==================== block 1
==> block_1/registers.png <==
Other sequential cells in the stronger gray, the rest of the logic in the fainter gray.
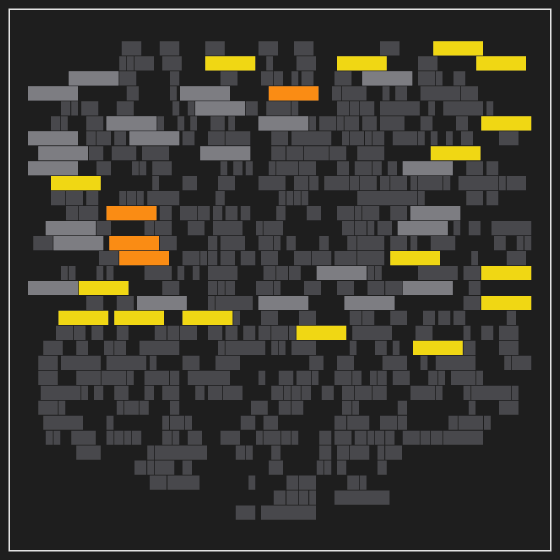

### config.mk
export PLATFORM = sky130hd
export DESIGN_NAME = dsm_ef2
export DESIGN_NICKNAME = d
export VERILOG_FILES = /design/src/rtl/dsm_ef2.sv
export SDC_FILE = /design/constraint.sdc
export NUM_CORES = 1
export LEC_CHECK = 0
export ABC_CLOCK_PERIOD_IN_PS = 8100
export CORE_MARGIN = 3
export CORE_UTILIZATION = 45
export CTS_CLUSTER_SIZE = 40
export DETAILED_ROUTE_END_ITERATION = 6
export GPL_TIMING_DRIVEN = 0
export PLACE_DENSITY = 0.64
export SLEW_MARGIN = 20
export SYNTH_ARGS = -nofsm -noshare
export SYNTH_HDL_FRONTEND = slang
export SYNTH_SLANG_ARGS = --single-unit
### constraint.sdc
create_clock -name i_clk -period 8.1 [get_ports i_clk]
set_input_delay 1.62 -clock i_clk [delete_from_list [all_inputs] [get_ports i_clk]]
set_output_delay 1.62 -clock i_clk [all_outputs]
set_load 0.1 [all_outputs]
### src/rtl/dsm_ef2.sv
// Second-order error-feedback sigma-delta requantizer, NTF = (1 - z^-1)^2, with overload recovery.
// Optional 1-bit LFSR dither is enabled by defining DSM_DITHER_EN.
//
// state   | meaning
// --------+----------------------------------------------------------
// RUN     | normal noise shaping, counting consecutive saturated samples
// RECOVER | one cycle: feedback state and counter cleared, then RUN

module dsm_ef2 #(
   parameter int gp_idata_width = 16,
   parameter int gp_odata_width = 4,
   parameter int gp_ovl_limit   = 8
) (
   input  logic                             i_clk,
   input  logic                             i_rst_an,
   input  logic                             i_ena,
   input  logic                             i_valid,
   input  logic signed [gp_idata_width-1:0] i_data,
   output logic                             o_valid,
   output logic signed [gp_odata_width-1:0] o_data,
   output logic                             o_ovl,
   input  logic                             i_ovl_clr
);

   localparam int W  = gp_idata_width;
   localparam int O  = gp_odata_width;
   localparam int S  = W - O;
   localparam int VW = W + 3;
   localparam int CW = $clog2(gp_ovl_limit + 1);

   localparam logic signed [VW-1:0] VMAX = {{4{1'b0}}, {(W-1){1'b1}}};
   localparam logic signed [VW-1:0] VMIN = {{4{1'b1}}, {(W-1){1'b0}}};
   localparam logic [CW-1:0]        OVL_LIMIT = CW'(gp_ovl_limit);

   typedef enum logic {RUN, RECOVER} state_t;

   state_t                state_q;
   logic signed [W-1:0]   e1_q;
   logic signed [W-1:0]   e2_q;
   logic [CW-1:0]         cnt_q;

   logic                  accept;
   logic signed [W-1:0]   fb1;
   logic signed [W-1:0]   fb2;
   logic signed [VW-1:0]  v;
   logic signed [W-1:0]   vs;
   logic                  sat;
   logic signed [O-1:0]   q;
   logic signed [W-1:0]   e;
   logic [CW-1:0]         cnt_nxt;
   logic                  ovl_set;

   assign accept = i_ena & i_valid;

`ifdef DSM_DITHER_EN
   logic [15:0] lfsr_q;

   always_ff @(posedge i_clk or negedge i_rst_an) begin
      if (!i_rst_an) begin
         lfsr_q <= 16'hACE1;
      end else if (accept) begin
         lfsr_q <= {lfsr_q[14:0], lfsr_q[15] ^ lfsr_q[13] ^ lfsr_q[12] ^ lfsr_q[10]};
      end
   end
`endif

   always_comb begin
      fb1 = e1_q;
      fb2 = e2_q;
      // A sample arriving during RECOVER already sees the cleared state.
      if (state_q == RECOVER) begin
         fb1 = '0;
         fb2 = '0;
      end

      v = {{3{i_data[W-1]}}, i_data}
        - {{2{fb1[W-1]}}, fb1, 1'b0}
        + {{3{fb2[W-1]}}, fb2};
`ifdef DSM_DITHER_EN
      v = v + {{(VW-S){1'b0}}, lfsr_q[0], {(S-1){1'b0}}};
`endif

      if (v > VMAX) begin
         vs  = VMAX[W-1:0];
         sat = 1'b1;
      end else if (v < VMIN) begin
         vs  = VMIN[W-1:0];
         sat = 1'b1;
      end else begin
         vs  = v[W-1:0];
         sat = 1'b0;
      end

      q = vs[W-1:S];
      // Always in [-(2^S-1), 0], so W bits never wrap.
      e = $signed({q, {S{1'b0}}}) - vs;

      cnt_nxt = sat ? cnt_q + CW'(1) : '0;
      ovl_set = (state_q == RUN) && accept && (cnt_nxt == OVL_LIMIT);
   end

   always_ff @(posedge i_clk or negedge i_rst_an) begin
      if (!i_rst_an) begin
         state_q <= RUN;
         e1_q    <= '0;
         e2_q    <= '0;
         cnt_q   <= '0;
         o_valid <= 1'b0;
         o_data  <= '0;
         o_ovl   <= 1'b0;
      end else begin
         o_valid <= accept;
         if (i_ena) begin
            if (accept) begin
               o_data <= q;
            end

            case (state_q)
               RUN: begin
                  if (accept) begin
                     e2_q  <= e1_q;
                     e1_q  <= e;
                     cnt_q <= cnt_nxt;
                     if (cnt_nxt == OVL_LIMIT) begin
                        state_q <= RECOVER;
                     end
                  end
               end
               RECOVER: begin
                  cnt_q   <= '0;
                  state_q <= RUN;
                  e2_q    <= '0;
                  if (accept) begin
                     e1_q <= e;
                  end else begin
                     e1_q <= '0;
                  end
               end
               default: state_q <= RUN;
            endcase

            if (ovl_set) begin
               o_ovl <= 1'b1;
            end else if (i_ovl_clr) begin
               o_ovl <= 1'b0;
            end
         end
      end
   end

endmodule

==================== block 2
**src/rtl/hash_core_param.sv**
```systemverilog
// Parametrised sequential byte-absorbing hash core driving an external 8-bit S-box.
// Optional macro HASH_CORE_CNT_SAT_EN makes the length counter saturate instead of wrapping.
module hash_core_param #(
  parameter int               N_H       = 8,
  parameter int               CNT_BYTES = 8,
  parameter logic [8*N_H-1:0] IV        = 64'hA0CC84CC3A1FA311
) (
  input  logic               clk,
  input  logic               reset_n,
  input  logic               start,
  input  logic               msg_valid,
  input  logic [7:0]         msg_byte,
  input  logic               msg_last,
  input  logic               finish,
  output logic               msg_ready,
  output logic [7:0]         sbox_in,
  input  logic [7:0]         sbox_out,
  output logic [8*N_H-1:0]   digest,
  output logic               digest_valid,
  output logic               busy
);

  localparam int IW    = (N_H > 2) ? $clog2(N_H) : 1;
  localparam int CW    = (CNT_BYTES > 1) ? $clog2(CNT_BYTES) : 1;
  localparam int CBITS = 8 * CNT_BYTES;
  localparam logic [IW-1:0] LAST_I  = IW'(N_H - 1);
  localparam logic [CW-1:0] LAST_CI = CW'(CNT_BYTES - 1);

  typedef enum logic [2:0] {
    S_IDLE,
    S_ABSORB,
    S_ROUND,
    S_FINAL,
    S_DONE
  } state_t;

  state_t                r_state;
  state_t                w_next;
  logic [N_H-1:0][7:0]   r_h;
  logic [CBITS-1:0]      r_c;
  logic [7:0]            r_m;
  logic                  r_last;
  logic [IW-1:0]         r_i;
  logic [CW-1:0]         r_ci;

  logic                  w_step_last;
  logic [IW-1:0]         w_inext;
  logic [2:0]            w_ramt;
  logic [7:0]            w_cbyte;
  logic [7:0]            w_key;
  logic [7:0]            w_mix;
  logic [7:0]            w_rotated;
  logic [CBITS-1:0]      w_cinc;

  assign w_step_last = (r_i == LAST_I);
  assign w_inext     = w_step_last ? '0 : r_i + 1'b1;

  if (IW >= 3) begin : g_ramt
    assign w_ramt = r_i[2:0];
  end else begin : g_ramt
    assign w_ramt = 3'(r_i);
  end

  always_comb begin
    w_cbyte = '0;
    for (int k = 0; k < CNT_BYTES; k++) begin
      if (CW'(k) == r_ci) w_cbyte = r_c[8*k +: 8];
    end
  end

  // The neighbour byte is read from the live state, so the final step sees the freshly written H[0].
  assign w_key     = (r_state == S_FINAL) ? w_cbyte : r_m;
  assign w_mix     = r_h[w_inext] ^ w_key;
  assign w_rotated = (w_mix << w_ramt) | (w_mix >> (4'd8 - {1'b0, w_ramt}));

`ifdef HASH_CORE_CNT_SAT_EN
  assign w_cinc = (&r_c) ? r_c : r_c + 1'b1;
`else
  assign w_cinc = r_c + 1'b1;
`endif

  always_ff @(posedge clk or negedge reset_n) begin
    if (!reset_n) r_state <= S_IDLE;
    else          r_state <= w_next;
  end

  always_comb begin
    w_next = r_state;
    if (start) begin
      w_next = S_ABSORB;
    end else begin
      case (r_state)
        S_ABSORB: begin
          if (msg_valid)   w_next = S_ROUND;
          else if (finish) w_next = S_FINAL;
        end
        S_ROUND: if (w_step_last) w_next = r_last ? S_FINAL : S_ABSORB;
        S_FINAL: if (w_step_last) w_next = S_DONE;
        default: w_next = r_state;
      endcase
    end
  end

  always_comb begin
    msg_ready    = (r_state == S_ABSORB);
    busy         = (r_state == S_ROUND) || (r_state == S_FINAL);
    digest_valid = (r_state == S_DONE);
    sbox_in      = busy ? w_rotated : 8'h00;
  end

  // Start outranks every state so an in-flight pass can be abandoned at any step.
  always_ff @(posedge clk or negedge reset_n) begin
    if (!reset_n) begin
      r_h    <= IV;
      r_c    <= '0;
      r_m    <= '0;
      r_last <= 1'b0;
      r_i    <= '0;
      r_ci   <= '0;
    end else if (start) begin
      r_h    <= IV;
      r_c    <= '0;
      r_last <= 1'b0;
      r_i    <= '0;
      r_ci   <= '0;
    end else begin
      case (r_state)
        S_ABSORB: begin
          if (msg_valid) begin
            r_m    <= msg_byte;
            r_c    <= w_cinc;
            r_last <= msg_last | finish;
            r_i    <= '0;
            r_ci   <= '0;
          end else if (finish) begin
            r_i  <= '0;
            r_ci <= '0;
          end
        end
        S_ROUND: begin
          r_h[r_i] <= sbox_out;
          r_i      <= w_inext;
        end
        S_FINAL: begin
          r_h[r_i] <= sbox_out;
          r_i      <= w_inext;
          r_ci     <= (r_ci == LAST_CI) ? '0 : r_ci + 1'b1;
        end
        default: begin
        end
      endcase
    end
  end

  assign digest = r_h;

endmodule

```
**config.mk**
```make
export PLATFORM = sky130hd
export DESIGN_NAME = hash_core_param
export DESIGN_NICKNAME = d
export VERILOG_FILES = /design/src/rtl/hash_core_param.sv
export SDC_FILE = /design/constraint.sdc
export NUM_CORES = 1
export LEC_CHECK = 0
export CORE_ASPECT_RATIO = 0.75
export CORE_MARGIN = 2
export CORE_UTILIZATION = 42
export CTS_CLUSTER_DIAMETER = 40
export DETAILED_ROUTE_END_ITERATION = 8
export PLACE_DENSITY = 0.69
export SYNTH_ARGS = -nofsm -noshare
export SYNTH_HDL_FRONTEND = slang
export SYNTH_SLANG_ARGS = --single-unit
```
**constraint.sdc**
```tcl
create_clock -name clk -period 9.7 [get_ports clk]
set_input_delay 0.97 -clock clk [delete_from_list [all_inputs] [get_ports clk]]
set_output_delay 0.97 -clock clk [all_outputs]
set_load 0.1 [all_outputs]
```
==================== block 3
<file path="config.mk">
export PLATFORM = sky130hd
export DESIGN_NAME = up_down_counter_param
export DESIGN_NICKNAME = d
export VERILOG_FILES = /design/src/rtl/up_down_counter_param.sv
export SDC_FILE = /design/constraint.sdc
export NUM_CORES = 1
export LEC_CHECK = 0
export ABC_AREA = 1
export ABC_CLOCK_PERIOD_IN_PS = 1560
export CAP_MARGIN = 10
export CORE_AREA = 5 5 42 44
export DETAILED_ROUTE_END_ITERATION = 10
export DIE_AREA = 0 0 47 49
export MAX_ROUTING_LAYER = met4
export PLACE_DENSITY = 0.65
export SYNTH_ARGS = -nofsm -noshare
export SYNTH_HDL_FRONTEND = slang
export SYNTH_SLANG_ARGS = --single-unit
</file>
<file path="constraint.sdc">
create_clock -name clk -period 1.56 [get_ports clk]
set_input_delay 0.39 -clock clk [delete_from_list [all_inputs] [get_ports clk]]
set_output_delay 0.39 -clock clk [all_outputs]
set_load 0.05 [all_outputs]
</file>
<file path="src/rtl/up_down_counter_param.sv">
// rtl/up_down_counter_param.sv - synchronous up/down counter with modulus, load, clear and wrap/saturate mode
module up_down_counter_param #(
  parameter int WIDTH    = 4,
  parameter int MAX_VAL  = (1 << WIDTH) - 1,
  parameter bit SATURATE = 1'b0
) (
  input  logic             clk,
  input  logic             rst,
  input  logic             en,
  input  logic             up_down,
  input  logic             load,
  input  logic [WIDTH-1:0] load_val,
  input  logic             clear,
  output logic [WIDTH-1:0] count,
  output logic             tc,
  output logic             wrap,
  output logic             at_limit
);

  localparam logic [WIDTH-1:0] MAX_V = WIDTH'(MAX_VAL);
  localparam logic [WIDTH-1:0] ONE   = WIDTH'(1);

  logic at_top;
  logic at_bottom;

  assign at_top    = (count == MAX_V);
  assign at_bottom = (count == '0);

  // Cascade signal: a following stage should use en_next = en & tc.
  assign tc = up_down ? at_top : at_bottom;

  always_ff @(posedge clk or negedge rst) begin
    if (!rst) begin
      count    <= '0;
      wrap     <= 1'b0;
      at_limit <= 1'b0;
    end else if (clear) begin
      count    <= '0;
      wrap     <= 1'b0;
      at_limit <= 1'b0;
    end else if (load) begin
      count    <= (load_val > MAX_V) ? MAX_V : load_val;
      wrap     <= 1'b0;
      at_limit <= 1'b0;
    end else if (en) begin
      wrap     <= 1'b0;
      at_limit <= 1'b0;
      if (up_down) begin
        if (!at_top) begin
          count <= count + ONE;
        end else if (SATURATE) begin
          at_limit <= 1'b1;
        end else begin
          count <= '0;
          wrap  <= 1'b1;
        end
      end else begin
        if (!at_bottom) begin
          count <= count - ONE;
        end else if (SATURATE) begin
          at_limit <= 1'b1;
        end else begin
          count <= MAX_V;
          wrap  <= 1'b1;
        end
      end
    end else begin
      wrap     <= 1'b0;
      at_limit <= 1'b0;
    end
  end

endmodule

</file>
==================== block 4
[config.mk]
export PLATFORM = sky130hd
export DESIGN_NAME = cbus_arbiter_n_flat
export DESIGN_NICKNAME = d
export VERILOG_FILES = /design/src/rtl/cbus_arbiter_n_if.sv /design/src/rtl/cbus_arbiter_n.sv /design/src/flat_wrapper.sv
export SDC_FILE = /design/constraint.sdc
export NUM_CORES = 1
export LEC_CHECK = 0
export CAP_MARGIN = 20
export CELL_PAD_IN_SITES_DETAIL_PLACEMENT = 1
export CELL_PAD_IN_SITES_GLOBAL_PLACEMENT = 2
export CORE_UTILIZATION = 10
export CTS_CLUSTER_SIZE = 20
export DETAILED_ROUTE_END_ITERATION = 10
export HOLD_SLACK_MARGIN = 0.03
export PLACE_DENSITY_LB_ADDON = 0.2
export SLEW_MARGIN = 20
export SYNTH_ARGS = -nofsm -noshare
export SYNTH_HDL_FRONTEND = slang
export SYNTH_SLANG_ARGS = --single-unit
[constraint.sdc]
create_clock -name clk -period 1.26 [get_ports clk]
set_input_delay 0.252 -clock clk [delete_from_list [all_inputs] [get_ports clk]]
set_output_delay 0.252 -clock clk [all_outputs]
set_load 0.005 [all_outputs]
[src/rtl/cbus_arbiter_n_if.sv]
// CBus payload types and the N-master arbiter bus bundle (upstream requests/responses
// plus the single downstream port).
package cbus_arbiter_n_pkg;
  localparam int unsigned ADDR_W = 32;
  localparam int unsigned DATA_W = 32;
  localparam int unsigned LEN_W  = 4;

  typedef struct packed {
    logic              valid;
    logic              we;
    logic [ADDR_W-1:0] addr;
    logic [LEN_W-1:0]  len;
    logic [DATA_W-1:0] wdata;
  } cbus_req_t;

  typedef struct packed {
    logic              ready;
    logic              last;
    logic [DATA_W-1:0] data;
  } cbus_resp_t;
endpackage

interface cbus_arbiter_n_if #(
  parameter int unsigned NUM_MASTERS = 2
);
  import cbus_arbiter_n_pkg::*;

  cbus_req_t  ireqs  [NUM_MASTERS];
  cbus_resp_t iresps [NUM_MASTERS];
  cbus_req_t  oreq;
  cbus_resp_t oresp;

  // slave: the arbiter; master: the surrounding masters plus downstream responder
  modport slave  (input  ireqs, input  oresp, output iresps, output oreq);
  modport master (output ireqs, output oresp, input  iresps, input  oreq);
endinterface

[src/rtl/cbus_arbiter_n.sv]
// N-master CBus arbiter: grants one upstream master per burst, holds it until last.
// Define CBUS_ARB_RR_EN for round-robin selection; otherwise lowest index wins.
module cbus_arbiter_n
  import cbus_arbiter_n_pkg::*;
#(
  parameter int unsigned NUM_MASTERS = 2,
  parameter int unsigned SEL_W       = $clog2(NUM_MASTERS)
) (
  input  logic                clk,
  input  logic                reset,
  cbus_arbiter_n_if.slave     bus,
  output logic                busy,
  output logic [SEL_W-1:0]    grant_id
);

  typedef enum logic {IDLE, BUSY} state_e;

  state_e           state_q, state_d;
  logic [SEL_W-1:0] sel_q, sel_d;
  logic             busy_q, busy_d;
  logic             found_c;
  logic [SEL_W-1:0] winner_c;
`ifdef CBUS_ARB_RR_EN
  logic [SEL_W-1:0] rr_ptr_q, rr_ptr_d;
`endif

  // Winner search; the round-robin pass only considers indices at or above rr_ptr
  always_comb begin
    found_c  = 1'b0;
    winner_c = '0;
`ifdef CBUS_ARB_RR_EN
    for (int i = 0; i < int'(NUM_MASTERS); i++) begin
      if (!found_c && bus.ireqs[i].valid && (SEL_W'(i) >= rr_ptr_q)) begin
        found_c  = 1'b1;
        winner_c = SEL_W'(i);
      end
    end
`endif
    for (int i = 0; i < int'(NUM_MASTERS); i++) begin
      if (!found_c && bus.ireqs[i].valid) begin
        found_c  = 1'b1;
        winner_c = SEL_W'(i);
      end
    end
  end

  always_comb begin
    state_d  = state_q;
    sel_d    = sel_q;
`ifdef CBUS_ARB_RR_EN
    rr_ptr_d = rr_ptr_q;
`endif
    case (state_q)
      IDLE: begin
        if (found_c) begin
          state_d = BUSY;
          sel_d   = winner_c;
        end
      end
      BUSY: begin
        if (bus.oresp.ready && bus.oresp.last) begin
          state_d = IDLE;
`ifdef CBUS_ARB_RR_EN
          rr_ptr_d = (sel_q == SEL_W'(NUM_MASTERS - 1)) ? '0 : sel_q + SEL_W'(1);
`endif
        end
      end
      default: state_d = IDLE;
    endcase
    busy_d = (state_d == BUSY);
  end

  always_ff @(posedge clk or negedge reset) begin
    if (!reset) begin
      state_q  <= IDLE;
      sel_q    <= '0;
      busy_q   <= 1'b0;
`ifdef CBUS_ARB_RR_EN
      rr_ptr_q <= '0;
`endif
    end else begin
      state_q  <= state_d;
      sel_q    <= sel_d;
      busy_q   <= busy_d;
`ifdef CBUS_ARB_RR_EN
      rr_ptr_q <= rr_ptr_d;
`endif
    end
  end

  // Combinational beat path between the granted master and the downstream port
  always_comb begin
    bus.oreq = '0;
    for (int i = 0; i < int'(NUM_MASTERS); i++) begin
      bus.iresps[i] = '0;
    end
    if (state_q == BUSY) begin
      for (int i = 0; i < int'(NUM_MASTERS); i++) begin
        if (SEL_W'(i) == sel_q) begin
          bus.oreq      = bus.ireqs[i];
          bus.iresps[i] = bus.oresp;
        end
      end
    end
  end

  assign busy     = busy_q;
  assign grant_id = sel_q;

endmodule

[src/flat_wrapper.sv]
// flat-port wrapper written by rule: the top's interface ports become plain ports
module cbus_arbiter_n_flat import cbus_arbiter_n_pkg::*;
#(
  parameter int unsigned NUM_MASTERS = 2,
  parameter int unsigned SEL_W       = $clog2(NUM_MASTERS)
)
  (clk, reset, busy, grant_id, bus_ireqs, bus_oresp, bus_iresps, bus_oreq);
  cbus_arbiter_n_if #(.NUM_MASTERS(NUM_MASTERS)) bus_i ();
  input  logic clk;
  input  logic reset;
  output logic busy;
  output logic [SEL_W-1:0] grant_id;
  input wire logic [$bits(bus_i.ireqs)-1:0] bus_ireqs;
  input wire logic [$bits(bus_i.oresp)-1:0] bus_oresp;
  output wire logic [$bits(bus_i.iresps)-1:0] bus_iresps;
  output wire logic [$bits(bus_i.oreq)-1:0] bus_oreq;
  assign bus_i.ireqs = {>>{bus_ireqs}};
  assign bus_i.oresp = bus_oresp;
  assign bus_iresps = {>>{bus_i.iresps}};
  assign bus_oreq = bus_i.oreq;
  cbus_arbiter_n #(.NUM_MASTERS(NUM_MASTERS), .SEL_W(SEL_W)) u_core (.clk(clk), .reset(reset), .bus(bus_i), .busy(busy), .grant_id(grant_id));
endmodule
==================== block 5
--- config.mk ---
export PLATFORM = sky130hd
export DESIGN_NAME = seg_scan
export DESIGN_NICKNAME = d
export VERILOG_FILES = /design/src/rtl/seg_scan.sv
export SDC_FILE = /design/constraint.sdc
export NUM_CORES = 1
export LEC_CHECK = 0
export ABC_AREA = 1
export ABC_CLOCK_PERIOD_IN_PS = 1920
export CAP_MARGIN = 5
export CORE_AREA = 8 8 84 86
export DETAILED_ROUTE_END_ITERATION = 6
export DIE_AREA = 0 0 92 94
export PLACE_DENSITY = 0.81
export SYNTH_ARGS = -nofsm -noshare
export SYNTH_HDL_FRONTEND = slang
export SYNTH_SLANG_ARGS = --single-unit
--- constraint.sdc ---
create_clock -name clk -period 1.92 [get_ports clk]
set_input_delay 0.384 -clock clk [delete_from_list [all_inputs] [get_ports clk]]
set_output_delay 0.384 -clock clk [all_outputs]
set_load 0.02 [all_outputs]
--- src/rtl/seg_scan.sv ---
// rtl/seg_scan.sv - four-digit multiplexed hex display scanner
// Pending/display double buffer with valid/ready load, swapped only at frame boundaries.
module seg_scan #(
   parameter int SCAN_DIV = 50000
) (
   input  logic        clk,
   input  logic        KEY0,
   input  logic [15:0] data_in,
   input  logic        data_valid,
   output logic        data_ready,
   input  logic        blank_lz,
   output logic [6:0]  seg,
   output logic [3:0]  dig_en
);

   localparam logic [15:0] DIV_LAST = 16'(SCAN_DIV - 1);

   logic [15:0] div_cnt;
   logic [1:0]  idx;
   logic [15:0] disp;
   logic [15:0] pend;
   logic        pend_full;

   logic        slot_end;
   logic        frame_end;
   logic        take;
   logic [3:0]  nibble;
   logic        upper_zero;
   logic [6:0]  seg_code;
   logic [6:0]  seg_next;
   logic [3:0]  dig_next;

   assign slot_end   = (div_cnt == DIV_LAST);
   assign frame_end  = slot_end && (idx == 2'd3);
   assign data_ready = ~pend_full;
   assign take       = data_valid && data_ready;

   // scan timebase
   always_ff @(posedge clk or negedge KEY0) begin
      if (!KEY0) begin
         div_cnt <= '0;
         idx     <= '0;
      end else begin
         if (slot_end) begin
            div_cnt <= '0;
            idx     <= idx + 2'd1;
         end else begin
            div_cnt <= div_cnt + 16'd1;
         end
      end
   end

   // a full pend blocks the handshake, so a boundary swap and a capture never coincide
   always_ff @(posedge clk or negedge KEY0) begin
      if (!KEY0) begin
         disp      <= '0;
         pend      <= '0;
         pend_full <= 1'b0;
      end else begin
         if (frame_end && pend_full) begin
            disp      <= pend;
            pend_full <= 1'b0;
         end else if (take) begin
            pend      <= data_in;
            pend_full <= 1'b1;
         end
      end
   end

   always_comb begin
      nibble = disp[{idx, 2'b00} +: 4];
      upper_zero = 1'b0;
      case (idx)
         2'd1:    upper_zero = (disp[15:4] == 12'h000);
         2'd2:    upper_zero = (disp[15:8] == 8'h00);
         2'd3:    upper_zero = (disp[15:12] == 4'h0);
         default: upper_zero = 1'b0;
      endcase
   end

   always_comb begin
      seg_code = 7'h7F;
      case (nibble)
         4'h0: seg_code = 7'h40;
         4'h1: seg_code = 7'h79;
         4'h2: seg_code = 7'h24;
         4'h3: seg_code = 7'h30;
         4'h4: seg_code = 7'h19;
         4'h5: seg_code = 7'h12;
         4'h6: seg_code = 7'h02;
         4'h7: seg_code = 7'h78;
         4'h8: seg_code = 7'h00;
         4'h9: seg_code = 7'h10;
         4'hA: seg_code = 7'h08;
         4'hB: seg_code = 7'h03;
         4'hC: seg_code = 7'h46;
         4'hD: seg_code = 7'h21;
         4'hE: seg_code = 7'h06;
         4'hF: seg_code = 7'h0E;
         default: seg_code = 7'h7F;
      endcase
   end

   // the first cycle of every slot is dead time to avoid ghosting between digits
   always_comb begin
      seg_next = (blank_lz && upper_zero) ? 7'h7F : seg_code;
      dig_next = (div_cnt == 16'd0) ? 4'hF : ~(4'b0001 << idx);
   end

   always_ff @(posedge clk or negedge KEY0) begin
      if (!KEY0) begin
         seg    <= 7'h7F;
         dig_en <= 4'hF;
      end else begin
         seg    <= seg_next;
         dig_en <= dig_next;
      end
   end

endmodule
==> block_3/pins.png <==
Pins as bars across the die edge, other pins in gray.
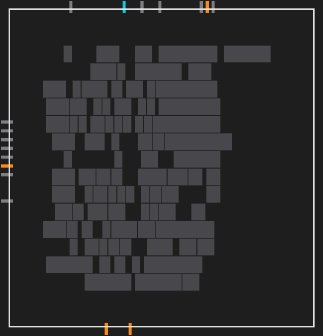
Key: `en` = cyan [pins 1, direction input, edge top]; `count` = orange [pins 4, direction output, edge 2 bottom, 1 left, 1 top]
All pins by edge: 8 left, 7 top, 2 bottom.

==> results.txt, block 3 <==
fresh numbers from the pnr run: layout cells sized above 1 44.09%, Top reg by flops count, top cell category multi-input combinational cells, worst setup path end tc, status complete, but fails checks, TritonRoute pass-1 iters 4, leading area contributor after synthesis dfrtp_1, CTS tree done, Max FO, Critical Path 3, Top cells by area dfrtp_1 (27%), nand2_1 (12%), ha_1 (8.2%), inv_1 (6.6%), nand2_2 (5.5%), CP Capture Type output pin, Remaining DRCs 0, GRT Overall Usage 12.48%, final worst slack -0.2114 ns, Compound-Gate Fraction of Synth Area 10.96%, FP Rows 14, FFs w/ async S/R, synth 100.0%, post-synth cell types 22, final setup vio count 1, Post-DRT Antenna Nets 0, most frequent cell after synthesis nand2_1, max reg flops 4, failing checks setup timing, ClkCell Share between 3 and 4%
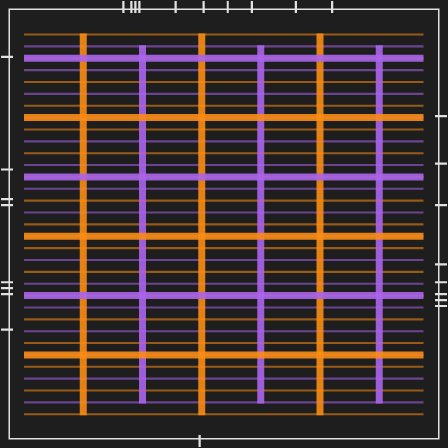
(block_1/pdn.png)
Pins as bars on the die edge.
Key: VSS = orange; VDD = purple
27 signal pins sit on the boundary. 6 straps on met5. 33 met1 rails follow the rows.
Core ar.: 7968 um^2
die width: 98.11 um
die height: 98.11 um

## Picture notes: block_1/registers.png
Key: `o_data` = orange [placed flops 4, where left middle]; `e2_q` = yellow [placed flops 16]
Another 23 sequential cells are not colored.
final core area utilization: 54.44%
Flop area: 1076 um^2
Seq/total area: 24.81%

==> results.txt, block 1 <==
fresh numbers from the pnr run: status finished clean, Compound-Gate Fraction of Synth Area 25.70%, most frequent cell after synthesis dfrtp_1, CP startpoint i_data[9], Worst Path Arrival between 6 and 7 ns, post-CTS setup buffer count 0, # clock sinks approximately 43, I/O Buffers 26, Logic area 2510 um^2, grt met3 use 3.286%, final worst slack 1.561 ns, Final Slew Violations 0, number of global-route vias before repair 3146, final setup vio count 0, Slew @ Worst Pin 0.9829 ns, initial drt markers 206, CTS tree done, Clock Tree Root clkbuf_8, count of library flops with an enable pin 0, # Cells Yosys 420, FFs w/ async S/R, synth 100.0%, CP Capture Type register, FP Rows 32, reg2reg start state_q, Clock Skew 0.006295 ns, hold path depth 2, Worst Path Buf+Inv 5, post-synth cell types roughly 64, Vias/cell 5.616, pre-CTS setup slack 1.305 ns, final net count 511, CTS-repair resized insts 0, non-clock inverter total of the final layout 42, worst min path class register to register, number of clock buffers in the layout 6, Max FO, Critical Path 10, cell count after synthesis 420, ant diodes 0, ClkCell Share 2.711%
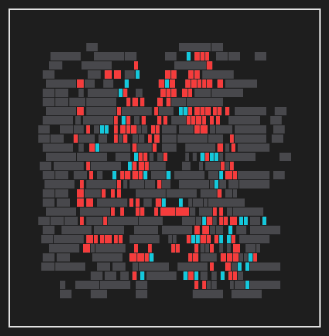
(block_5/gate_families.png)
Key: inverters = cyan [cells 41]; NAND gates = red [cells 155]

==> block_5/final_clocks.png <==
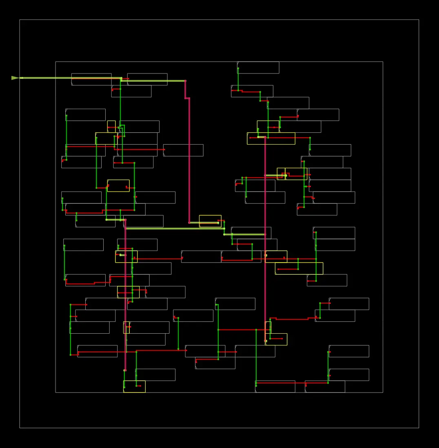
Seq cells: 62
number of clock buffers in the layout: 12
# clock sinks: 62

==> results.txt, block 5 <==
fresh numbers from the pnr run: Cells after DPL 463, Ys Warns 0, initial core utilization 55.03%, clock slew at reported path FFs 0.07 ns, Final Non-Filler Cells 480, syn_nets 387, critical path's slowest cell clkdlybuf4s50_1, hold path depth 2, reg2reg start idx[1], xor and xnor area share after synthesis 2.216%, die area 8648 um^2, Comb area share 36.56%, Non-clock buffers, area share 10.30%, slew margin rel. 65.66%, Flop area ~1600 um^2, Seq/total area 41.02%, FP Rows 28, worst-path cell chain inv_1, clkdlybuf4s50_1, worst setup path end data_ready, grt peak-use layer met2, Post-DRT Antenna Nets 0, antenna violations before repair 0, Synth top area share about two fifths, status finished clean, DR top layer met4, most frequent cell after synthesis nand2_1, Hold-fix buffers, CTS 1, final hold vios 0, Remaining DRCs 0, area post-placement between 3000 and 4000 um^2, Worst Path Arrival 1.46 ns, grt met3 use 3.757%, Comb gates 247, Compound-Gate Fraction of Synth Area 3.522%, initial drt markers 143, top comb family, area simple AND/OR/NAND/NOR gates, pre-CTS setup slack 0.2541 ns, Crit Path Class register to output pin, CTS-repair resized insts 0
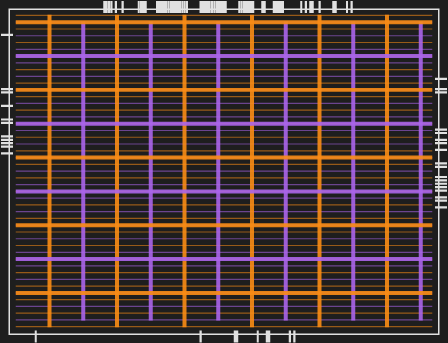
(block_2/pdn.png)
Pins as bars on the die edge.
Key: VSS = orange; VDD = purple
97 signal pins sit on the boundary. 12 straps on met4. 47 met1 rails follow the rows. 9 straps on met5.

==> results.txt, block 2 <==
fresh numbers from the pnr run: # Cells Yosys between 1000 and 1500, Plain + repair buffers 105, Slew @ Worst Pin around 1.2 ns, final hold vios 0, TritonCTS buffer count 17, Vias/cell 5.810, most frequent logic cell in the layout nand2_1, syn_nets around 1000, cell mode on critical path inv_1, first-pass GRT wire length roughly 42000 um, syn avg cell area a little under 9 um^2, initial core utilization 42.46%, Synth top area share about 33%, Worst Path Buf+Inv 4, Final Slew Violations 0, Worst setup SP type register, cell area after layout 10550 um^2, DR top layer met4, slew margin rel. 20.38%, grt met3 use 4.823%, hpwl dp 18870 um, Non-clock buffers, area share 9.736%, Cell Area, Synth 8895 um^2, ant diodes 0, H-tree depth 4, largest net degree at the start of global routing approximately 98, Clock Skew 0.008711 ns, final core area utilization roughly half, register area share after synthesis 41.45%, Ports 97, FFs w/ async S/R, synth 100.0%, status finished clean, Post-Route M1 WL 13360 um, vias between 7000 and 8000, CP startpoint r_i[0], Logic area 4786 um^2, worst hold endpoint digest[20], hold path depth 2, worst-path cell chain buf_4, inv_1, ha_1, inv_1, nor2_2, nor2_1, a221o_1, xnor2_1, o311ai_0, a211oi_1, a21oi_1, clkdlybuf4s50_1
==> block_4/gate_families.png <==
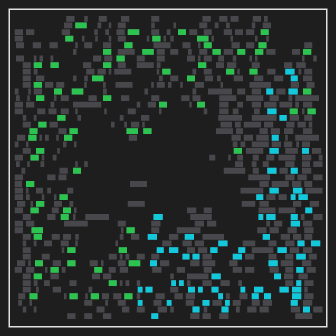
Key: multiplexers = green [cells 70, where all over the die]; AND and OR gates = cyan [cells 67]

==> results.txt, block 4 <==
fresh numbers from the pnr run: syn_nets 419, cell mode on critical path buf_6, # Taps 216, CP top delay family buffers and inverters, TritonCTS buffer count 3, grt met3 use 4.305%, worst-path cell chain buf_6, buf_12, buf_16, buf_6, mux2i_1, nor2_1, buf_2, Seq cells 2, final worst slack -0.6070 ns, detail-routed net length per standard cell 17.84 um, Max Cap Viol 0, die area 16930 um^2, Flop area 55.05 um^2, commonest non-fill, non-tap cells in the layout clkdlybuf4s50_1 (175), buf_6 (83), buf_2 (71), status complete, but fails checks, routed length on met3 1378 um, met2 WL just over 8000 um, Final TNS setup -63.71 ns, final setup vio count 141, failing checks setup timing, Comb gates approximately 210, # clock sinks 2, # Cells Yosys roughly 240, RSZ-0062 raised after global routing true, Logic area 1683 um^2, Stages on worst setup path 7, top cell category non-clock buffers

==> layout pictures side by side <==
Metal 1.
Supply wires on this layer in gray.
(a)
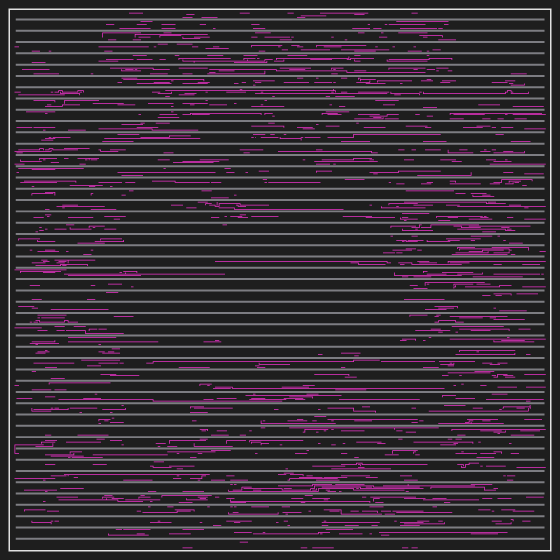
(b)
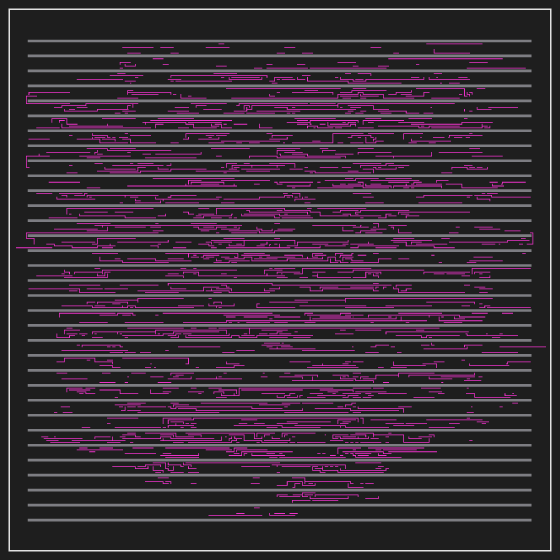
(c)
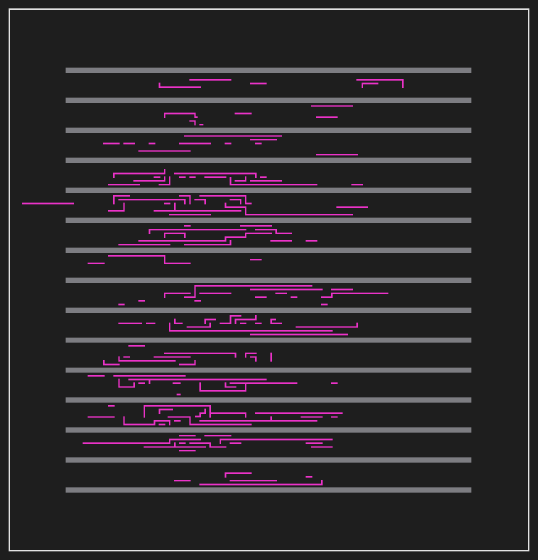
(d)
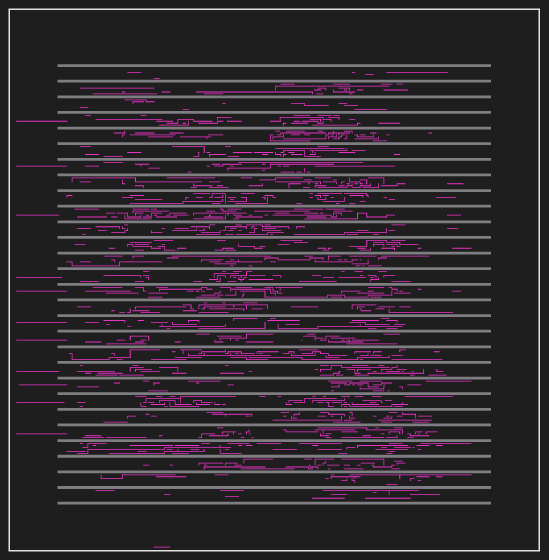
(e)
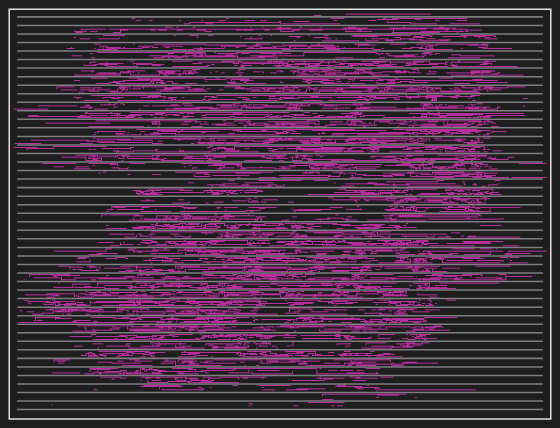
(b) is block 1.
(c) is block 3.
(d) is block 5.
(e) is block 2.
(a) is block 4.


==================== block 6
==> block_6/registers.png <==
Other sequential cells in the stronger gray, the rest of the logic in the fainter gray.
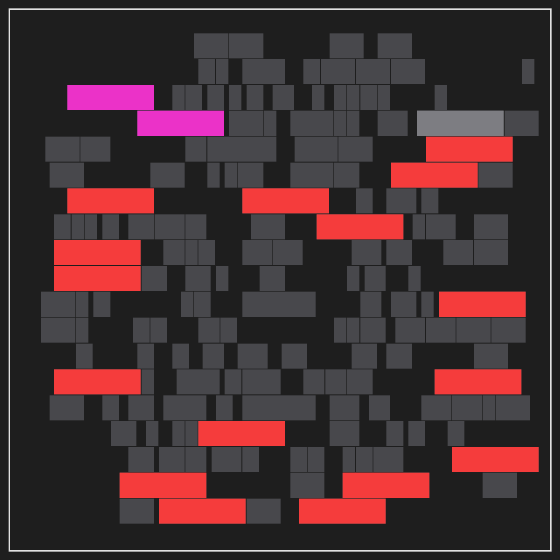

--- src/rtl/cpu_run_ctrl.sv ---
// Run/step/breakpoint sequencer for the CPU core: produces a prescaled clock enable and
// stops the core on request, on a retired step, on core HALT or on a PC breakpoint.
// Optional feature macro: CPU_BREAKPOINT_EN (breakpoint compare, bp_mask and BREAK state).
module cpu_run_ctrl #(
  parameter int unsigned DIV_W = 16,
  parameter int unsigned PC_W  = 16
) (
  input  logic             clk,
  input  logic             reset_n,
  input  logic [DIV_W-1:0] prescale,
  input  logic             run_req,
  input  logic             step_req,
  input  logic             halt_req,
  input  logic             bp_valid,
  input  logic [PC_W-1:0]  bp_addr,
  input  logic [PC_W-1:0]  cpu_pc,
  input  logic             cpu_retired,
  input  logic             cpu_halted,
  output logic             cpu_ce,
  output logic [1:0]       state,
  output logic             bp_hit,
  output logic             step_done
);

  typedef enum logic [1:0] {
    StHalt  = 2'd0,
    StRun   = 2'd1,
    StStep  = 2'd2,
    StBreak = 2'd3
  } state_e;

  state_e           state_q, state_d;
  logic [DIV_W-1:0] cnt_q, cnt_d;
  logic             step_done_q, step_done_d;
  logic             active, tick, bp_stop, retire_ce, entering;

  assign active    = (state_q == StRun) || (state_q == StStep);
  assign tick      = active && (cnt_q == '0);
  assign cpu_ce    = tick && !bp_stop;
  assign retire_ce = cpu_ce && cpu_retired;

  always_comb begin
    state_d     = state_q;
    step_done_d = 1'b0;
    case (state_q)
      StHalt: begin
        if (step_req) begin
          state_d = StStep;
        end else if (run_req) begin
          state_d = StRun;
        end
      end
      StRun: begin
        if (halt_req) begin
          state_d = StHalt;
        end else if (tick && bp_stop) begin
          state_d = StBreak;
        end else if (cpu_ce && cpu_halted) begin
          state_d = StHalt;
        end
      end
      StStep: begin
        if (halt_req) begin
          state_d = StHalt;
        end else if (retire_ce) begin
          state_d     = StHalt;
          step_done_d = 1'b1;
        end
      end
      StBreak: begin
        if (halt_req) begin
          state_d = StHalt;
        end else if (step_req) begin
          state_d = StStep;
        end else if (run_req) begin
          state_d = StRun;
        end
      end
      default: state_d = StHalt;
    endcase
  end

  // Entering RUN/STEP zeroes the counter so the first enable lands on the next cycle.
  assign entering = (state_d != state_q) && ((state_d == StRun) || (state_d == StStep));

  always_comb begin
    cnt_d = cnt_q;
    if (entering) begin
      cnt_d = '0;
    end else if (tick) begin
      cnt_d = prescale;
    end else if (cnt_q != '0) begin
      cnt_d = cnt_q - DIV_W'(1);
    end
  end

  always_ff @(posedge clk or negedge reset_n) begin
    if (!reset_n) begin
      state_q     <= StHalt;
      cnt_q       <= '0;
      step_done_q <= 1'b0;
    end else begin
      state_q     <= state_d;
      cnt_q       <= cnt_d;
      step_done_q <= step_done_d;
    end
  end

`ifdef CPU_BREAKPOINT_EN
  logic bp_mask_q, bp_mask_d, bp_hit_q;

  assign bp_stop = (state_q == StRun) && bp_valid && (cpu_pc == bp_addr) && !bp_mask_q;

  // The mask lets a resume execute the instruction at the breakpoint PC once.
  always_comb begin
    bp_mask_d = bp_mask_q;
    if (state_d == StHalt) begin
      bp_mask_d = 1'b0;
    end else if ((state_q == StBreak) && (state_d != StBreak)) begin
      bp_mask_d = 1'b1;
    end else if (retire_ce) begin
      bp_mask_d = 1'b0;
    end
  end

  always_ff @(posedge clk or negedge reset_n) begin
    if (!reset_n) begin
      bp_mask_q <= 1'b0;
      bp_hit_q  <= 1'b0;
    end else begin
      bp_mask_q <= bp_mask_d;
      bp_hit_q  <= (state_d == StBreak);
    end
  end

  assign bp_hit = bp_hit_q;
`else
  logic unused_bp;
  assign unused_bp = ^{bp_valid, bp_addr};
  assign bp_stop   = 1'b0;
  assign bp_hit    = 1'b0;
`endif

  assign state     = state_q;
  assign step_done = step_done_q;

endmodule

--- config.mk ---
export PLATFORM = sky130hd
export DESIGN_NAME = cpu_run_ctrl
export DESIGN_NICKNAME = d
export VERILOG_FILES = /design/src/rtl/cpu_run_ctrl.sv
export SDC_FILE = /design/constraint.sdc
export NUM_CORES = 1
export LEC_CHECK = 0
export CORE_UTILIZATION = 42
export CTS_BUF_LIST = sky130_fd_sc_hd__clkbuf_4
export DETAILED_ROUTE_END_ITERATION = 8
export PLACE_DENSITY_LB_ADDON = 0.15
export REMOVE_ABC_BUFFERS = 1
export SLEW_MARGIN = 15
export SYNTH_ARGS = -nofsm -noshare
export SYNTH_HDL_FRONTEND = slang
export SYNTH_SLANG_ARGS = --single-unit
--- constraint.sdc ---
create_clock -name clk -period 3.49 [get_ports clk]
set_input_delay 0.698 -clock clk [delete_from_list [all_inputs] [get_ports clk]]
set_output_delay 0.698 -clock clk [all_outputs]
set_load 0.02 [all_outputs]
==================== block 7
--- src/rtl/instr_cache_refill.sv ---
// Direct-mapped instruction cache with four-word lines. Lookups are combinational;
// a miss starts an in-order refill of the whole line using a req/ready handshake.
module instr_cache_refill #(
  parameter int INDEX_BITS = 4
) (
  input  logic        clk,
  input  logic        reset,
  input  logic [31:0] pc,
  input  logic        invalidate,
  output logic        hit,
  output logic [31:0] instr2Word,
  output logic        mem_req,
  output logic [31:0] mem_addr,
  input  logic        mem_ready,
  input  logic [31:0] mem_rdata
);

  localparam int LINES    = 2 ** INDEX_BITS;
  localparam int TAG_BITS = 28 - INDEX_BITS;

  typedef enum logic [0:0] {
    IDLE   = 1'b0,
    REFILL = 1'b1
  } state_t;

  state_t                  state_r;
  state_t                  state_next_s;
  logic [1:0]              beat_r;
  logic [TAG_BITS-1:0]     miss_tag_r;
  logic [INDEX_BITS-1:0]   miss_index_r;
  logic                    kill_r;
  logic [LINES-1:0]        valid_r;
  logic [TAG_BITS-1:0]     tag_r [LINES];
  logic [31:0]             data_r [LINES][4];
  logic                    mem_req_r;
  logic [31:0]             mem_addr_r;

  logic [1:0]              offset_s;
  logic [INDEX_BITS-1:0]   index_s;
  logic [TAG_BITS-1:0]     tag_s;
  logic                    lookup_hit_s;
  logic                    start_s;
  logic                    beat_we_s;
  logic                    last_beat_s;
  logic                    unused_pc_bits_s;

  assign offset_s         = pc[3:2];
  assign index_s          = pc[INDEX_BITS+3:4];
  assign tag_s            = pc[31:INDEX_BITS+4];
  assign unused_pc_bits_s = ^pc[1:0];

  // Lookup is suppressed outside IDLE so a pc aliasing the line in flight never hits.
  assign lookup_hit_s = (state_r == IDLE) && valid_r[index_s] && (tag_r[index_s] == tag_s);

  // Fetch word or bubble for the current pc.
  always_comb begin
    hit        = lookup_hit_s;
    instr2Word = 32'h0000_0000;
    if (lookup_hit_s) begin
      instr2Word = data_r[index_s][offset_s];
    end else begin
      instr2Word = 32'h0000_0000;
    end
  end

  assign mem_req  = mem_req_r;
  assign mem_addr = mem_addr_r;

  // FSM state register.
  always_ff @(posedge clk or posedge reset) begin
    if (reset) begin
      state_r <= IDLE;
    end else begin
      state_r <= state_next_s;
    end
  end

  // FSM next-state logic.
  always_comb begin
    state_next_s = state_r;
    case (state_r)
      IDLE:    state_next_s = start_s ? REFILL : IDLE;
      REFILL:  state_next_s = last_beat_s ? IDLE : REFILL;
      default: state_next_s = IDLE;
    endcase
  end

  // FSM control outputs: refill start, beat write strobe, final beat.
  always_comb begin
    start_s     = 1'b0;
    beat_we_s   = 1'b0;
    last_beat_s = 1'b0;
    case (state_r)
      IDLE: begin
        if (!lookup_hit_s && !invalidate) begin
          start_s = 1'b1;
        end else begin
          start_s = 1'b0;
        end
      end
      REFILL: begin
        beat_we_s   = mem_ready;
        last_beat_s = mem_ready && (beat_r == 2'd3);
      end
      default: begin
        start_s     = 1'b0;
        beat_we_s   = 1'b0;
        last_beat_s = 1'b0;
      end
    endcase
  end

  // Refill bookkeeping and the registered memory request.
  always_ff @(posedge clk or posedge reset) begin
    if (reset) begin
      beat_r       <= 2'd0;
      miss_tag_r   <= '0;
      miss_index_r <= '0;
      mem_req_r    <= 1'b0;
      mem_addr_r   <= 32'h0000_0000;
    end else if (start_s) begin
      beat_r       <= 2'd0;
      miss_tag_r   <= tag_s;
      miss_index_r <= index_s;
      mem_req_r    <= 1'b1;
      mem_addr_r   <= {pc[31:4], 4'h0};
    end else if (beat_we_s) begin
      beat_r       <= beat_r + 2'd1;
      mem_req_r    <= !last_beat_s;
      mem_addr_r   <= mem_addr_r + 32'd4;
    end
  end

  // Any invalidate seen during a refill keeps the fetched line from becoming valid.
  always_ff @(posedge clk or posedge reset) begin
    if (reset) begin
      kill_r <= 1'b0;
    end else if (start_s) begin
      kill_r <= 1'b0;
    end else if (state_r == REFILL && invalidate) begin
      kill_r <= 1'b1;
    end
  end

  // Valid bits: invalidate takes priority over the final-beat set.
  always_ff @(posedge clk or posedge reset) begin
    if (reset) begin
      valid_r <= '0;
    end else if (invalidate) begin
      valid_r <= '0;
    end else if (start_s) begin
      valid_r[index_s] <= 1'b0;
    end else if (last_beat_s && !kill_r) begin
      valid_r[miss_index_r] <= 1'b1;
    end
  end

  // Data and tag storage; contents are qualified by the valid bits.
  always_ff @(posedge clk) begin
    if (beat_we_s) begin
      data_r[miss_index_r][beat_r] <= mem_rdata;
    end
    if (last_beat_s) begin
      tag_r[miss_index_r] <= miss_tag_r;
    end
  end

endmodule

--- config.mk ---
export PLATFORM = sky130hd
export DESIGN_NAME = instr_cache_refill
export DESIGN_NICKNAME = d
export VERILOG_FILES = /design/src/rtl/instr_cache_refill.sv
export SDC_FILE = /design/constraint.sdc
export NUM_CORES = 2
export LEC_CHECK = 0
export CORE_AREA = 3 3 425 427
export DETAILED_ROUTE_END_ITERATION = 16
export DIE_AREA = 0 0 428 430
export GPL_TIMING_DRIVEN = 1
export PLACE_DENSITY = 0.74
export SKIP_CTS_REPAIR_TIMING = 1
export SYNTH_ARGS = -nofsm -noshare
export SYNTH_HDL_FRONTEND = slang
export SYNTH_SLANG_ARGS = --single-unit
--- constraint.sdc ---
create_clock -name clk -period 4.6 [get_ports clk]
set_input_delay 0.92 -clock clk [delete_from_list [all_inputs] [get_ports clk]]
set_output_delay 0.92 -clock clk [all_outputs]
set_load 0.01 [all_outputs]
==================== block 8
`config.mk`:
```
export PLATFORM = sky130hd
export DESIGN_NAME = irq_ctrl
export DESIGN_NICKNAME = d
export VERILOG_FILES = /design/src/rtl/irq_ctrl.sv
export SDC_FILE = /design/constraint.sdc
export NUM_CORES = 1
export LEC_CHECK = 0
export CAP_MARGIN = 20
export CELL_PAD_IN_SITES_DETAIL_PLACEMENT = 1
export CELL_PAD_IN_SITES_GLOBAL_PLACEMENT = 2
export CORE_UTILIZATION = 32
export CTS_CLUSTER_SIZE = 25
export DETAILED_ROUTE_END_ITERATION = 6
export GPL_TIMING_DRIVEN = 0
export PLACE_DENSITY_LB_ADDON = 0.2
export SYNTH_ARGS = -nofsm -noshare
export SYNTH_HDL_FRONTEND = slang
export SYNTH_SLANG_ARGS = --single-unit
export TNS_END_PERCENT = 5
```
`constraint.sdc`:
```
create_clock -name clock -period 2 [get_ports clock]
set_input_delay 0.4 -clock clock [delete_from_list [all_inputs] [get_ports clock]]
set_output_delay 0.4 -clock clock [all_outputs]
set_load 0.005 [all_outputs]
```
`src/rtl/irq_ctrl.sv`:
```
// irq_ctrl -- prioritised vectored interrupt controller for the LCR580 CPU.
//
// NSRC request lines are synchronised, latched as pending (edge or level
// mode), masked, arbitrated by fixed priority (index 0 highest) and presented
// to the CPU as a registered irq plus a 4-bit vector. Four registers sit at
// BASE_PORT+0..3 on the CPU port bus: MASK, MODE, PEND (W1C), ISR (write=EOI).
//
// Ports
//   clock    in   system clock
//   reset    in   asynchronous active-high reset
//   src      in   raw request lines (asynchronous to clock)
//   address  in   CPU port address
//   out      in   CPU write data
//   port_we  in   CPU port write strobe
//   port_rd  in   CPU port read strobe (reads have no side effects)
//   pin      out  register read data, 8'h00 when address is not mapped
//   sel      out  address falls inside the register window
//   iff1     in   CPU interrupt-enable flag
//   ack      in   CPU interrupt acknowledge pulse
//   irq      out  registered interrupt request
//   vect     out  registered vector of the current winner
module irq_ctrl #(
  parameter int          NSRC      = 8,
  parameter logic [3:0]  VBASE     = 4'h0,
  parameter logic [7:0]  BASE_PORT = 8'h20
) (
  input  logic            clock,
  input  logic            reset,
  input  logic [NSRC-1:0] src,
  input  logic [7:0]      address,
  input  logic [7:0]      out,
  input  logic            port_we,
  input  logic            port_rd,
  output logic [7:0]      pin,
  output logic            sel,
  input  logic            iff1,
  input  logic            ack,
  output logic            irq,
  output logic [3:0]      vect
);

  logic [NSRC-1:0] s1_q, s2_q, s3_q;
  logic [NSRC-1:0] mask_q, mask_d;
  logic [NSRC-1:0] mode_q, mode_d;
  logic [NSRC-1:0] pend_q, pend_d;
  logic [NSRC-1:0] isr_q, isr_d;
  logic            irq_q, irq_d;
  logic [3:0]      vect_q, vect_d;

  logic [NSRC-1:0] edge_w, blk, cand, ack_vec;
  logic [7:0]      off, rd8;
  logic            wr_en, wr_mask, wr_mode, wr_pend, wr_isr, ack_take, found;
  logic [3:0]      win, ack_idx;
  logic            unused_rd;

  // Reads are side-effect free, so the read strobe carries no information.
  assign unused_rd = port_rd;

  function automatic logic [3:0] lowest_idx(input logic [NSRC-1:0] v);
    lowest_idx = '0;
    for (int i = NSRC - 1; i >= 0; i--) begin
      if (v[i]) lowest_idx = 4'(i);
    end
  endfunction

  // Offset arithmetic wraps, so the window may straddle address 8'hFF.
  assign off     = address - BASE_PORT;
  assign sel     = (off[7:2] == 6'd0);
  assign wr_en   = port_we & sel;
  assign wr_mask = wr_en & (off[1:0] == 2'd0);
  assign wr_mode = wr_en & (off[1:0] == 2'd1);
  assign wr_pend = wr_en & (off[1:0] == 2'd2);
  assign wr_isr  = wr_en & (off[1:0] == 2'd3);

  assign edge_w   = s2_q & ~s3_q;
  assign ack_take = ack & irq_q;
  assign ack_idx  = vect_q - VBASE;

  always_comb begin
    rd8 = '0;
    case (off[1:0])
      2'd0:    rd8[NSRC-1:0] = mask_q;
      2'd1:    rd8[NSRC-1:0] = mode_q;
      2'd2:    rd8[NSRC-1:0] = pend_q;
      default: rd8[NSRC-1:0] = isr_q;
    endcase
    pin = sel ? rd8 : 8'h00;
  end

  // blk[i] is set when any in-service bit at index <= i is set, so every
  // source at or below the priority of the active handler is held off.
  always_comb begin
    blk = '0;
    for (int i = 0; i < NSRC; i++) begin
      blk[i] = (i == 0) ? isr_q[0] : (blk[i-1] | isr_q[i]);
    end
  end

  assign cand = pend_q & mask_q & ~blk;
  assign win  = lowest_idx(cand);

  always_comb begin
    ack_vec = '0;
    for (int i = 0; i < NSRC; i++) begin
      ack_vec[i] = ack_take && (ack_idx == 4'(i));
    end
  end

  always_comb begin
    mask_d = wr_mask ? out[NSRC-1:0] : mask_q;
    mode_d = wr_mode ? out[NSRC-1:0] : mode_q;
    pend_d = pend_q;
    for (int i = 0; i < NSRC; i++) begin
      if (mode_q[i]) begin
        // Level bits track the synchronised line; a switch to edge mode drops them.
        pend_d[i] = (wr_mode && !out[i]) ? 1'b0 : s2_q[i];
      end else begin
        // Clears first, then a fresh edge, so a new edge always survives.
        if (wr_pend && out[i]) pend_d[i] = 1'b0;
        if (ack_vec[i])        pend_d[i] = 1'b0;
        if (edge_w[i])         pend_d[i] = 1'b1;
      end
    end
  end

  // EOI retires the lowest in-service bit before any same-clock ack sets a new one.
  always_comb begin
    isr_d = isr_q;
    found = 1'b0;
    if (wr_isr) begin
      for (int i = 0; i < NSRC; i++) begin
        if (isr_q[i] && !found) begin
          isr_d[i] = 1'b0;
          found    = 1'b1;
        end
      end
    end
    isr_d = isr_d | ack_vec;
  end

  assign irq_d  = iff1 & (|cand) & ~ack;
  assign vect_d = (|cand) ? (VBASE + win) : vect_q;

  always_ff @(posedge clock or posedge reset) begin
    if (reset) begin
      s1_q   <= '0;
      s2_q   <= '0;
      s3_q   <= '0;
      mask_q <= '0;
      mode_q <= '0;
      pend_q <= '0;
      isr_q  <= '0;
      irq_q  <= 1'b0;
      vect_q <= 4'h0;
    end else begin
      s1_q   <= src;
      s2_q   <= s1_q;
      s3_q   <= s2_q;
      mask_q <= mask_d;
      mode_q <= mode_d;
      pend_q <= pend_d;
      isr_q  <= isr_d;
      irq_q  <= irq_d;
      vect_q <= vect_d;
    end
  end

  assign irq  = irq_q;
  assign vect = vect_q;

endmodule
```

==> notes/layouts.md <==
Pictures saved along the way, in no particular order.

Metal 1.
Supply wires on this layer in gray.
picture 1
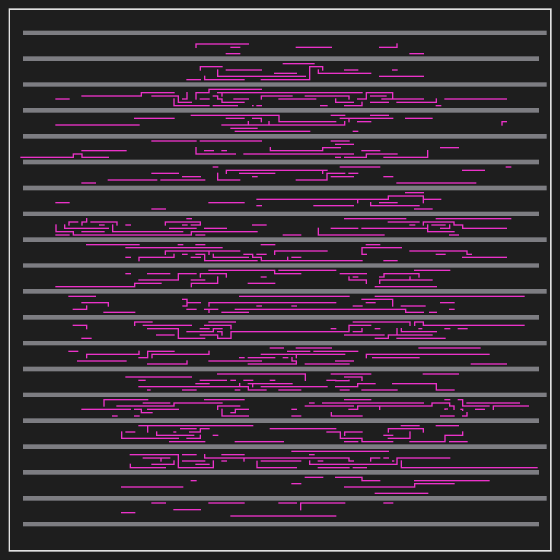
picture 2
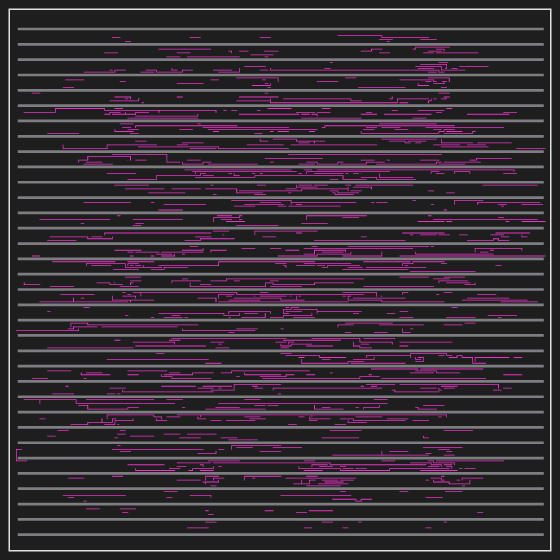
picture 3
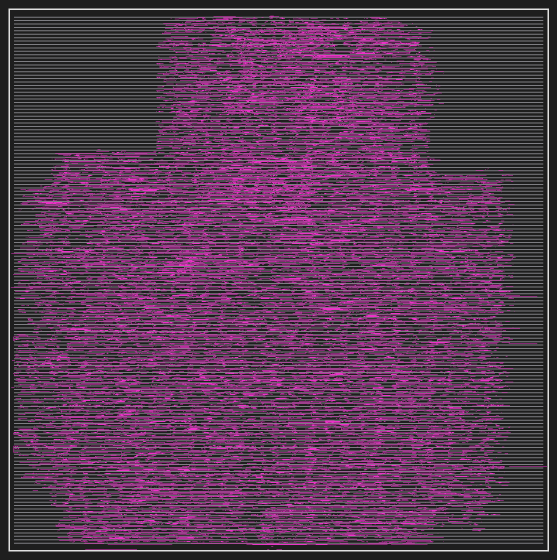
Picture 1 comes from block 6.
Picture 3 comes from block 7.
Picture 2 comes from block 8.

==> block_8/gate_families.png <==
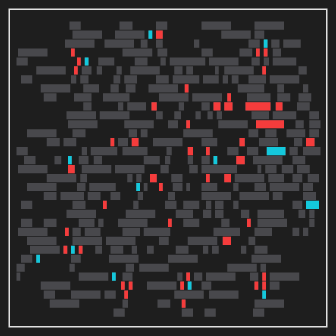
Key: inverters = cyan [cells 13, where all over the die]; NAND gates = red [cells 44]
Comb area share: 33.28%
Final Non-Filler Cells: 417

==> block_8/final_clocks.png <==
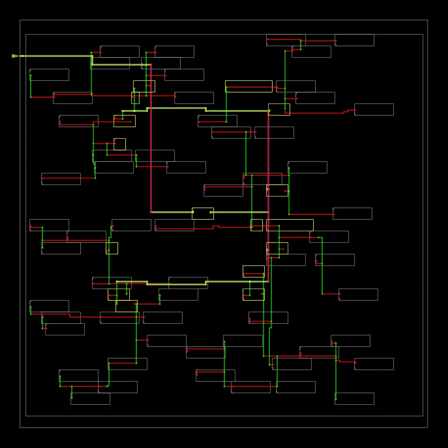
worst-skew pair later-pin latency: 0.34 ns
Seq cells: 60
TritonCTS buffer count: 9
Power Clock: 1.24 mW

==> results.txt, block 8 <==
fresh numbers from the pnr run: final setup vio count 38, detail-routed net length per standard cell 17.71 um, Ports 44, die width 95.86 um, worst-path cell chain buf_8, inv_12, ha_4, or4b_4, nor3_4, buf_6, buf_6, buf_6, and2_4, buf_6, final worst slack -0.3875 ns, Top cells by area dfrtp_1 (53%), mux2_2 (6.4%), mux4_2 (6.4%), o21ai_0 (3.9%), nand2_1 (3.7%), worst hold start s1_q[4], post-synth cell types 43, worst min path class register to register, Clock Tree Buf Depth 2, status complete, but fails checks, Mux area share 12.78%, # Cells Yosys 239, Comb power frac 22.3%, FFs w/ async S/R, synth 100.0%, terminus of the critical flop-to-flop path vect[0], ys flop type dfrtp_1, Clock Tree Root clkbuf_8, final net count 338, count of library flops with an enable pin 0, pwr dens 933.5 nW/um^2, VDD IR max 0.3626 mV, Final GP Congestion 0.7100, failing checks setup timing
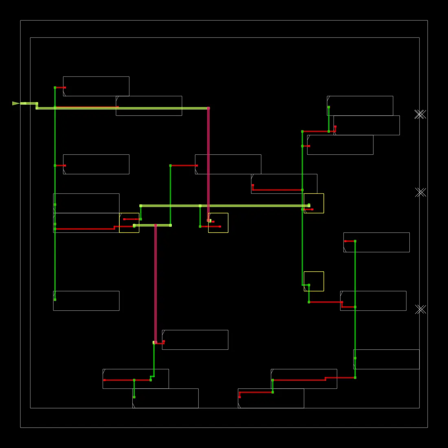
(block_6/final_clocks.png)
number of clock buffers in the layout: 4
Seq cells: 19
worst-skew pair later-pin latency: 0.30 ns
Power Clock: 0.123 mW

Notes on block_6/registers.png above:
Key: `cnt_q` = red [placed flops 16]; `state` = magenta [placed flops 2]

==> results.txt, block 6 <==
fresh numbers from the pnr run: CP Capture Type output pin, most frequent logic cell in the layout clkdlybuf4s50_1, critical path's slowest cell or4bb_1, GRT Overall Usage 18.69%, syn avg cell area between 9 and 10 um^2, die height 56.80 um, layout cells sized above 1 around 7.2%, hpwl dp roughly 2100 um, number of fillers in the final layout around 280, met2 usage 30.10%, Cells after DPL roughly 190, Cell Area, Synth 1261 um^2, TritonCTS buffer count 3, hold_ws 0.5176 ns, Worst Path Arrival ~2.6 ns, status complete, but fails checks, area post-placement 1544 um^2, FF-to-FF path depth 9, Crit Path Class register to output pin, pre-CTS setup slack 0.2822 ns, Comb power frac around three fifths, Stages on worst setup path 5, top comb family, area simple AND/OR/NAND/NOR gates, Final Non-Filler Cells 197, top cell category multi-input combinational cells, Max FO, Critical Path 7, Ys Warns 0, largest net degree at the start of global routing 20, Sequential Power Share between 30% and 40%, Seq/total area roughly 30%, Remaining DRCs 7, DR top layer met4, Net Sw Power 0.5754 mW, failing checks DRC, worst hold endpoint cnt_q[0], cell count after synthesis 140, slew margin rel. between 40% and 50%, count of library flops with an enable pin 0, tool warnings 62, Final Slew Violations 0
==> block_7/registers.png <==
Other sequential cells in the stronger gray, the rest of the logic in the fainter gray.
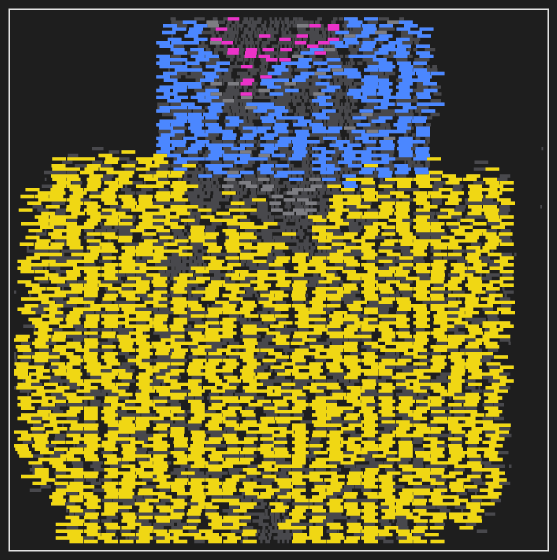
Key: `data_r` = yellow [placed flops 2048]; `mem_addr` = magenta [placed flops 30, where top middle]; `tag_r` = blue [placed flops 384]
Another 49 sequential cells are not colored.
Seq power: 27.3 mW
Flop area: 75010 um^2
Seq/total area: 66.90%
final core area utilization: 63.53%

==> block_7/final_clocks.png <==
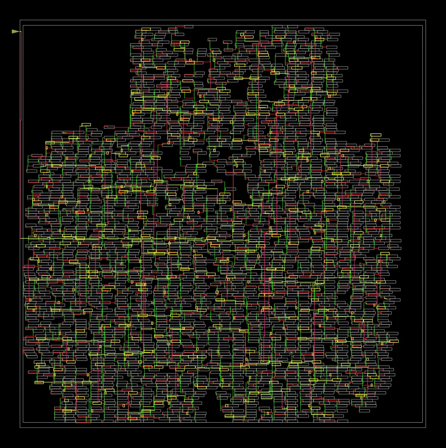
Power Clock: 18.6 mW
TritonCTS buffer count: 230

==> results.txt, block 7 <==
fresh numbers from the pnr run: P_leak 35.76 nW, non-clock inverter total of the final layout 39, Cell Area, Synth 97160 um^2, data required time at the worst endpoint 3.68 ns, critical path's slowest cell mux4_2, worst-path cell chain buf_16, buf_4, mux4_2, mux2i_1, xor2_1, nor2_1, a311o_1, nor4b_2, nand3_4, buf_8, clkbuf_16, nor2b_2, buf_2, failing checks setup timing, final setup vio count 33, worst min path class input port to asynchronous set/reset pin, detail-routed net length per standard cell ~35 um, post-synth cell types 76, final worst slack -0.3172 ns, Crit Path Class input port to output pin, initial drt markers about 6900, Max Fclk 203.4 MHz, die area 184000 um^2, status complete, but fails checks, Min Clock Period, post-route ~4.9 ns, CP startpoint pc[5], Logic area 21570 um^2, register area share after synthesis between 70% and 80%, Adder Share, Synth 0.06439%, layout cells sized above 1 between 30 and 40%, # clock sinks 2511, # Taps 2340, Post-synth top cells edfxtp_1 (2432), mux4_2 (754), nor2_1 (128), Non-clock buffers, area share approximately 4.6%, terminus of the critical flop-to-flop path miss_index_r[2]

==================== block 9
==> block_9/registers.png <==
Other sequential cells in the stronger gray, the rest of the logic in the fainter gray.
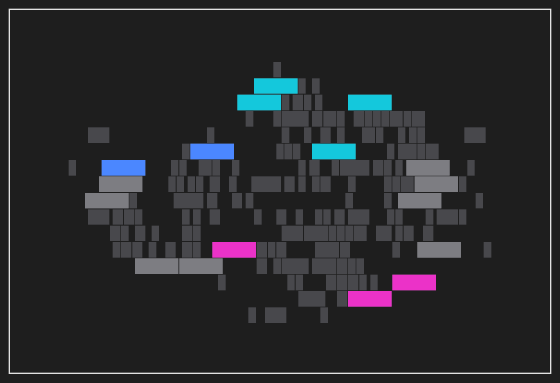

<file path="config.mk">
export PLATFORM = sky130hd
export DESIGN_NAME = combo_lock_param
export DESIGN_NICKNAME = d
export VERILOG_FILES = /design/src/rtl/combo_lock_pkg.sv /design/src/rtl/combo_lock_timer.sv /design/src/rtl/combo_lock_param.sv
export SDC_FILE = /design/constraint.sdc
export NUM_CORES = 1
export LEC_CHECK = 0
export ABC_AREA = 1
export CORE_ASPECT_RATIO = 0.6
export CORE_MARGIN = 8
export CORE_UTILIZATION = 30
export CTS_CLUSTER_DIAMETER = 40
export CTS_CLUSTER_SIZE = 40
export DETAILED_ROUTE_END_ITERATION = 8
export GPL_ROUTABILITY_DRIVEN = 0
export RECOVER_POWER = 100
export SLEW_MARGIN = 20
export SYNTH_ARGS = -nofsm -noshare
export SYNTH_HDL_FRONTEND = slang
export SYNTH_SLANG_ARGS = --single-unit
</file>
<file path="constraint.sdc">
create_clock -name clk -period 2.81 [get_ports clk]
set_input_delay 0.562 -clock clk [delete_from_list [all_inputs] [get_ports clk]]
set_output_delay 0.562 -clock clk [all_outputs]
set_load 0.1 [all_outputs]
</file>
<file path="src/rtl/combo_lock_pkg.sv">
// Shared types and helpers for the combination lock.
// The state encoding is visible on the lock's state output, so these
// values are part of the interface and must not be reordered.
package combo_lock_pkg;

    localparam int STATE_W = 2;

    typedef enum logic [STATE_W-1:0] {
        IDLE     = 2'd0,
        ENTRY    = 2'd1,
        UNLOCKED = 2'd2,
        LOCKOUT  = 2'd3
    } state_e;

    // Width of a down-counter that holds values 0 .. cycles-1 (at least 1 bit).
    function automatic int cnt_width(input int cycles);
        return (cycles <= 2) ? 1 : $clog2(cycles);
    endfunction

endpackage

</file>
<file path="src/rtl/combo_lock_timer.sv">
// Loadable down-counter shared by the unlock window and the lockout period.
// zero_o reports the registered count, so a load of N-1 yields N cycles
// before the owner sees zero and leaves its state.
module combo_lock_timer #(
    parameter int W = 4
) (
    input  logic         clk,
    input  logic         rst,
    input  logic         load_i,
    input  logic [W-1:0] value_i,
    input  logic         dec_i,
    output logic         zero_o
);

    logic [W-1:0] cnt_q;
    logic [W-1:0] cnt_d;

    // Next count: a load wins, otherwise decrement without wrapping below zero.
    always_comb begin
        cnt_d = cnt_q;
        if (load_i) begin
            cnt_d = value_i;
        end else if (dec_i && (cnt_q != '0)) begin
            cnt_d = cnt_q - W'(1);
        end
    end

    // Count register with synchronous reset.
    always_ff @(posedge clk) begin
        if (rst) begin
            cnt_q <= '0;
        end else begin
            cnt_q <= cnt_d;
        end
    end

    assign zero_o = (cnt_q == '0);

endmodule

</file>
<file path="src/rtl/combo_lock_param.sv">
// Parametrised serial combination lock with unlock window, failure counting
// and timed lockout. Bits arrive MSB first, one per bit_valid strobe.
// Optional macro COMBO_LOCK_REPROG_EN adds prog/prog_busy so the stored code
// can be rewritten from the unlocked state; without it the code is fixed.
// All outputs come straight from flops.
module combo_lock_param
    import combo_lock_pkg::*;
#(
    parameter int                CODE_LEN       = 5,
    parameter logic [CODE_LEN-1:0] CODE_DEFAULT = 5'b01011,
    parameter int                MAX_FAILS      = 3,
    parameter int                UNLOCK_CYCLES  = 8,
    parameter int                LOCKOUT_CYCLES = 16
) (
    input  logic                               clk,
    input  logic                               rst,
    input  logic                               bit_valid,
    input  logic                               bit_in,
    input  logic                               abort,
    input  logic                               relock,
    output logic                               unlocked,
    output logic                               lockout,
    output logic [STATE_W-1:0]                 state,
    output logic [$clog2(MAX_FAILS+1)-1:0]     fail_count,
    output logic [$clog2(CODE_LEN+1)-1:0]      progress
`ifdef COMBO_LOCK_REPROG_EN
    ,
    input  logic                               prog,
    output logic                               prog_busy
`endif
);

    localparam int FAIL_W  = $clog2(MAX_FAILS + 1);
    localparam int PROG_W  = $clog2(CODE_LEN + 1);
    localparam int TMR_MAX = (UNLOCK_CYCLES > LOCKOUT_CYCLES) ? UNLOCK_CYCLES : LOCKOUT_CYCLES;
    localparam int TMR_W   = cnt_width(TMR_MAX);

    // Only CODE_LEN-1 bits need storing: the final bit is combined on the fly.
    state_e              state_q, state_d;
    logic [CODE_LEN-2:0] entry_q, entry_d;
    logic [PROG_W-1:0]   progress_q, progress_d;
    logic [FAIL_W-1:0]   fail_q, fail_d;
    logic                unlocked_q, lockout_q;
    logic [CODE_LEN-1:0] entry_shift;
    logic [CODE_LEN-1:0] stored_code;
    logic                last_bit;
    logic                tmr_load, tmr_dec, tmr_zero;
    logic [TMR_W-1:0]    tmr_value;

`ifdef COMBO_LOCK_REPROG_EN
    logic                prog_q, prog_d;
    logic                prog_busy_q;
    logic [CODE_LEN-1:0] code_q, code_d;
    assign stored_code = code_q;
`else
    assign stored_code = CODE_DEFAULT;
`endif

    assign entry_shift = {entry_q, bit_in};
    assign last_bit    = (progress_q == PROG_W'(CODE_LEN - 1));

    combo_lock_timer #(.W(TMR_W)) u_timer (
        .clk     (clk),
        .rst     (rst),
        .load_i  (tmr_load),
        .value_i (tmr_value),
        .dec_i   (tmr_dec),
        .zero_o  (tmr_zero)
    );

    // State register plus the registered copies of the outputs.
    always_ff @(posedge clk) begin
        if (rst) begin
            state_q     <= IDLE;
            entry_q     <= '0;
            progress_q  <= '0;
            fail_q      <= '0;
            unlocked_q  <= 1'b0;
            lockout_q   <= 1'b0;
`ifdef COMBO_LOCK_REPROG_EN
            prog_q      <= 1'b0;
            prog_busy_q <= 1'b0;
            code_q      <= CODE_DEFAULT;
`endif
        end else begin
            state_q     <= state_d;
            entry_q     <= entry_d;
            progress_q  <= progress_d;
            fail_q      <= fail_d;
            unlocked_q  <= (state_d == UNLOCKED);
            lockout_q   <= (state_d == LOCKOUT);
`ifdef COMBO_LOCK_REPROG_EN
            prog_q      <= prog_d;
            prog_busy_q <= prog_d;
            code_q      <= code_d;
`endif
        end
    end

    // Next-state logic: key entry, attempt evaluation and the timed states.
    always_comb begin
        state_d    = state_q;
        entry_d    = entry_q;
        progress_d = progress_q;
        fail_d     = fail_q;
        tmr_load   = 1'b0;
        tmr_value  = '0;
        tmr_dec    = 1'b0;
`ifdef COMBO_LOCK_REPROG_EN
        prog_d     = prog_q;
        code_d     = code_q;
`endif
        case (state_q)
            IDLE: begin
                if (bit_valid) begin
                    entry_d    = entry_shift[CODE_LEN-2:0];
                    progress_d = PROG_W'(1);
                    state_d    = ENTRY;
                end
            end
            ENTRY: begin
                // abort beats a simultaneous strobe and is never a failure
                if (abort) begin
                    progress_d = '0;
                    state_d    = IDLE;
                end else if (bit_valid) begin
                    entry_d = entry_shift[CODE_LEN-2:0];
                    if (last_bit) begin
                        progress_d = '0;
                        if (entry_shift == stored_code) begin
                            fail_d    = '0;
                            state_d   = UNLOCKED;
                            tmr_load  = 1'b1;
                            tmr_value = TMR_W'(UNLOCK_CYCLES - 1);
                        end else if (fail_q >= FAIL_W'(MAX_FAILS - 1)) begin
                            fail_d    = FAIL_W'(MAX_FAILS);
                            state_d   = LOCKOUT;
                            tmr_load  = 1'b1;
                            tmr_value = TMR_W'(LOCKOUT_CYCLES - 1);
                        end else begin
                            fail_d  = fail_q + FAIL_W'(1);
                            state_d = IDLE;
                        end
                    end else begin
                        progress_d = progress_q + PROG_W'(1);
                    end
                end
            end
            UNLOCKED: begin
`ifdef COMBO_LOCK_REPROG_EN
                // programming freezes the window until the new code is in or abort
                if (prog_q) begin
                    if (abort) begin
                        prog_d     = 1'b0;
                        progress_d = '0;
                        state_d    = IDLE;
                    end else if (bit_valid) begin
                        entry_d = entry_shift[CODE_LEN-2:0];
                        if (last_bit) begin
                            code_d     = entry_shift;
                            prog_d     = 1'b0;
                            progress_d = '0;
                            state_d    = IDLE;
                        end else begin
                            progress_d = progress_q + PROG_W'(1);
                        end
                    end
                end else if (prog) begin
                    prog_d     = 1'b1;
                    progress_d = '0;
                end else
`endif
                if (relock || tmr_zero) begin
                    state_d = IDLE;
                end else begin
                    tmr_dec = 1'b1;
                end
            end
            LOCKOUT: begin
                if (tmr_zero) begin
                    fail_d  = '0;
                    state_d = IDLE;
                end else begin
                    tmr_dec = 1'b1;
                end
            end
            default: state_d = IDLE;
        endcase
    end

    // Output logic: drive ports from their registers.
    always_comb begin
        state      = state_q;
        unlocked   = unlocked_q;
        lockout    = lockout_q;
        fail_count = fail_q;
        progress   = progress_q;
`ifdef COMBO_LOCK_REPROG_EN
        prog_busy  = prog_busy_q;
`endif
    end

endmodule
</file>
==================== block 10
### src/rtl/vram_arbiter_if.sv
// Bundle of host, video-fetch and RAM-side signals around the VRAM arbiter.
// The arbiter connects via the slave modport; requesters and the RAM model use master.
interface vram_arbiter_if #(
    parameter int ADDR_W = 10,
    parameter int DATA_W = 32
);
    logic                  host_req;
    logic                  host_we;
    logic [ADDR_W-1:0]     host_addr;
    logic [DATA_W-1:0]     host_wdata;
    logic [DATA_W/8-1:0]   host_wstrb;
    logic                  host_gnt;
    logic                  host_done;
    logic [DATA_W-1:0]     host_rdata;
    logic                  host_err;

    logic                  vid_req;
    logic [ADDR_W-1:0]     vid_addr;
    logic                  vid_gnt;
    logic                  vid_rvalid;
    logic [DATA_W-1:0]     vid_rdata;

    logic                  ram_en;
    logic [DATA_W/8-1:0]   ram_we;
    logic [ADDR_W-1:0]     ram_addr;
    logic [DATA_W-1:0]     ram_wdata;
    logic [DATA_W-1:0]     ram_rdata;

    modport slave (
        input  host_req, host_we, host_addr, host_wdata, host_wstrb,
        input  vid_req, vid_addr, ram_rdata,
        output host_gnt, host_done, host_rdata, host_err,
        output vid_gnt, vid_rvalid, vid_rdata,
        output ram_en, ram_we, ram_addr, ram_wdata
    );

    modport master (
        output host_req, host_we, host_addr, host_wdata, host_wstrb,
        output vid_req, vid_addr, ram_rdata,
        input  host_gnt, host_done, host_rdata, host_err,
        input  vid_gnt, vid_rvalid, vid_rdata,
        input  ram_en, ram_we, ram_addr, ram_wdata
    );
endinterface

### src/rtl/vram_arbiter.sv
// Single-port character-VRAM arbiter: video fetch has fixed priority, host gets idle slots.
// Define VRAM_ARB_STARVE_EN to let a starved host steal one slot after STARVE_MAX losses.
module vram_arbiter #(
    parameter int ADDR_W     = 10,
    parameter int DATA_W     = 32,
    parameter int DEPTH      = 600,
    parameter int STARVE_MAX = 15
) (
    input  logic           axi_aclk,
    input  logic           axi_aresetn,
    vram_arbiter_if.slave  bus
);
    localparam int STRB_W = DATA_W / 8;
    localparam logic [ADDR_W:0] DEPTH_X = (ADDR_W + 1)'(DEPTH);

    if (STARVE_MAX < 1) begin : g_bad_starve_max
        $error("STARVE_MAX must be at least 1");
    end

    // state | meaning
    // IDLE  | waiting for host_req
    // PEND  | host request captured, waiting for a slot video does not own
    // RD    | host read issued, RAM data arrives this cycle
    // DONE  | host_done pulse with err/rdata
    typedef enum logic [1:0] {IDLE, PEND, RD, DONE} state_t;

    state_t              state_q;
    logic                we_q;
    logic [ADDR_W-1:0]   addr_q;
    logic [DATA_W-1:0]   wdata_q;
    logic [STRB_W-1:0]   wstrb_q;
    logic                host_done_q;
    logic                host_err_q;
    logic [DATA_W-1:0]   host_rdata_q;

    logic                vid_v1_q;
    logic                vid_oor1_q;
    logic                vid_rvalid_q;
    logic [DATA_W-1:0]   vid_rdata_q;

    logic                starve_win;
    logic                vid_gnt_w;
    logic                vid_in_range;
    logic                host_in_range;
    logic                host_issue;

    assign vid_gnt_w     = axi_aresetn & bus.vid_req & ~starve_win;
    assign vid_in_range  = {1'b0, bus.vid_addr} < DEPTH_X;
    assign host_in_range = {1'b0, bus.host_addr} < DEPTH_X;
    assign host_issue    = (state_q == PEND) & ~vid_gnt_w;

`ifdef VRAM_ARB_STARVE_EN
    localparam int CNT_W = ($clog2(STARVE_MAX + 1) > 4) ? $clog2(STARVE_MAX + 1) : 4;
    logic [CNT_W-1:0] starve_cnt_q;

    assign starve_win = (state_q == PEND) && (starve_cnt_q == CNT_W'(STARVE_MAX));

    always_ff @(posedge axi_aclk or negedge axi_aresetn) begin
        if (!axi_aresetn) begin
            starve_cnt_q <= '0;
        end else if (state_q == PEND && vid_gnt_w) begin
            starve_cnt_q <= starve_cnt_q + CNT_W'(1);
        end else begin
            starve_cnt_q <= '0;
        end
    end
`else
    assign starve_win = 1'b0;
`endif

    // Host issue and video grant are mutually exclusive, so a plain priority mux suffices.
    always_comb begin
        bus.ram_en    = 1'b0;
        bus.ram_we    = '0;
        bus.ram_addr  = '0;
        bus.ram_wdata = '0;
        if (host_issue) begin
            bus.ram_en    = 1'b1;
            bus.ram_we    = we_q ? wstrb_q : '0;
            bus.ram_addr  = addr_q;
            bus.ram_wdata = wdata_q;
        end else if (vid_gnt_w && vid_in_range) begin
            bus.ram_en   = 1'b1;
            bus.ram_addr = bus.vid_addr;
        end
    end

    always_ff @(posedge axi_aclk or negedge axi_aresetn) begin
        if (!axi_aresetn) begin
            state_q      <= IDLE;
            we_q         <= 1'b0;
            addr_q       <= '0;
            wdata_q      <= '0;
            wstrb_q      <= '0;
            host_done_q  <= 1'b0;
            host_err_q   <= 1'b0;
            host_rdata_q <= '0;
        end else begin
            host_done_q <= 1'b0;
            host_err_q  <= 1'b0;
            case (state_q)
                IDLE: begin
                    if (bus.host_req) begin
                        we_q    <= bus.host_we;
                        addr_q  <= bus.host_addr;
                        wdata_q <= bus.host_wdata;
                        wstrb_q <= bus.host_wstrb;
                        if (host_in_range) begin
                            state_q <= PEND;
                        end else begin
                            state_q      <= DONE;
                            host_done_q  <= 1'b1;
                            host_err_q   <= 1'b1;
                            host_rdata_q <= '0;
                        end
                    end
                end
                PEND: begin
                    if (!vid_gnt_w) begin
                        if (we_q) begin
                            state_q      <= DONE;
                            host_done_q  <= 1'b1;
                            host_rdata_q <= '0;
                        end else begin
                            state_q <= RD;
                        end
                    end
                end
                RD: begin
                    host_rdata_q <= bus.ram_rdata;
                    host_done_q  <= 1'b1;
                    state_q      <= DONE;
                end
                DONE: state_q <= IDLE;
                default: state_q <= IDLE;
            endcase
        end
    end

    // Two-stage video return: grant -> RAM access -> registered data.
    always_ff @(posedge axi_aclk or negedge axi_aresetn) begin
        if (!axi_aresetn) begin
            vid_v1_q     <= 1'b0;
            vid_oor1_q   <= 1'b0;
            vid_rvalid_q <= 1'b0;
            vid_rdata_q  <= '0;
        end else begin
            vid_v1_q     <= vid_gnt_w;
            vid_oor1_q   <= ~vid_in_range;
            vid_rvalid_q <= vid_v1_q;
            if (vid_v1_q) begin
                vid_rdata_q <= vid_oor1_q ? '0 : bus.ram_rdata;
            end
        end
    end

    assign bus.host_gnt   = axi_aresetn & (state_q == IDLE) & bus.host_req;
    assign bus.host_done  = host_done_q;
    assign bus.host_err   = host_err_q;
    assign bus.host_rdata = host_rdata_q;
    assign bus.vid_gnt    = vid_gnt_w;
    assign bus.vid_rvalid = vid_rvalid_q;
    assign bus.vid_rdata  = vid_rdata_q;
endmodule

### src/flat_wrapper.sv
// flat-port wrapper written by rule: the top's interface ports become plain ports
module vram_arbiter_flat 
#(
    parameter int ADDR_W     = 10,
    parameter int DATA_W     = 32,
    parameter int DEPTH      = 600,
    parameter int STARVE_MAX = 15
)
  (axi_aclk, axi_aresetn, bus_host_req, bus_host_we, bus_host_addr, bus_host_wdata, bus_host_wstrb, bus_vid_req, bus_vid_addr, bus_ram_rdata, bus_host_gnt, bus_host_done, bus_host_rdata, bus_host_err, bus_vid_gnt, bus_vid_rvalid, bus_vid_rdata, bus_ram_en, bus_ram_we, bus_ram_addr, bus_ram_wdata);
  vram_arbiter_if #(.ADDR_W(ADDR_W), .DATA_W(DATA_W)) bus_i ();
  input  logic axi_aclk;
  input  logic axi_aresetn;
  input wire logic [$bits(bus_i.host_req)-1:0] bus_host_req;
  input wire logic [$bits(bus_i.host_we)-1:0] bus_host_we;
  input wire logic [$bits(bus_i.host_addr)-1:0] bus_host_addr;
  input wire logic [$bits(bus_i.host_wdata)-1:0] bus_host_wdata;
  input wire logic [$bits(bus_i.host_wstrb)-1:0] bus_host_wstrb;
  input wire logic [$bits(bus_i.vid_req)-1:0] bus_vid_req;
  input wire logic [$bits(bus_i.vid_addr)-1:0] bus_vid_addr;
  input wire logic [$bits(bus_i.ram_rdata)-1:0] bus_ram_rdata;
  output wire logic [$bits(bus_i.host_gnt)-1:0] bus_host_gnt;
  output wire logic [$bits(bus_i.host_done)-1:0] bus_host_done;
  output wire logic [$bits(bus_i.host_rdata)-1:0] bus_host_rdata;
  output wire logic [$bits(bus_i.host_err)-1:0] bus_host_err;
  output wire logic [$bits(bus_i.vid_gnt)-1:0] bus_vid_gnt;
  output wire logic [$bits(bus_i.vid_rvalid)-1:0] bus_vid_rvalid;
  output wire logic [$bits(bus_i.vid_rdata)-1:0] bus_vid_rdata;
  output wire logic [$bits(bus_i.ram_en)-1:0] bus_ram_en;
  output wire logic [$bits(bus_i.ram_we)-1:0] bus_ram_we;
  output wire logic [$bits(bus_i.ram_addr)-1:0] bus_ram_addr;
  output wire logic [$bits(bus_i.ram_wdata)-1:0] bus_ram_wdata;
  assign bus_i.host_req = bus_host_req;
  assign bus_i.host_we = bus_host_we;
  assign bus_i.host_addr = bus_host_addr;
  assign bus_i.host_wdata = bus_host_wdata;
  assign bus_i.host_wstrb = bus_host_wstrb;
  assign bus_i.vid_req = bus_vid_req;
  assign bus_i.vid_addr = bus_vid_addr;
  assign bus_i.ram_rdata = bus_ram_rdata;
  assign bus_host_gnt = bus_i.host_gnt;
  assign bus_host_done = bus_i.host_done;
  assign bus_host_rdata = bus_i.host_rdata;
  assign bus_host_err = bus_i.host_err;
  assign bus_vid_gnt = bus_i.vid_gnt;
  assign bus_vid_rvalid = bus_i.vid_rvalid;
  assign bus_vid_rdata = bus_i.vid_rdata;
  assign bus_ram_en = bus_i.ram_en;
  assign bus_ram_we = bus_i.ram_we;
  assign bus_ram_addr = bus_i.ram_addr;
  assign bus_ram_wdata = bus_i.ram_wdata;
  vram_arbiter #(.ADDR_W(ADDR_W), .DATA_W(DATA_W), .DEPTH(DEPTH), .STARVE_MAX(STARVE_MAX)) u_core (.axi_aclk(axi_aclk), .axi_aresetn(axi_aresetn), .bus(bus_i));
endmodule
### config.mk
export PLATFORM = sky130hd
export DESIGN_NAME = vram_arbiter_flat
export DESIGN_NICKNAME = d
export VERILOG_FILES = /design/src/rtl/vram_arbiter_if.sv /design/src/rtl/vram_arbiter.sv /design/src/flat_wrapper.sv
export SDC_FILE = /design/constraint.sdc
export NUM_CORES = 1
export LEC_CHECK = 0
export ABC_AREA = 1
export ABC_CLOCK_PERIOD_IN_PS = 1850
export CAP_MARGIN = 10
export CORE_MARGIN = 4
export CORE_UTILIZATION = 45
export DETAILED_ROUTE_END_ITERATION = 6
export PLACE_DENSITY_LB_ADDON = 0.12
export RECOVER_POWER = 50
export SLEW_MARGIN = 40
export SYNTH_ARGS = -nofsm -noshare
export SYNTH_HDL_FRONTEND = slang
export SYNTH_SLANG_ARGS = --single-unit
### constraint.sdc
create_clock -name axi_aclk -period 1.85 [get_ports axi_aclk]
set_input_delay 0.185 -clock axi_aclk [delete_from_list [all_inputs] [get_ports axi_aclk]]
set_output_delay 0.185 -clock axi_aclk [all_outputs]
set_load 0.02 [all_outputs]
==> block_9/final_clocks.png <==
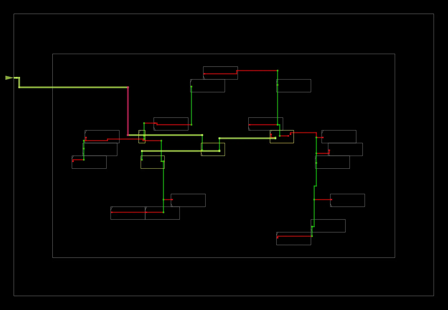
TritonCTS buffer count: 3
Power Clock: 0.182 mW
number of clock buffers in the layout: 4
Seq cells: 17

==> block_9/met1.png <==
Supply wires on this layer in gray.
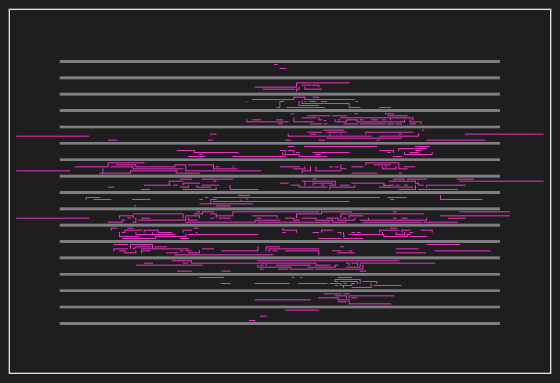
The longest straight run is 27.6 um. 159 nets have wire on it.

About block_9/registers.png:
Key: `u_timer.cnt_q` = cyan [placed flops 4, where top middle]; `progress` = magenta [placed flops 3]; `fail_count` = blue [placed flops 2]

==> results.txt, block 9 <==
fresh numbers from the pnr run: Max Fclk 457.5 MHz, most frequent cell after synthesis nand2_1, status finished clean, Ys Warns 0, Comb area share 46.11%, FP Rows 16, Mux area share 0%, xor and xnor area share after synthesis 0%, Adder Share, Synth 3.836%, Seq power 0.256 mW, Clock Tree Buf Depth 2, final hold vios 0, Clock Skew 0.001808 ns, FFs w/ async S/R, synth 0%, leading area contributor after synthesis dfxtp_1, slew margin rel. 21.58%, terminus of the critical flop-to-flop path unlocked, initial core utilization 30.74%, first-pass GRT wire length just under 4000 um, Comb power frac 15.9%, pwr dens approximately 460 nW/um^2, Worst path max stage delay around 0.90 ns, VDD IR max 0.1988 mV
==> block_10/gate_families.png <==
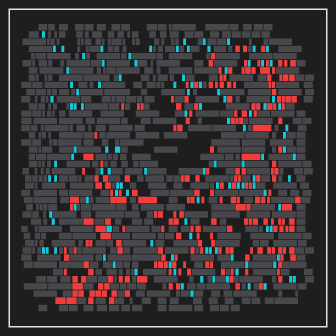
Key: NAND gates = red [cells 217]; inverters = cyan [cells 113, where all over the die]
Final Non-Filler Cells: 1073
Comb area share: 24.72%
most frequent logic cell in the layout: clkdlybuf4s50_1

==> block_10/met1.png <==
Supply wires on this layer in gray.
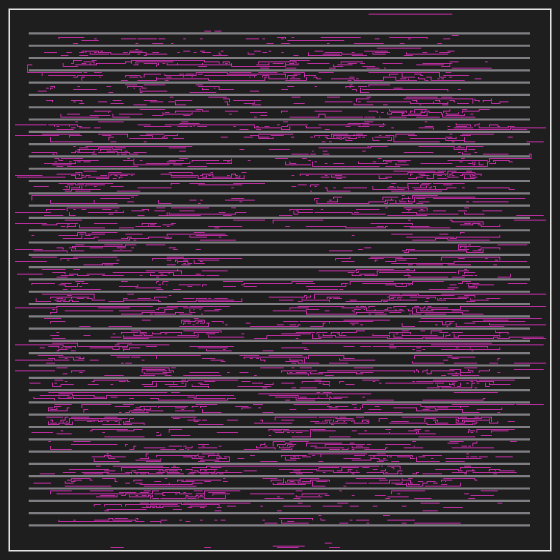
880 nets have wire on it. The wires run mostly horizontal. The layer carries 6830 um of wire. The longest straight run is 41.9 um.

==> results.txt, block 10 <==
fresh numbers from the pnr run: Post-DRT Antenna Nets 0, cell count after synthesis about 660, Hold-fix buffers, CTS 1, met2 WL 8841 um, largest net degree at the start of global routing 56, Ys Warns 0, Final Cycle Share 104.4%, hpwl dp ~11000 um, final setup vio count ~46, number of fillers in the final layout ~870, failing checks setup timing, Clock Skew 0.01043 ns, Post-synth top cells dfrtp_1 (118), inv_1 (109), nand2_1 (103), status complete, but fails checks, register area share after synthesis 52.86%, Worst path max stage delay slightly below 0.4 ns, tool warnings 32, Slew @ Worst Pin roughly 0.75 ns, post-CTS setup buffer count 4, detail-routed net length per standard cell 16.13 um, Remaining DRCs 0, post-synth cell types 29, I/O Buffers ~210, worst hold endpoint u_core.wdata_q[7], CTS-repair resized insts 306, top comb family, area simple AND/OR/NAND/NOR gates, Overflow after GRT 0, routed length on met3 1225 um, non-clock inverter total of the final layout approximately 110, Seq/total area 32.64%, terminus of the critical flop-to-flop path u_core.bus.host_rdata[20], xor and xnor area share after synthesis 0%, final worst slack -0.08054 ns, die width around 120 um

==================== block 11
==> block_11/met1.png <==
Supply wires on this layer in gray.
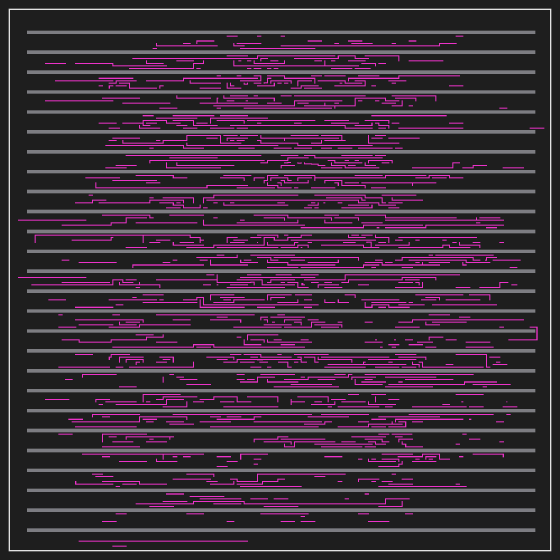

[src/rtl/moore_seq_detector_param.sv]
// Programmable Moore serial pattern detector with overlap control and match counter.
// Ports: clk, reset_n, x/x_valid serial in, cfg_* load, cnt_clr; y, match_count, armed out.
module moore_seq_detector_param #(
  parameter int                PAT_W       = 8,
  parameter int                LEN_W       = $clog2(PAT_W + 1),
  parameter int                CNT_W       = 16,
  parameter logic [PAT_W-1:0]  RST_PATTERN = PAT_W'(8'b0000_1101),
  parameter int                RST_LEN     = 4
) (
  input  logic             clk,
  input  logic             reset_n,
  input  logic             x,
  input  logic             x_valid,
  input  logic             cfg_load,
  input  logic [PAT_W-1:0] cfg_pattern,
  input  logic [LEN_W-1:0] cfg_len,
  input  logic             cfg_overlap,
  input  logic             cnt_clr,
  output logic             y,
  output logic [CNT_W-1:0] match_count,
  output logic             armed
);

  localparam logic [LEN_W-1:0] LEN_MAX = LEN_W'(PAT_W);
  localparam logic [LEN_W-1:0] LEN_ONE = LEN_W'(1);
  localparam logic [LEN_W-1:0] LEN_RST = LEN_W'(RST_LEN);

  logic [PAT_W-1:0] pat_q;
  logic [LEN_W-1:0] len_q;
  logic             ovl_q;
  logic [PAT_W-1:0] hist_q;
  logic [LEN_W-1:0] fill_q;
  logic             y_q;
  logic [CNT_W-1:0] cnt_q;

  logic             accept;
  logic [PAT_W-1:0] nh;
  logic [PAT_W-1:0] mask;
  logic [LEN_W-1:0] nf;
  logic [LEN_W-1:0] len_c;
  logic             hit;

  assign accept = x_valid & ~cfg_load;

  always_comb begin
    nh = {hist_q[PAT_W-2:0], x};
    nf = (fill_q >= LEN_MAX) ? LEN_MAX : fill_q + LEN_ONE;
    mask = '0;
    for (int i = 0; i < PAT_W; i++) begin
      mask[i] = (i < int'(len_q));
    end
    // only the youngest len bits take part in the compare
    hit = (nf >= len_q) && (((nh ^ pat_q) & mask) == '0);
  end

  always_comb begin
    len_c = cfg_len;
    unique case (1'b1)
      (cfg_len == '0):     len_c = LEN_ONE;
      (cfg_len > LEN_MAX): len_c = LEN_MAX;
      default:             len_c = cfg_len;
    endcase
  end

  always_ff @(posedge clk or negedge reset_n) begin
    if (!reset_n) begin
      pat_q <= RST_PATTERN;
      len_q <= LEN_RST;
      ovl_q <= 1'b1;
    end else if (cfg_load) begin
      pat_q <= cfg_pattern;
      len_q <= len_c;
      ovl_q <= cfg_overlap;
    end
  end

  always_ff @(posedge clk or negedge reset_n) begin
    if (!reset_n) begin
      hist_q <= '0;
      fill_q <= '0;
      y_q    <= 1'b0;
    end else begin
      unique case (1'b1)
        cfg_load: begin
          hist_q <= '0;
          fill_q <= '0;
          y_q    <= 1'b0;
        end
        accept: begin
          hist_q <= nh;
          y_q    <= hit;
          // non-overlap: matched bits cannot seed the next match
          fill_q <= (hit && !ovl_q) ? '0 : nf;
        end
        default: begin
          y_q <= 1'b0;
        end
      endcase
    end
  end

  always_ff @(posedge clk or negedge reset_n) begin
    if (!reset_n) begin
      cnt_q <= '0;
    end else if (cnt_clr) begin
      cnt_q <= '0;
    end else if (accept && hit && (cnt_q != '1)) begin
      cnt_q <= cnt_q + CNT_W'(1);
    end
  end

  assign y           = y_q;
  assign match_count = cnt_q;
  assign armed       = (fill_q >= len_q);

endmodule
[config.mk]
export PLATFORM = sky130hd
export DESIGN_NAME = moore_seq_detector_param
export DESIGN_NICKNAME = d
export VERILOG_FILES = /design/src/rtl/moore_seq_detector_param.sv
export SDC_FILE = /design/constraint.sdc
export NUM_CORES = 1
export LEC_CHECK = 0
export CAP_MARGIN = 5
export CORE_MARGIN = 2
export CORE_UTILIZATION = 50
export CTS_BUF_LIST = sky130_fd_sc_hd__clkbuf_4
export CTS_CLUSTER_DIAMETER = 30
export DETAILED_ROUTE_END_ITERATION = 8
export GPL_TIMING_DRIVEN = 0
export PLACE_DENSITY = 0.78
export SLEW_MARGIN = 20
export SYNTH_ARGS = -nofsm -noshare
export SYNTH_HDL_FRONTEND = slang
export SYNTH_SLANG_ARGS = --single-unit
[constraint.sdc]
create_clock -name clk -period 2.46 [get_ports clk]
set_clock_uncertainty 0.05 [all_clocks]
set_input_delay 0.369 -clock clk [delete_from_list [all_inputs] [get_ports clk]]
set_output_delay 0.369 -clock clk [all_outputs]
set_load 0.1 [all_outputs]
==================== block 12
===== src/rtl/pwm_motor_multi.sv =====
// Multi-channel H-bridge PWM generator: one shared period timer, per-channel
// duty slew limiting, dead-timed direction reversal and brake override.
module pwm_motor_multi #(
  parameter int          NUM_CH       = 4,
  parameter int          DC_Precision = 8,
  parameter int          Period       = 18,
  parameter int unsigned RAMP_STEP    = 8,
  parameter int          DEAD_PERIODS = 2
) (
  input  logic                           clk,
  input  logic                           reset,
  input  logic [NUM_CH-1:0]              fb,
  input  logic [NUM_CH-1:0]              brake,
  input  logic [NUM_CH*DC_Precision-1:0] DutyCycleIn,
  output logic [2*NUM_CH-1:0]            MotorOut,
  output logic [NUM_CH-1:0]              busy,
  output logic                           period_start
);

  localparam int DW = $clog2(DEAD_PERIODS + 1);

  typedef enum logic [1:0] {RUN, DRAIN, DEAD, BRAKE} state_t;

  logic [Period-1:0]       timer;
  logic                    zero;
  state_t                  state    [NUM_CH];
  state_t                  state_nx [NUM_CH];
  logic [DC_Precision-1:0] act      [NUM_CH];
  logic [DC_Precision-1:0] act_nx   [NUM_CH];
  logic [DW-1:0]           dead     [NUM_CH];
  logic [DW-1:0]           dead_nx  [NUM_CH];
  logic [1:0]              mout     [NUM_CH];
  logic [1:0]              mout_nx  [NUM_CH];
  logic [NUM_CH-1:0]       dir;
  logic [NUM_CH-1:0]       dir_nx;

  assign zero = (timer == '0);

  // Saturating step of at most RAMP_STEP from cur toward tgt.
  function automatic logic [DC_Precision-1:0] ramp(
    input logic [DC_Precision-1:0] cur,
    input logic [DC_Precision-1:0] tgt
  );
    int unsigned c;
    int unsigned t;
    c = 32'(cur);
    t = 32'(tgt);
    if (RAMP_STEP == 0) return tgt;
    if (t >= c) begin
      if (t - c <= RAMP_STEP) return tgt;
      return DC_Precision'(c + RAMP_STEP);
    end
    if (c - t <= RAMP_STEP) return tgt;
    return DC_Precision'(c - RAMP_STEP);
  endfunction

  always_comb begin
    dir_nx = dir;
    for (int ch = 0; ch < NUM_CH; ch++) begin
      state_nx[ch] = state[ch];
      act_nx[ch]   = act[ch];
      dead_nx[ch]  = dead[ch];
      mout_nx[ch]  = mout[ch];
      if (brake[ch]) begin
        state_nx[ch] = BRAKE;
        act_nx[ch]   = '0;
        mout_nx[ch]  = 2'b11;
      end else if (zero) begin
        unique case (state[ch])
          RUN: begin
            if (fb[ch] == dir[ch]) begin
              act_nx[ch] = ramp(act[ch], DutyCycleIn[ch*DC_Precision +: DC_Precision]);
            end else begin
              state_nx[ch] = DRAIN;
              act_nx[ch]   = ramp(act[ch], '0);
            end
          end
          DRAIN: begin
            act_nx[ch] = ramp(act[ch], '0);
            if (act_nx[ch] == '0) begin
              state_nx[ch] = DEAD;
              dead_nx[ch]  = DW'(DEAD_PERIODS);
            end
          end
          DEAD: begin
            act_nx[ch] = '0;
            if (dead[ch] <= DW'(1)) begin
              state_nx[ch] = RUN;
              dead_nx[ch]  = '0;
              dir_nx[ch]   = fb[ch];
            end else begin
              dead_nx[ch] = dead[ch] - DW'(1);
            end
          end
          BRAKE: begin
            state_nx[ch] = RUN;
            act_nx[ch]   = '0;
            dir_nx[ch]   = fb[ch];
          end
        endcase
        // Direction only changes while act is 0, so the old dir is safe here.
        mout_nx[ch] = (act_nx[ch] != '0) ? (dir[ch] ? 2'b10 : 2'b01) : 2'b00;
      end else if (state[ch] != BRAKE &&
                   timer[Period-1 -: DC_Precision] == act[ch]) begin
        mout_nx[ch] = 2'b00;
      end
    end
  end

  always_ff @(posedge clk or negedge reset) begin
    if (!reset) begin
      timer        <= '0;
      period_start <= 1'b0;
      dir          <= '1;
      for (int ch = 0; ch < NUM_CH; ch++) begin
        state[ch] <= RUN;
        act[ch]   <= '0;
        dead[ch]  <= '0;
        mout[ch]  <= 2'b00;
      end
    end else begin
      timer        <= timer + Period'(1);
      period_start <= zero;
      dir          <= dir_nx;
      for (int ch = 0; ch < NUM_CH; ch++) begin
        state[ch] <= state_nx[ch];
        act[ch]   <= act_nx[ch];
        dead[ch]  <= dead_nx[ch];
        mout[ch]  <= mout_nx[ch];
      end
    end
  end

  for (genvar g = 0; g < NUM_CH; g++) begin : g_out
    assign MotorOut[2*g +: 2] = mout[g];
    assign busy[g]            = (state[g] == DRAIN) || (state[g] == DEAD);
  end

endmodule


===== config.mk =====
export PLATFORM = sky130hd
export DESIGN_NAME = pwm_motor_multi
export DESIGN_NICKNAME = d
export VERILOG_FILES = /design/src/rtl/pwm_motor_multi.sv
export SDC_FILE = /design/constraint.sdc
export NUM_CORES = 1
export LEC_CHECK = 0
export ABC_AREA = 0
export CORE_ASPECT_RATIO = 0.5
export CORE_MARGIN = 2
export CORE_UTILIZATION = 62
export CTS_CLUSTER_SIZE = 28
export DETAILED_ROUTE_END_ITERATION = 16
export MAX_ROUTING_LAYER = met4
export PLACE_DENSITY = 0.9
export REMOVE_ABC_BUFFERS = 1
export SETUP_SLACK_MARGIN = 0.3
export SYNTH_ARGS = -nofsm -noshare
export SYNTH_HDL_FRONTEND = slang
export SYNTH_SLANG_ARGS = --single-unit

===== constraint.sdc =====
create_clock -name clk -period 4.3 [get_ports clk]
set_input_delay 0.86 -clock clk [delete_from_list [all_inputs] [get_ports clk]]
set_output_delay 0.86 -clock clk [all_outputs]
set_load 0.1 [all_outputs]

==> block_12/gate_families.png <==
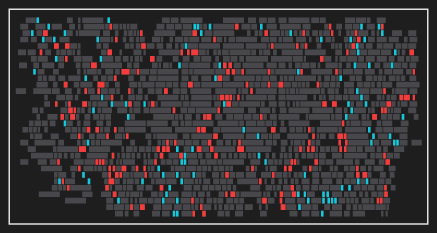
Key: inverters = cyan [cells 99, where all over the die]; NAND gates = red [cells 179, where all over the die]

==> block_12/registers.png <==
Other sequential cells in the stronger gray, the rest of the logic in the fainter gray.
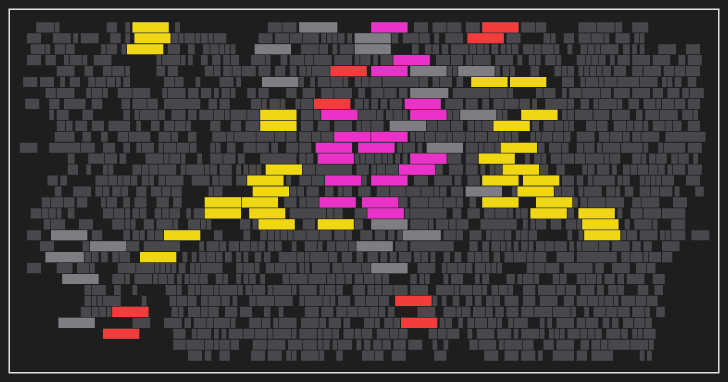
Key: `act` = yellow [placed flops 32]; `state` = red [placed flops 8]; `timer` = magenta [placed flops 18]
Another 21 sequential cells are not colored.
Seq power: 0.780 mW
final core area utilization: 72.97%
Seq/total area: 18.77%
Flop area: 1982 um^2

==> results.txt, block 12 <==
fresh numbers from the pnr run: status finished clean, Final Slew Violations 0, hold_ws 0.4994 ns, Slew @ Worst Pin between 1 and 1.5 ns, hold path depth 1, Overflow after GRT 0, Core ar. 14470 um^2, Final Non-Filler Cells 1459, final net count about 1400, die width 176.0 um, Comb area share approximately 64%, CP top delay family simple AND/OR/NAND/NOR gates, Adder Share, Synth 13.38%, Min Clock Period, post-route 3.893 ns, Logic area 6739 um^2, top comb family, area AND-OR/OR-AND gates, H-tree depth 3, first-pass GRT wire length approximately 41000 um, antenna violations before repair 0, number of fillers in the final layout 1080, Non-clock buffers, area share around 8.8%, die area 15830 um^2, max reg flops 32, # Cells Yosys 1193, worst setup path end MotorOut[6], I/O Buffers 54, GRT Overall Usage 32.40%, Post-DRT Antenna Nets 0, post-CTS setup buffer count 0, GR Util met1 42.82%, Cells after DPL 1440, post-synth cell types around 84, TritonCTS buffer count 9, detail-routed net length per standard cell approximately 17 um, pre-CTS setup slack -0.05910 ns
==> block_11/registers.png <==
Other sequential cells in the stronger gray, the rest of the logic in the fainter gray.
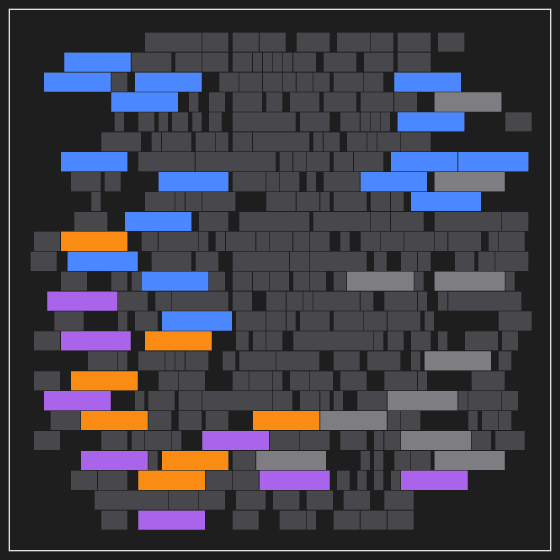
Key: `match_count` = blue [placed flops 16]; `pat_q` = purple [placed flops 8]; `hist_q` = orange [placed flops 7]
Another 10 sequential cells are not colored.

==> block_11/final_clocks.png <==
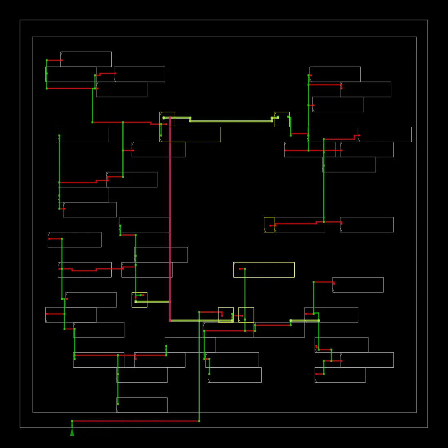
Seq cells: 41
worst-skew pair later-pin latency: 0.35 ns
number of clock buffers in the layout: 5
TritonCTS buffer count: 5

Notes on block_11/met1.png above:
303 nets have wire on it. The layer holds 46% of the routed length.

==> results.txt, block 11 <==
fresh numbers from the pnr run: status complete, but fails checks, failing checks setup timing, Yosys reg bits 41, Max Fclk 381.2 MHz, TritonRoute pass-1 iters 4, Post-Route M1 WL 2991 um, DR top layer met4, Seq power ~0.74 mW, Cells after DPL 347, first-pass GRT wire length 9473 um, Overflow after GRT 0, worst hold start x_valid, met2 usage 35.52%, final worst slack -0.1635 ns, data required time at the worst endpoint 2.66 ns, Worst path max stage delay 0.47 ns, terminus of the critical flop-to-flop path match_count[2], Ys Warns 0, final setup vio count 16, CTS tree done, count of library flops with an enable pin 0, vias 2272, worst-path cell chain ha_4, xnor2_4, nor2_1, ha_1, o21a_1, o22a_2, nand3_2, buf_6, nor4b_4, mux2_1, Top cells by area dfrtp_1 (37%), mux2_2 (6.9%), ha_1 (5.7%), dfstp_2 (5.4%), nor2_1 (3.9%), largest net degree at the start of global routing 23, hpwl dp 3969 um, final core area utilization 73.14%, ant diodes 0, number of global-route vias before repair 1964, CP startpoint fill_q[1], register area share after synthesis 42.42%, Tot Pwr around 1.7 mW, leading area contributor after synthesis dfrtp_1, clock power share 31.8%, Sequential Power Share 43.8%, die area 5441 um^2

==================== block 13
==> block_13/gate_families.png <==
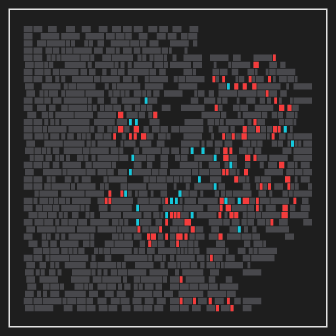
--- src/rtl/corner_adjuster_if.sv ---
// Bundle of the load / button / corner signals between the main FSM,
// the button debouncers and the corner adjuster.
interface corner_adjuster_if #(
  parameter int X_WIDTH = 10,
  parameter int Y_WIDTH = 9
);
  logic                   set_corners;
  logic                   enable;
  logic [4*X_WIDTH-1:0]   auto_corners_x;
  logic [4*Y_WIDTH-1:0]   auto_corners_y;
  logic                   btn_up;
  logic                   btn_down;
  logic                   btn_left;
  logic                   btn_right;
  logic                   btn_select;
  logic [4*X_WIDTH-1:0]   corners_x;
  logic [4*Y_WIDTH-1:0]   corners_y;
  logic [1:0]             selected;
  logic                   corners_valid;

  modport master (
    output set_corners, enable, auto_corners_x, auto_corners_y,
           btn_up, btn_down, btn_left, btn_right, btn_select,
    input  corners_x, corners_y, selected, corners_valid
  );

  modport slave (
    input  set_corners, enable, auto_corners_x, auto_corners_y,
           btn_up, btn_down, btn_left, btn_right, btn_select,
    output corners_x, corners_y, selected, corners_valid
  );
endinterface

--- src/rtl/corner_adjuster.sv ---
// Manual corner refinement: latches auto-detected corners, then lets the
// user pick a corner and nudge it with direction buttons (hold to repeat).
module corner_adjuster #(
  parameter int X_WIDTH       = 10,
  parameter int Y_WIDTH       = 9,
  parameter int X_MAX         = 639,
  parameter int Y_MAX         = 479,
  parameter int REPEAT_DELAY  = 16250000,
  parameter int REPEAT_PERIOD = 1625000
) (
  input logic              clk,
  input logic              reset_n,
  corner_adjuster_if.slave bus
);

  localparam int MAX_RPT = (REPEAT_DELAY > REPEAT_PERIOD) ? REPEAT_DELAY : REPEAT_PERIOD;
  localparam int CNT_W   = (MAX_RPT > 2) ? $clog2(MAX_RPT) : 1;

  typedef enum logic [1:0] {WAIT_PRESS, FIRST_DELAY, REPEATING} state_e;
  typedef enum logic [2:0] {D_NONE, D_UP, D_DOWN, D_LEFT, D_RIGHT} dir_e;

  logic [3:0][X_WIDTH-1:0] cx_q, cx_d;
  logic [3:0][Y_WIDTH-1:0] cy_q, cy_d;
  logic [1:0]              sel_q, sel_d;
  logic                    valid_q, valid_d;
  state_e                  state_q, state_d;
  dir_e                    dir_q, dir_d;
  logic [CNT_W-1:0]        cnt_q, cnt_d;
  logic                    sel_prev_q, sel_prev_d;

  dir_e                    dir_now;
  logic                    do_step;
  logic                    sel_edge;

  // Decode buttons: exactly one pressed selects a direction, otherwise none.
  always_comb begin
    dir_now = D_NONE;
    unique case ({bus.btn_up, bus.btn_down, bus.btn_left, bus.btn_right})
      4'b1000: dir_now = D_UP;
      4'b0100: dir_now = D_DOWN;
      4'b0010: dir_now = D_LEFT;
      4'b0001: dir_now = D_RIGHT;
      default: dir_now = D_NONE;
    endcase
  end

  // Next-state: load has top priority, then disable, then motion FSM and select.
  always_comb begin
    cx_d       = cx_q;
    cy_d       = cy_q;
    sel_d      = sel_q;
    valid_d    = valid_q;
    state_d    = state_q;
    dir_d      = dir_q;
    cnt_d      = cnt_q;
    do_step    = 1'b0;
    sel_prev_d = bus.btn_select;
    sel_edge   = bus.btn_select & ~sel_prev_q;

    if (bus.set_corners) begin
      cx_d    = bus.auto_corners_x;
      cy_d    = bus.auto_corners_y;
      sel_d   = 2'd0;
      valid_d = 1'b1;
      state_d = WAIT_PRESS;
      dir_d   = D_NONE;
      cnt_d   = '0;
    end else if (!bus.enable) begin
      state_d = WAIT_PRESS;
      cnt_d   = '0;
    end else begin
      unique case (state_q)
        WAIT_PRESS: begin
          if (dir_now != D_NONE) begin
            do_step = 1'b1;
            dir_d   = dir_now;
            cnt_d   = '0;
            state_d = FIRST_DELAY;
          end
        end
        FIRST_DELAY: begin
          // A released or changed direction drops back without stepping.
          if (dir_now != dir_q) begin
            state_d = WAIT_PRESS;
            cnt_d   = '0;
          end else if (cnt_q == CNT_W'(REPEAT_DELAY - 1)) begin
            do_step = 1'b1;
            cnt_d   = '0;
            state_d = REPEATING;
          end else begin
            cnt_d = cnt_q + CNT_W'(1);
          end
        end
        REPEATING: begin
          if (dir_now != dir_q) begin
            state_d = WAIT_PRESS;
            cnt_d   = '0;
          end else if (cnt_q == CNT_W'(REPEAT_PERIOD - 1)) begin
            do_step = 1'b1;
            cnt_d   = '0;
          end else begin
            cnt_d = cnt_q + CNT_W'(1);
          end
        end
        default: begin
          state_d = WAIT_PRESS;
          cnt_d   = '0;
        end
      endcase

      // Step always targets the corner selected before any select edge this cycle.
      if (do_step) begin
        unique case (dir_now)
          D_UP:    if (cy_q[sel_q] != '0)                  cy_d[sel_q] = cy_q[sel_q] - Y_WIDTH'(1);
          D_DOWN:  if (cy_q[sel_q] <  Y_WIDTH'(Y_MAX))     cy_d[sel_q] = cy_q[sel_q] + Y_WIDTH'(1);
          D_LEFT:  if (cx_q[sel_q] != '0)                  cx_d[sel_q] = cx_q[sel_q] - X_WIDTH'(1);
          D_RIGHT: if (cx_q[sel_q] <  X_WIDTH'(X_MAX))     cx_d[sel_q] = cx_q[sel_q] + X_WIDTH'(1);
          default: ;
        endcase
      end

      if (sel_edge) begin
        sel_d   = sel_q + 2'd1;
        state_d = WAIT_PRESS;
        cnt_d   = '0;
      end
    end
  end

  // State registers with synchronous active-low reset.
  always_ff @(posedge clk) begin
    if (!reset_n) begin
      cx_q       <= '0;
      cy_q       <= '0;
      sel_q      <= 2'd0;
      valid_q    <= 1'b0;
      state_q    <= WAIT_PRESS;
      dir_q      <= D_NONE;
      cnt_q      <= '0;
      sel_prev_q <= 1'b0;
    end else begin
      cx_q       <= cx_d;
      cy_q       <= cy_d;
      sel_q      <= sel_d;
      valid_q    <= valid_d;
      state_q    <= state_d;
      dir_q      <= dir_d;
      cnt_q      <= cnt_d;
      sel_prev_q <= sel_prev_d;
    end
  end

  assign bus.corners_x     = cx_q;
  assign bus.corners_y     = cy_q;
  assign bus.selected      = sel_q;
  assign bus.corners_valid = valid_q;

endmodule
--- src/flat_wrapper.sv ---
// flat-port wrapper written by rule: the top's interface ports become plain ports
module corner_adjuster_flat 
#(
  parameter int X_WIDTH       = 10,
  parameter int Y_WIDTH       = 9,
  parameter int X_MAX         = 639,
  parameter int Y_MAX         = 479,
  parameter int REPEAT_DELAY  = 16250000,
  parameter int REPEAT_PERIOD = 1625000
)
  (clk, reset_n, bus_set_corners, bus_enable, bus_auto_corners_x, bus_auto_corners_y, bus_btn_up, bus_btn_down, bus_btn_left, bus_btn_right, bus_btn_select, bus_corners_x, bus_corners_y, bus_selected, bus_corners_valid);
  corner_adjuster_if #(.X_WIDTH(X_WIDTH), .Y_WIDTH(Y_WIDTH)) bus_i ();
  input logic clk;
  input logic reset_n;
  input wire logic [$bits(bus_i.set_corners)-1:0] bus_set_corners;
  input wire logic [$bits(bus_i.enable)-1:0] bus_enable;
  input wire logic [$bits(bus_i.auto_corners_x)-1:0] bus_auto_corners_x;
  input wire logic [$bits(bus_i.auto_corners_y)-1:0] bus_auto_corners_y;
  input wire logic [$bits(bus_i.btn_up)-1:0] bus_btn_up;
  input wire logic [$bits(bus_i.btn_down)-1:0] bus_btn_down;
  input wire logic [$bits(bus_i.btn_left)-1:0] bus_btn_left;
  input wire logic [$bits(bus_i.btn_right)-1:0] bus_btn_right;
  input wire logic [$bits(bus_i.btn_select)-1:0] bus_btn_select;
  output wire logic [$bits(bus_i.corners_x)-1:0] bus_corners_x;
  output wire logic [$bits(bus_i.corners_y)-1:0] bus_corners_y;
  output wire logic [$bits(bus_i.selected)-1:0] bus_selected;
  output wire logic [$bits(bus_i.corners_valid)-1:0] bus_corners_valid;
  assign bus_i.set_corners = bus_set_corners;
  assign bus_i.enable = bus_enable;
  assign bus_i.auto_corners_x = bus_auto_corners_x;
  assign bus_i.auto_corners_y = bus_auto_corners_y;
  assign bus_i.btn_up = bus_btn_up;
  assign bus_i.btn_down = bus_btn_down;
  assign bus_i.btn_left = bus_btn_left;
  assign bus_i.btn_right = bus_btn_right;
  assign bus_i.btn_select = bus_btn_select;
  assign bus_corners_x = bus_i.corners_x;
  assign bus_corners_y = bus_i.corners_y;
  assign bus_selected = bus_i.selected;
  assign bus_corners_valid = bus_i.corners_valid;
  corner_adjuster #(.X_WIDTH(X_WIDTH), .Y_WIDTH(Y_WIDTH), .X_MAX(X_MAX), .Y_MAX(Y_MAX), .REPEAT_DELAY(REPEAT_DELAY), .REPEAT_PERIOD(REPEAT_PERIOD)) u_core (.clk(clk), .reset_n(reset_n), .bus(bus_i));
endmodule
--- config.mk ---
export PLATFORM = sky130hd
export DESIGN_NAME = corner_adjuster_flat
export DESIGN_NICKNAME = d
export VERILOG_FILES = /design/src/rtl/corner_adjuster_if.sv /design/src/rtl/corner_adjuster.sv /design/src/flat_wrapper.sv
export SDC_FILE = /design/constraint.sdc
export NUM_CORES = 1
export LEC_CHECK = 0
export ABC_CLOCK_PERIOD_IN_PS = 7800
export CORE_MARGIN = 5
export CORE_UTILIZATION = 54
export DETAILED_ROUTE_END_ITERATION = 6
export PLACE_DENSITY = 0.87
export SYNTH_ARGS = -nofsm -noshare
export SYNTH_HDL_FRONTEND = slang
export SYNTH_SLANG_ARGS = --single-unit
export TNS_END_PERCENT = 20
--- constraint.sdc ---
create_clock -name clk -period 7.8 [get_ports clk]
set_input_delay 1.56 -clock clk [delete_from_list [all_inputs] [get_ports clk]]
set_output_delay 1.56 -clock clk [all_outputs]
set_load 0.1 [all_outputs]
==> results.txt <==
fresh numbers from the pnr run: Overflow after GRT 0, Post-DRT Antenna Nets 0, Plain + repair buffers 174, GRT Overall Usage between 20% and 30%, GR Util met1 around 39%, layout cells sized above 1 9.789%, status finished clean, tool warnings 34, DR top layer met4, P_leak 2.980 nW, met2 WL 10030 um, FP Rows 40, final hold vios 0, final net count approximately 990, routed length on met3 2488 um, Remaining DRCs 0, leading area contributor after synthesis dfxtp_1, Worst Path Buf+Inv 1, Logic area 4008 um^2, Power Clock 0.487 mW, # Cells Yosys 760, area growth from synthesis to layout 29.39%, Clock Skew 0.01072 ns, Top cells by area dfxtp_1 (33%), a22oi_1 (8.1%), mux4_2 (6.5%), a21oi_1 (5.8%), o21ai_0 (4.8%), drt total wl 21610 um, Clock Tree Root clkbuf_16, CP startpoint bus_btn_left, post-CTS setup buffer count 0, Worst Path Arrival 5.21 ns, Final TNS setup 0 ns, largest net degree at the start of global routing 85, terminus of the critical flop-to-flop path u_core.bus.corners_x[0], hold path depth 1, worst-path cell chain clkdlybuf4s50_1, nor4b_2, nand3b_1, o211ai_1, and2_1, and3_1, a31oi_1, a311oi_1, # clock sinks 109, non-clock inverter total of the final layout 25, syn_nets 858, Clock Tree Buf Depth 2, Sequential Power Share between 30 and 40%
About block_13/gate_families.png:
Key: NAND gates = red [cells 87]; inverters = cyan [cells 25]
most frequent logic cell in the layout: clkdlybuf4s50_1
Comb area share: 47.28%
Final Non-Filler Cells: 1046



==> gallery <==
Power grid.
Pins as bars on the die edge.
shot_01.png
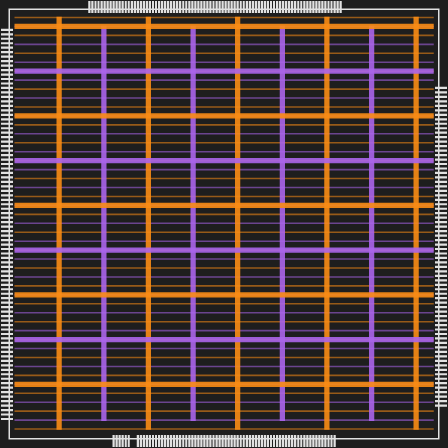
shot_02.png
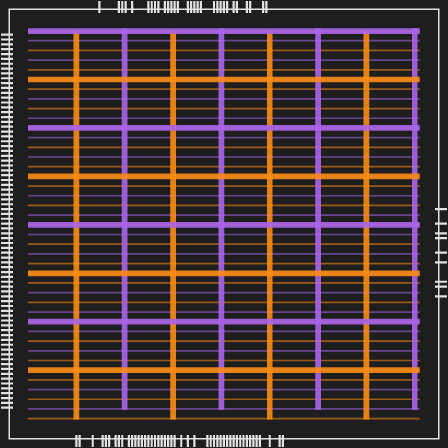
shot_03.png
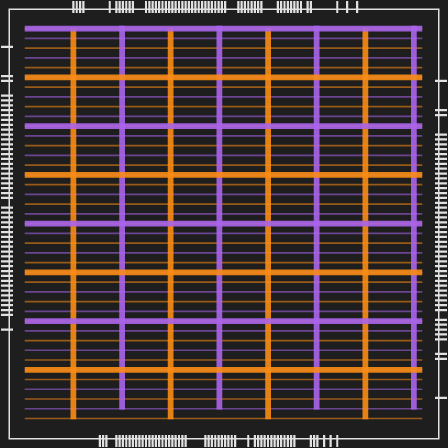
shot_04.png
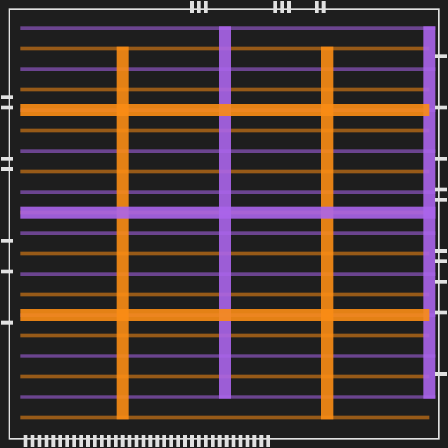
shot_05.png
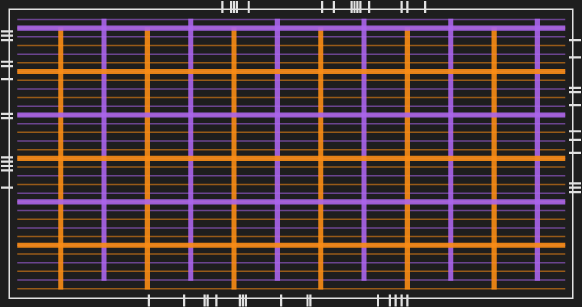
shot_06.png
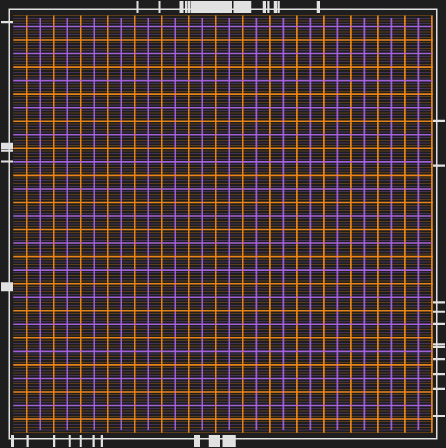
- block 10 = shot_03.png
- block 7 = shot_06.png
- block 4 = shot_01.png
- block 13 = shot_02.png
- block 12 = shot_05.png
- block 6 = shot_04.png
- smallest die: shot_04.png
- most pins: shot_01.png


==> layout pictures side by side <==
Sequential cells grouped by signal name.
Other sequential cells in the stronger gray, the rest of the logic in the fainter gray.
panel A
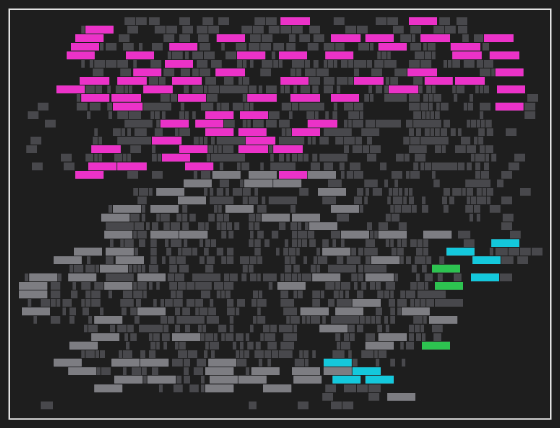
panel B
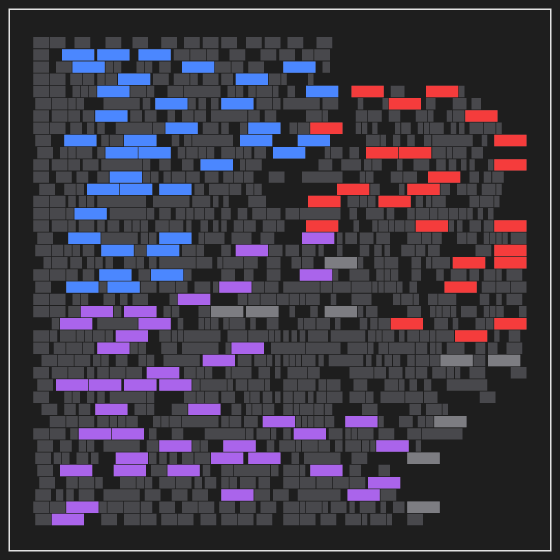
panel C
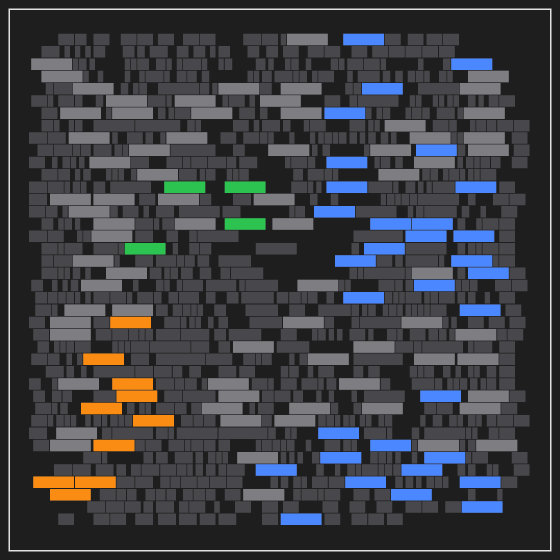
panel D
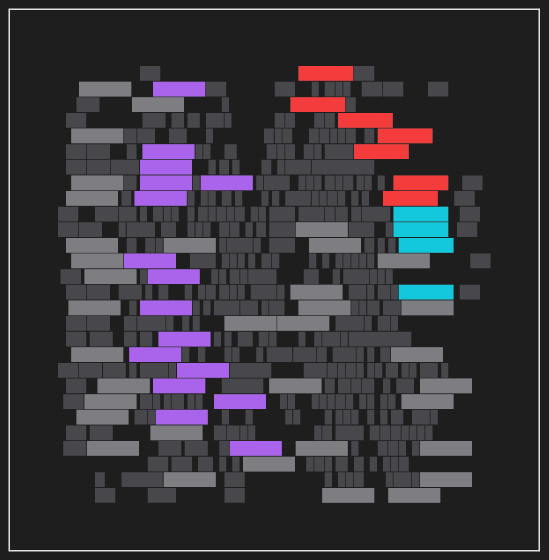
Panel D is block 5.
Panel A is block 2.
Panel B is block 13.
Panel C is block 10.
The one with the fewest cells is panel D.
The one with the most sequential cells is panel A.

Power figures rest on the tool's default switching activity, not on a simulated workload.
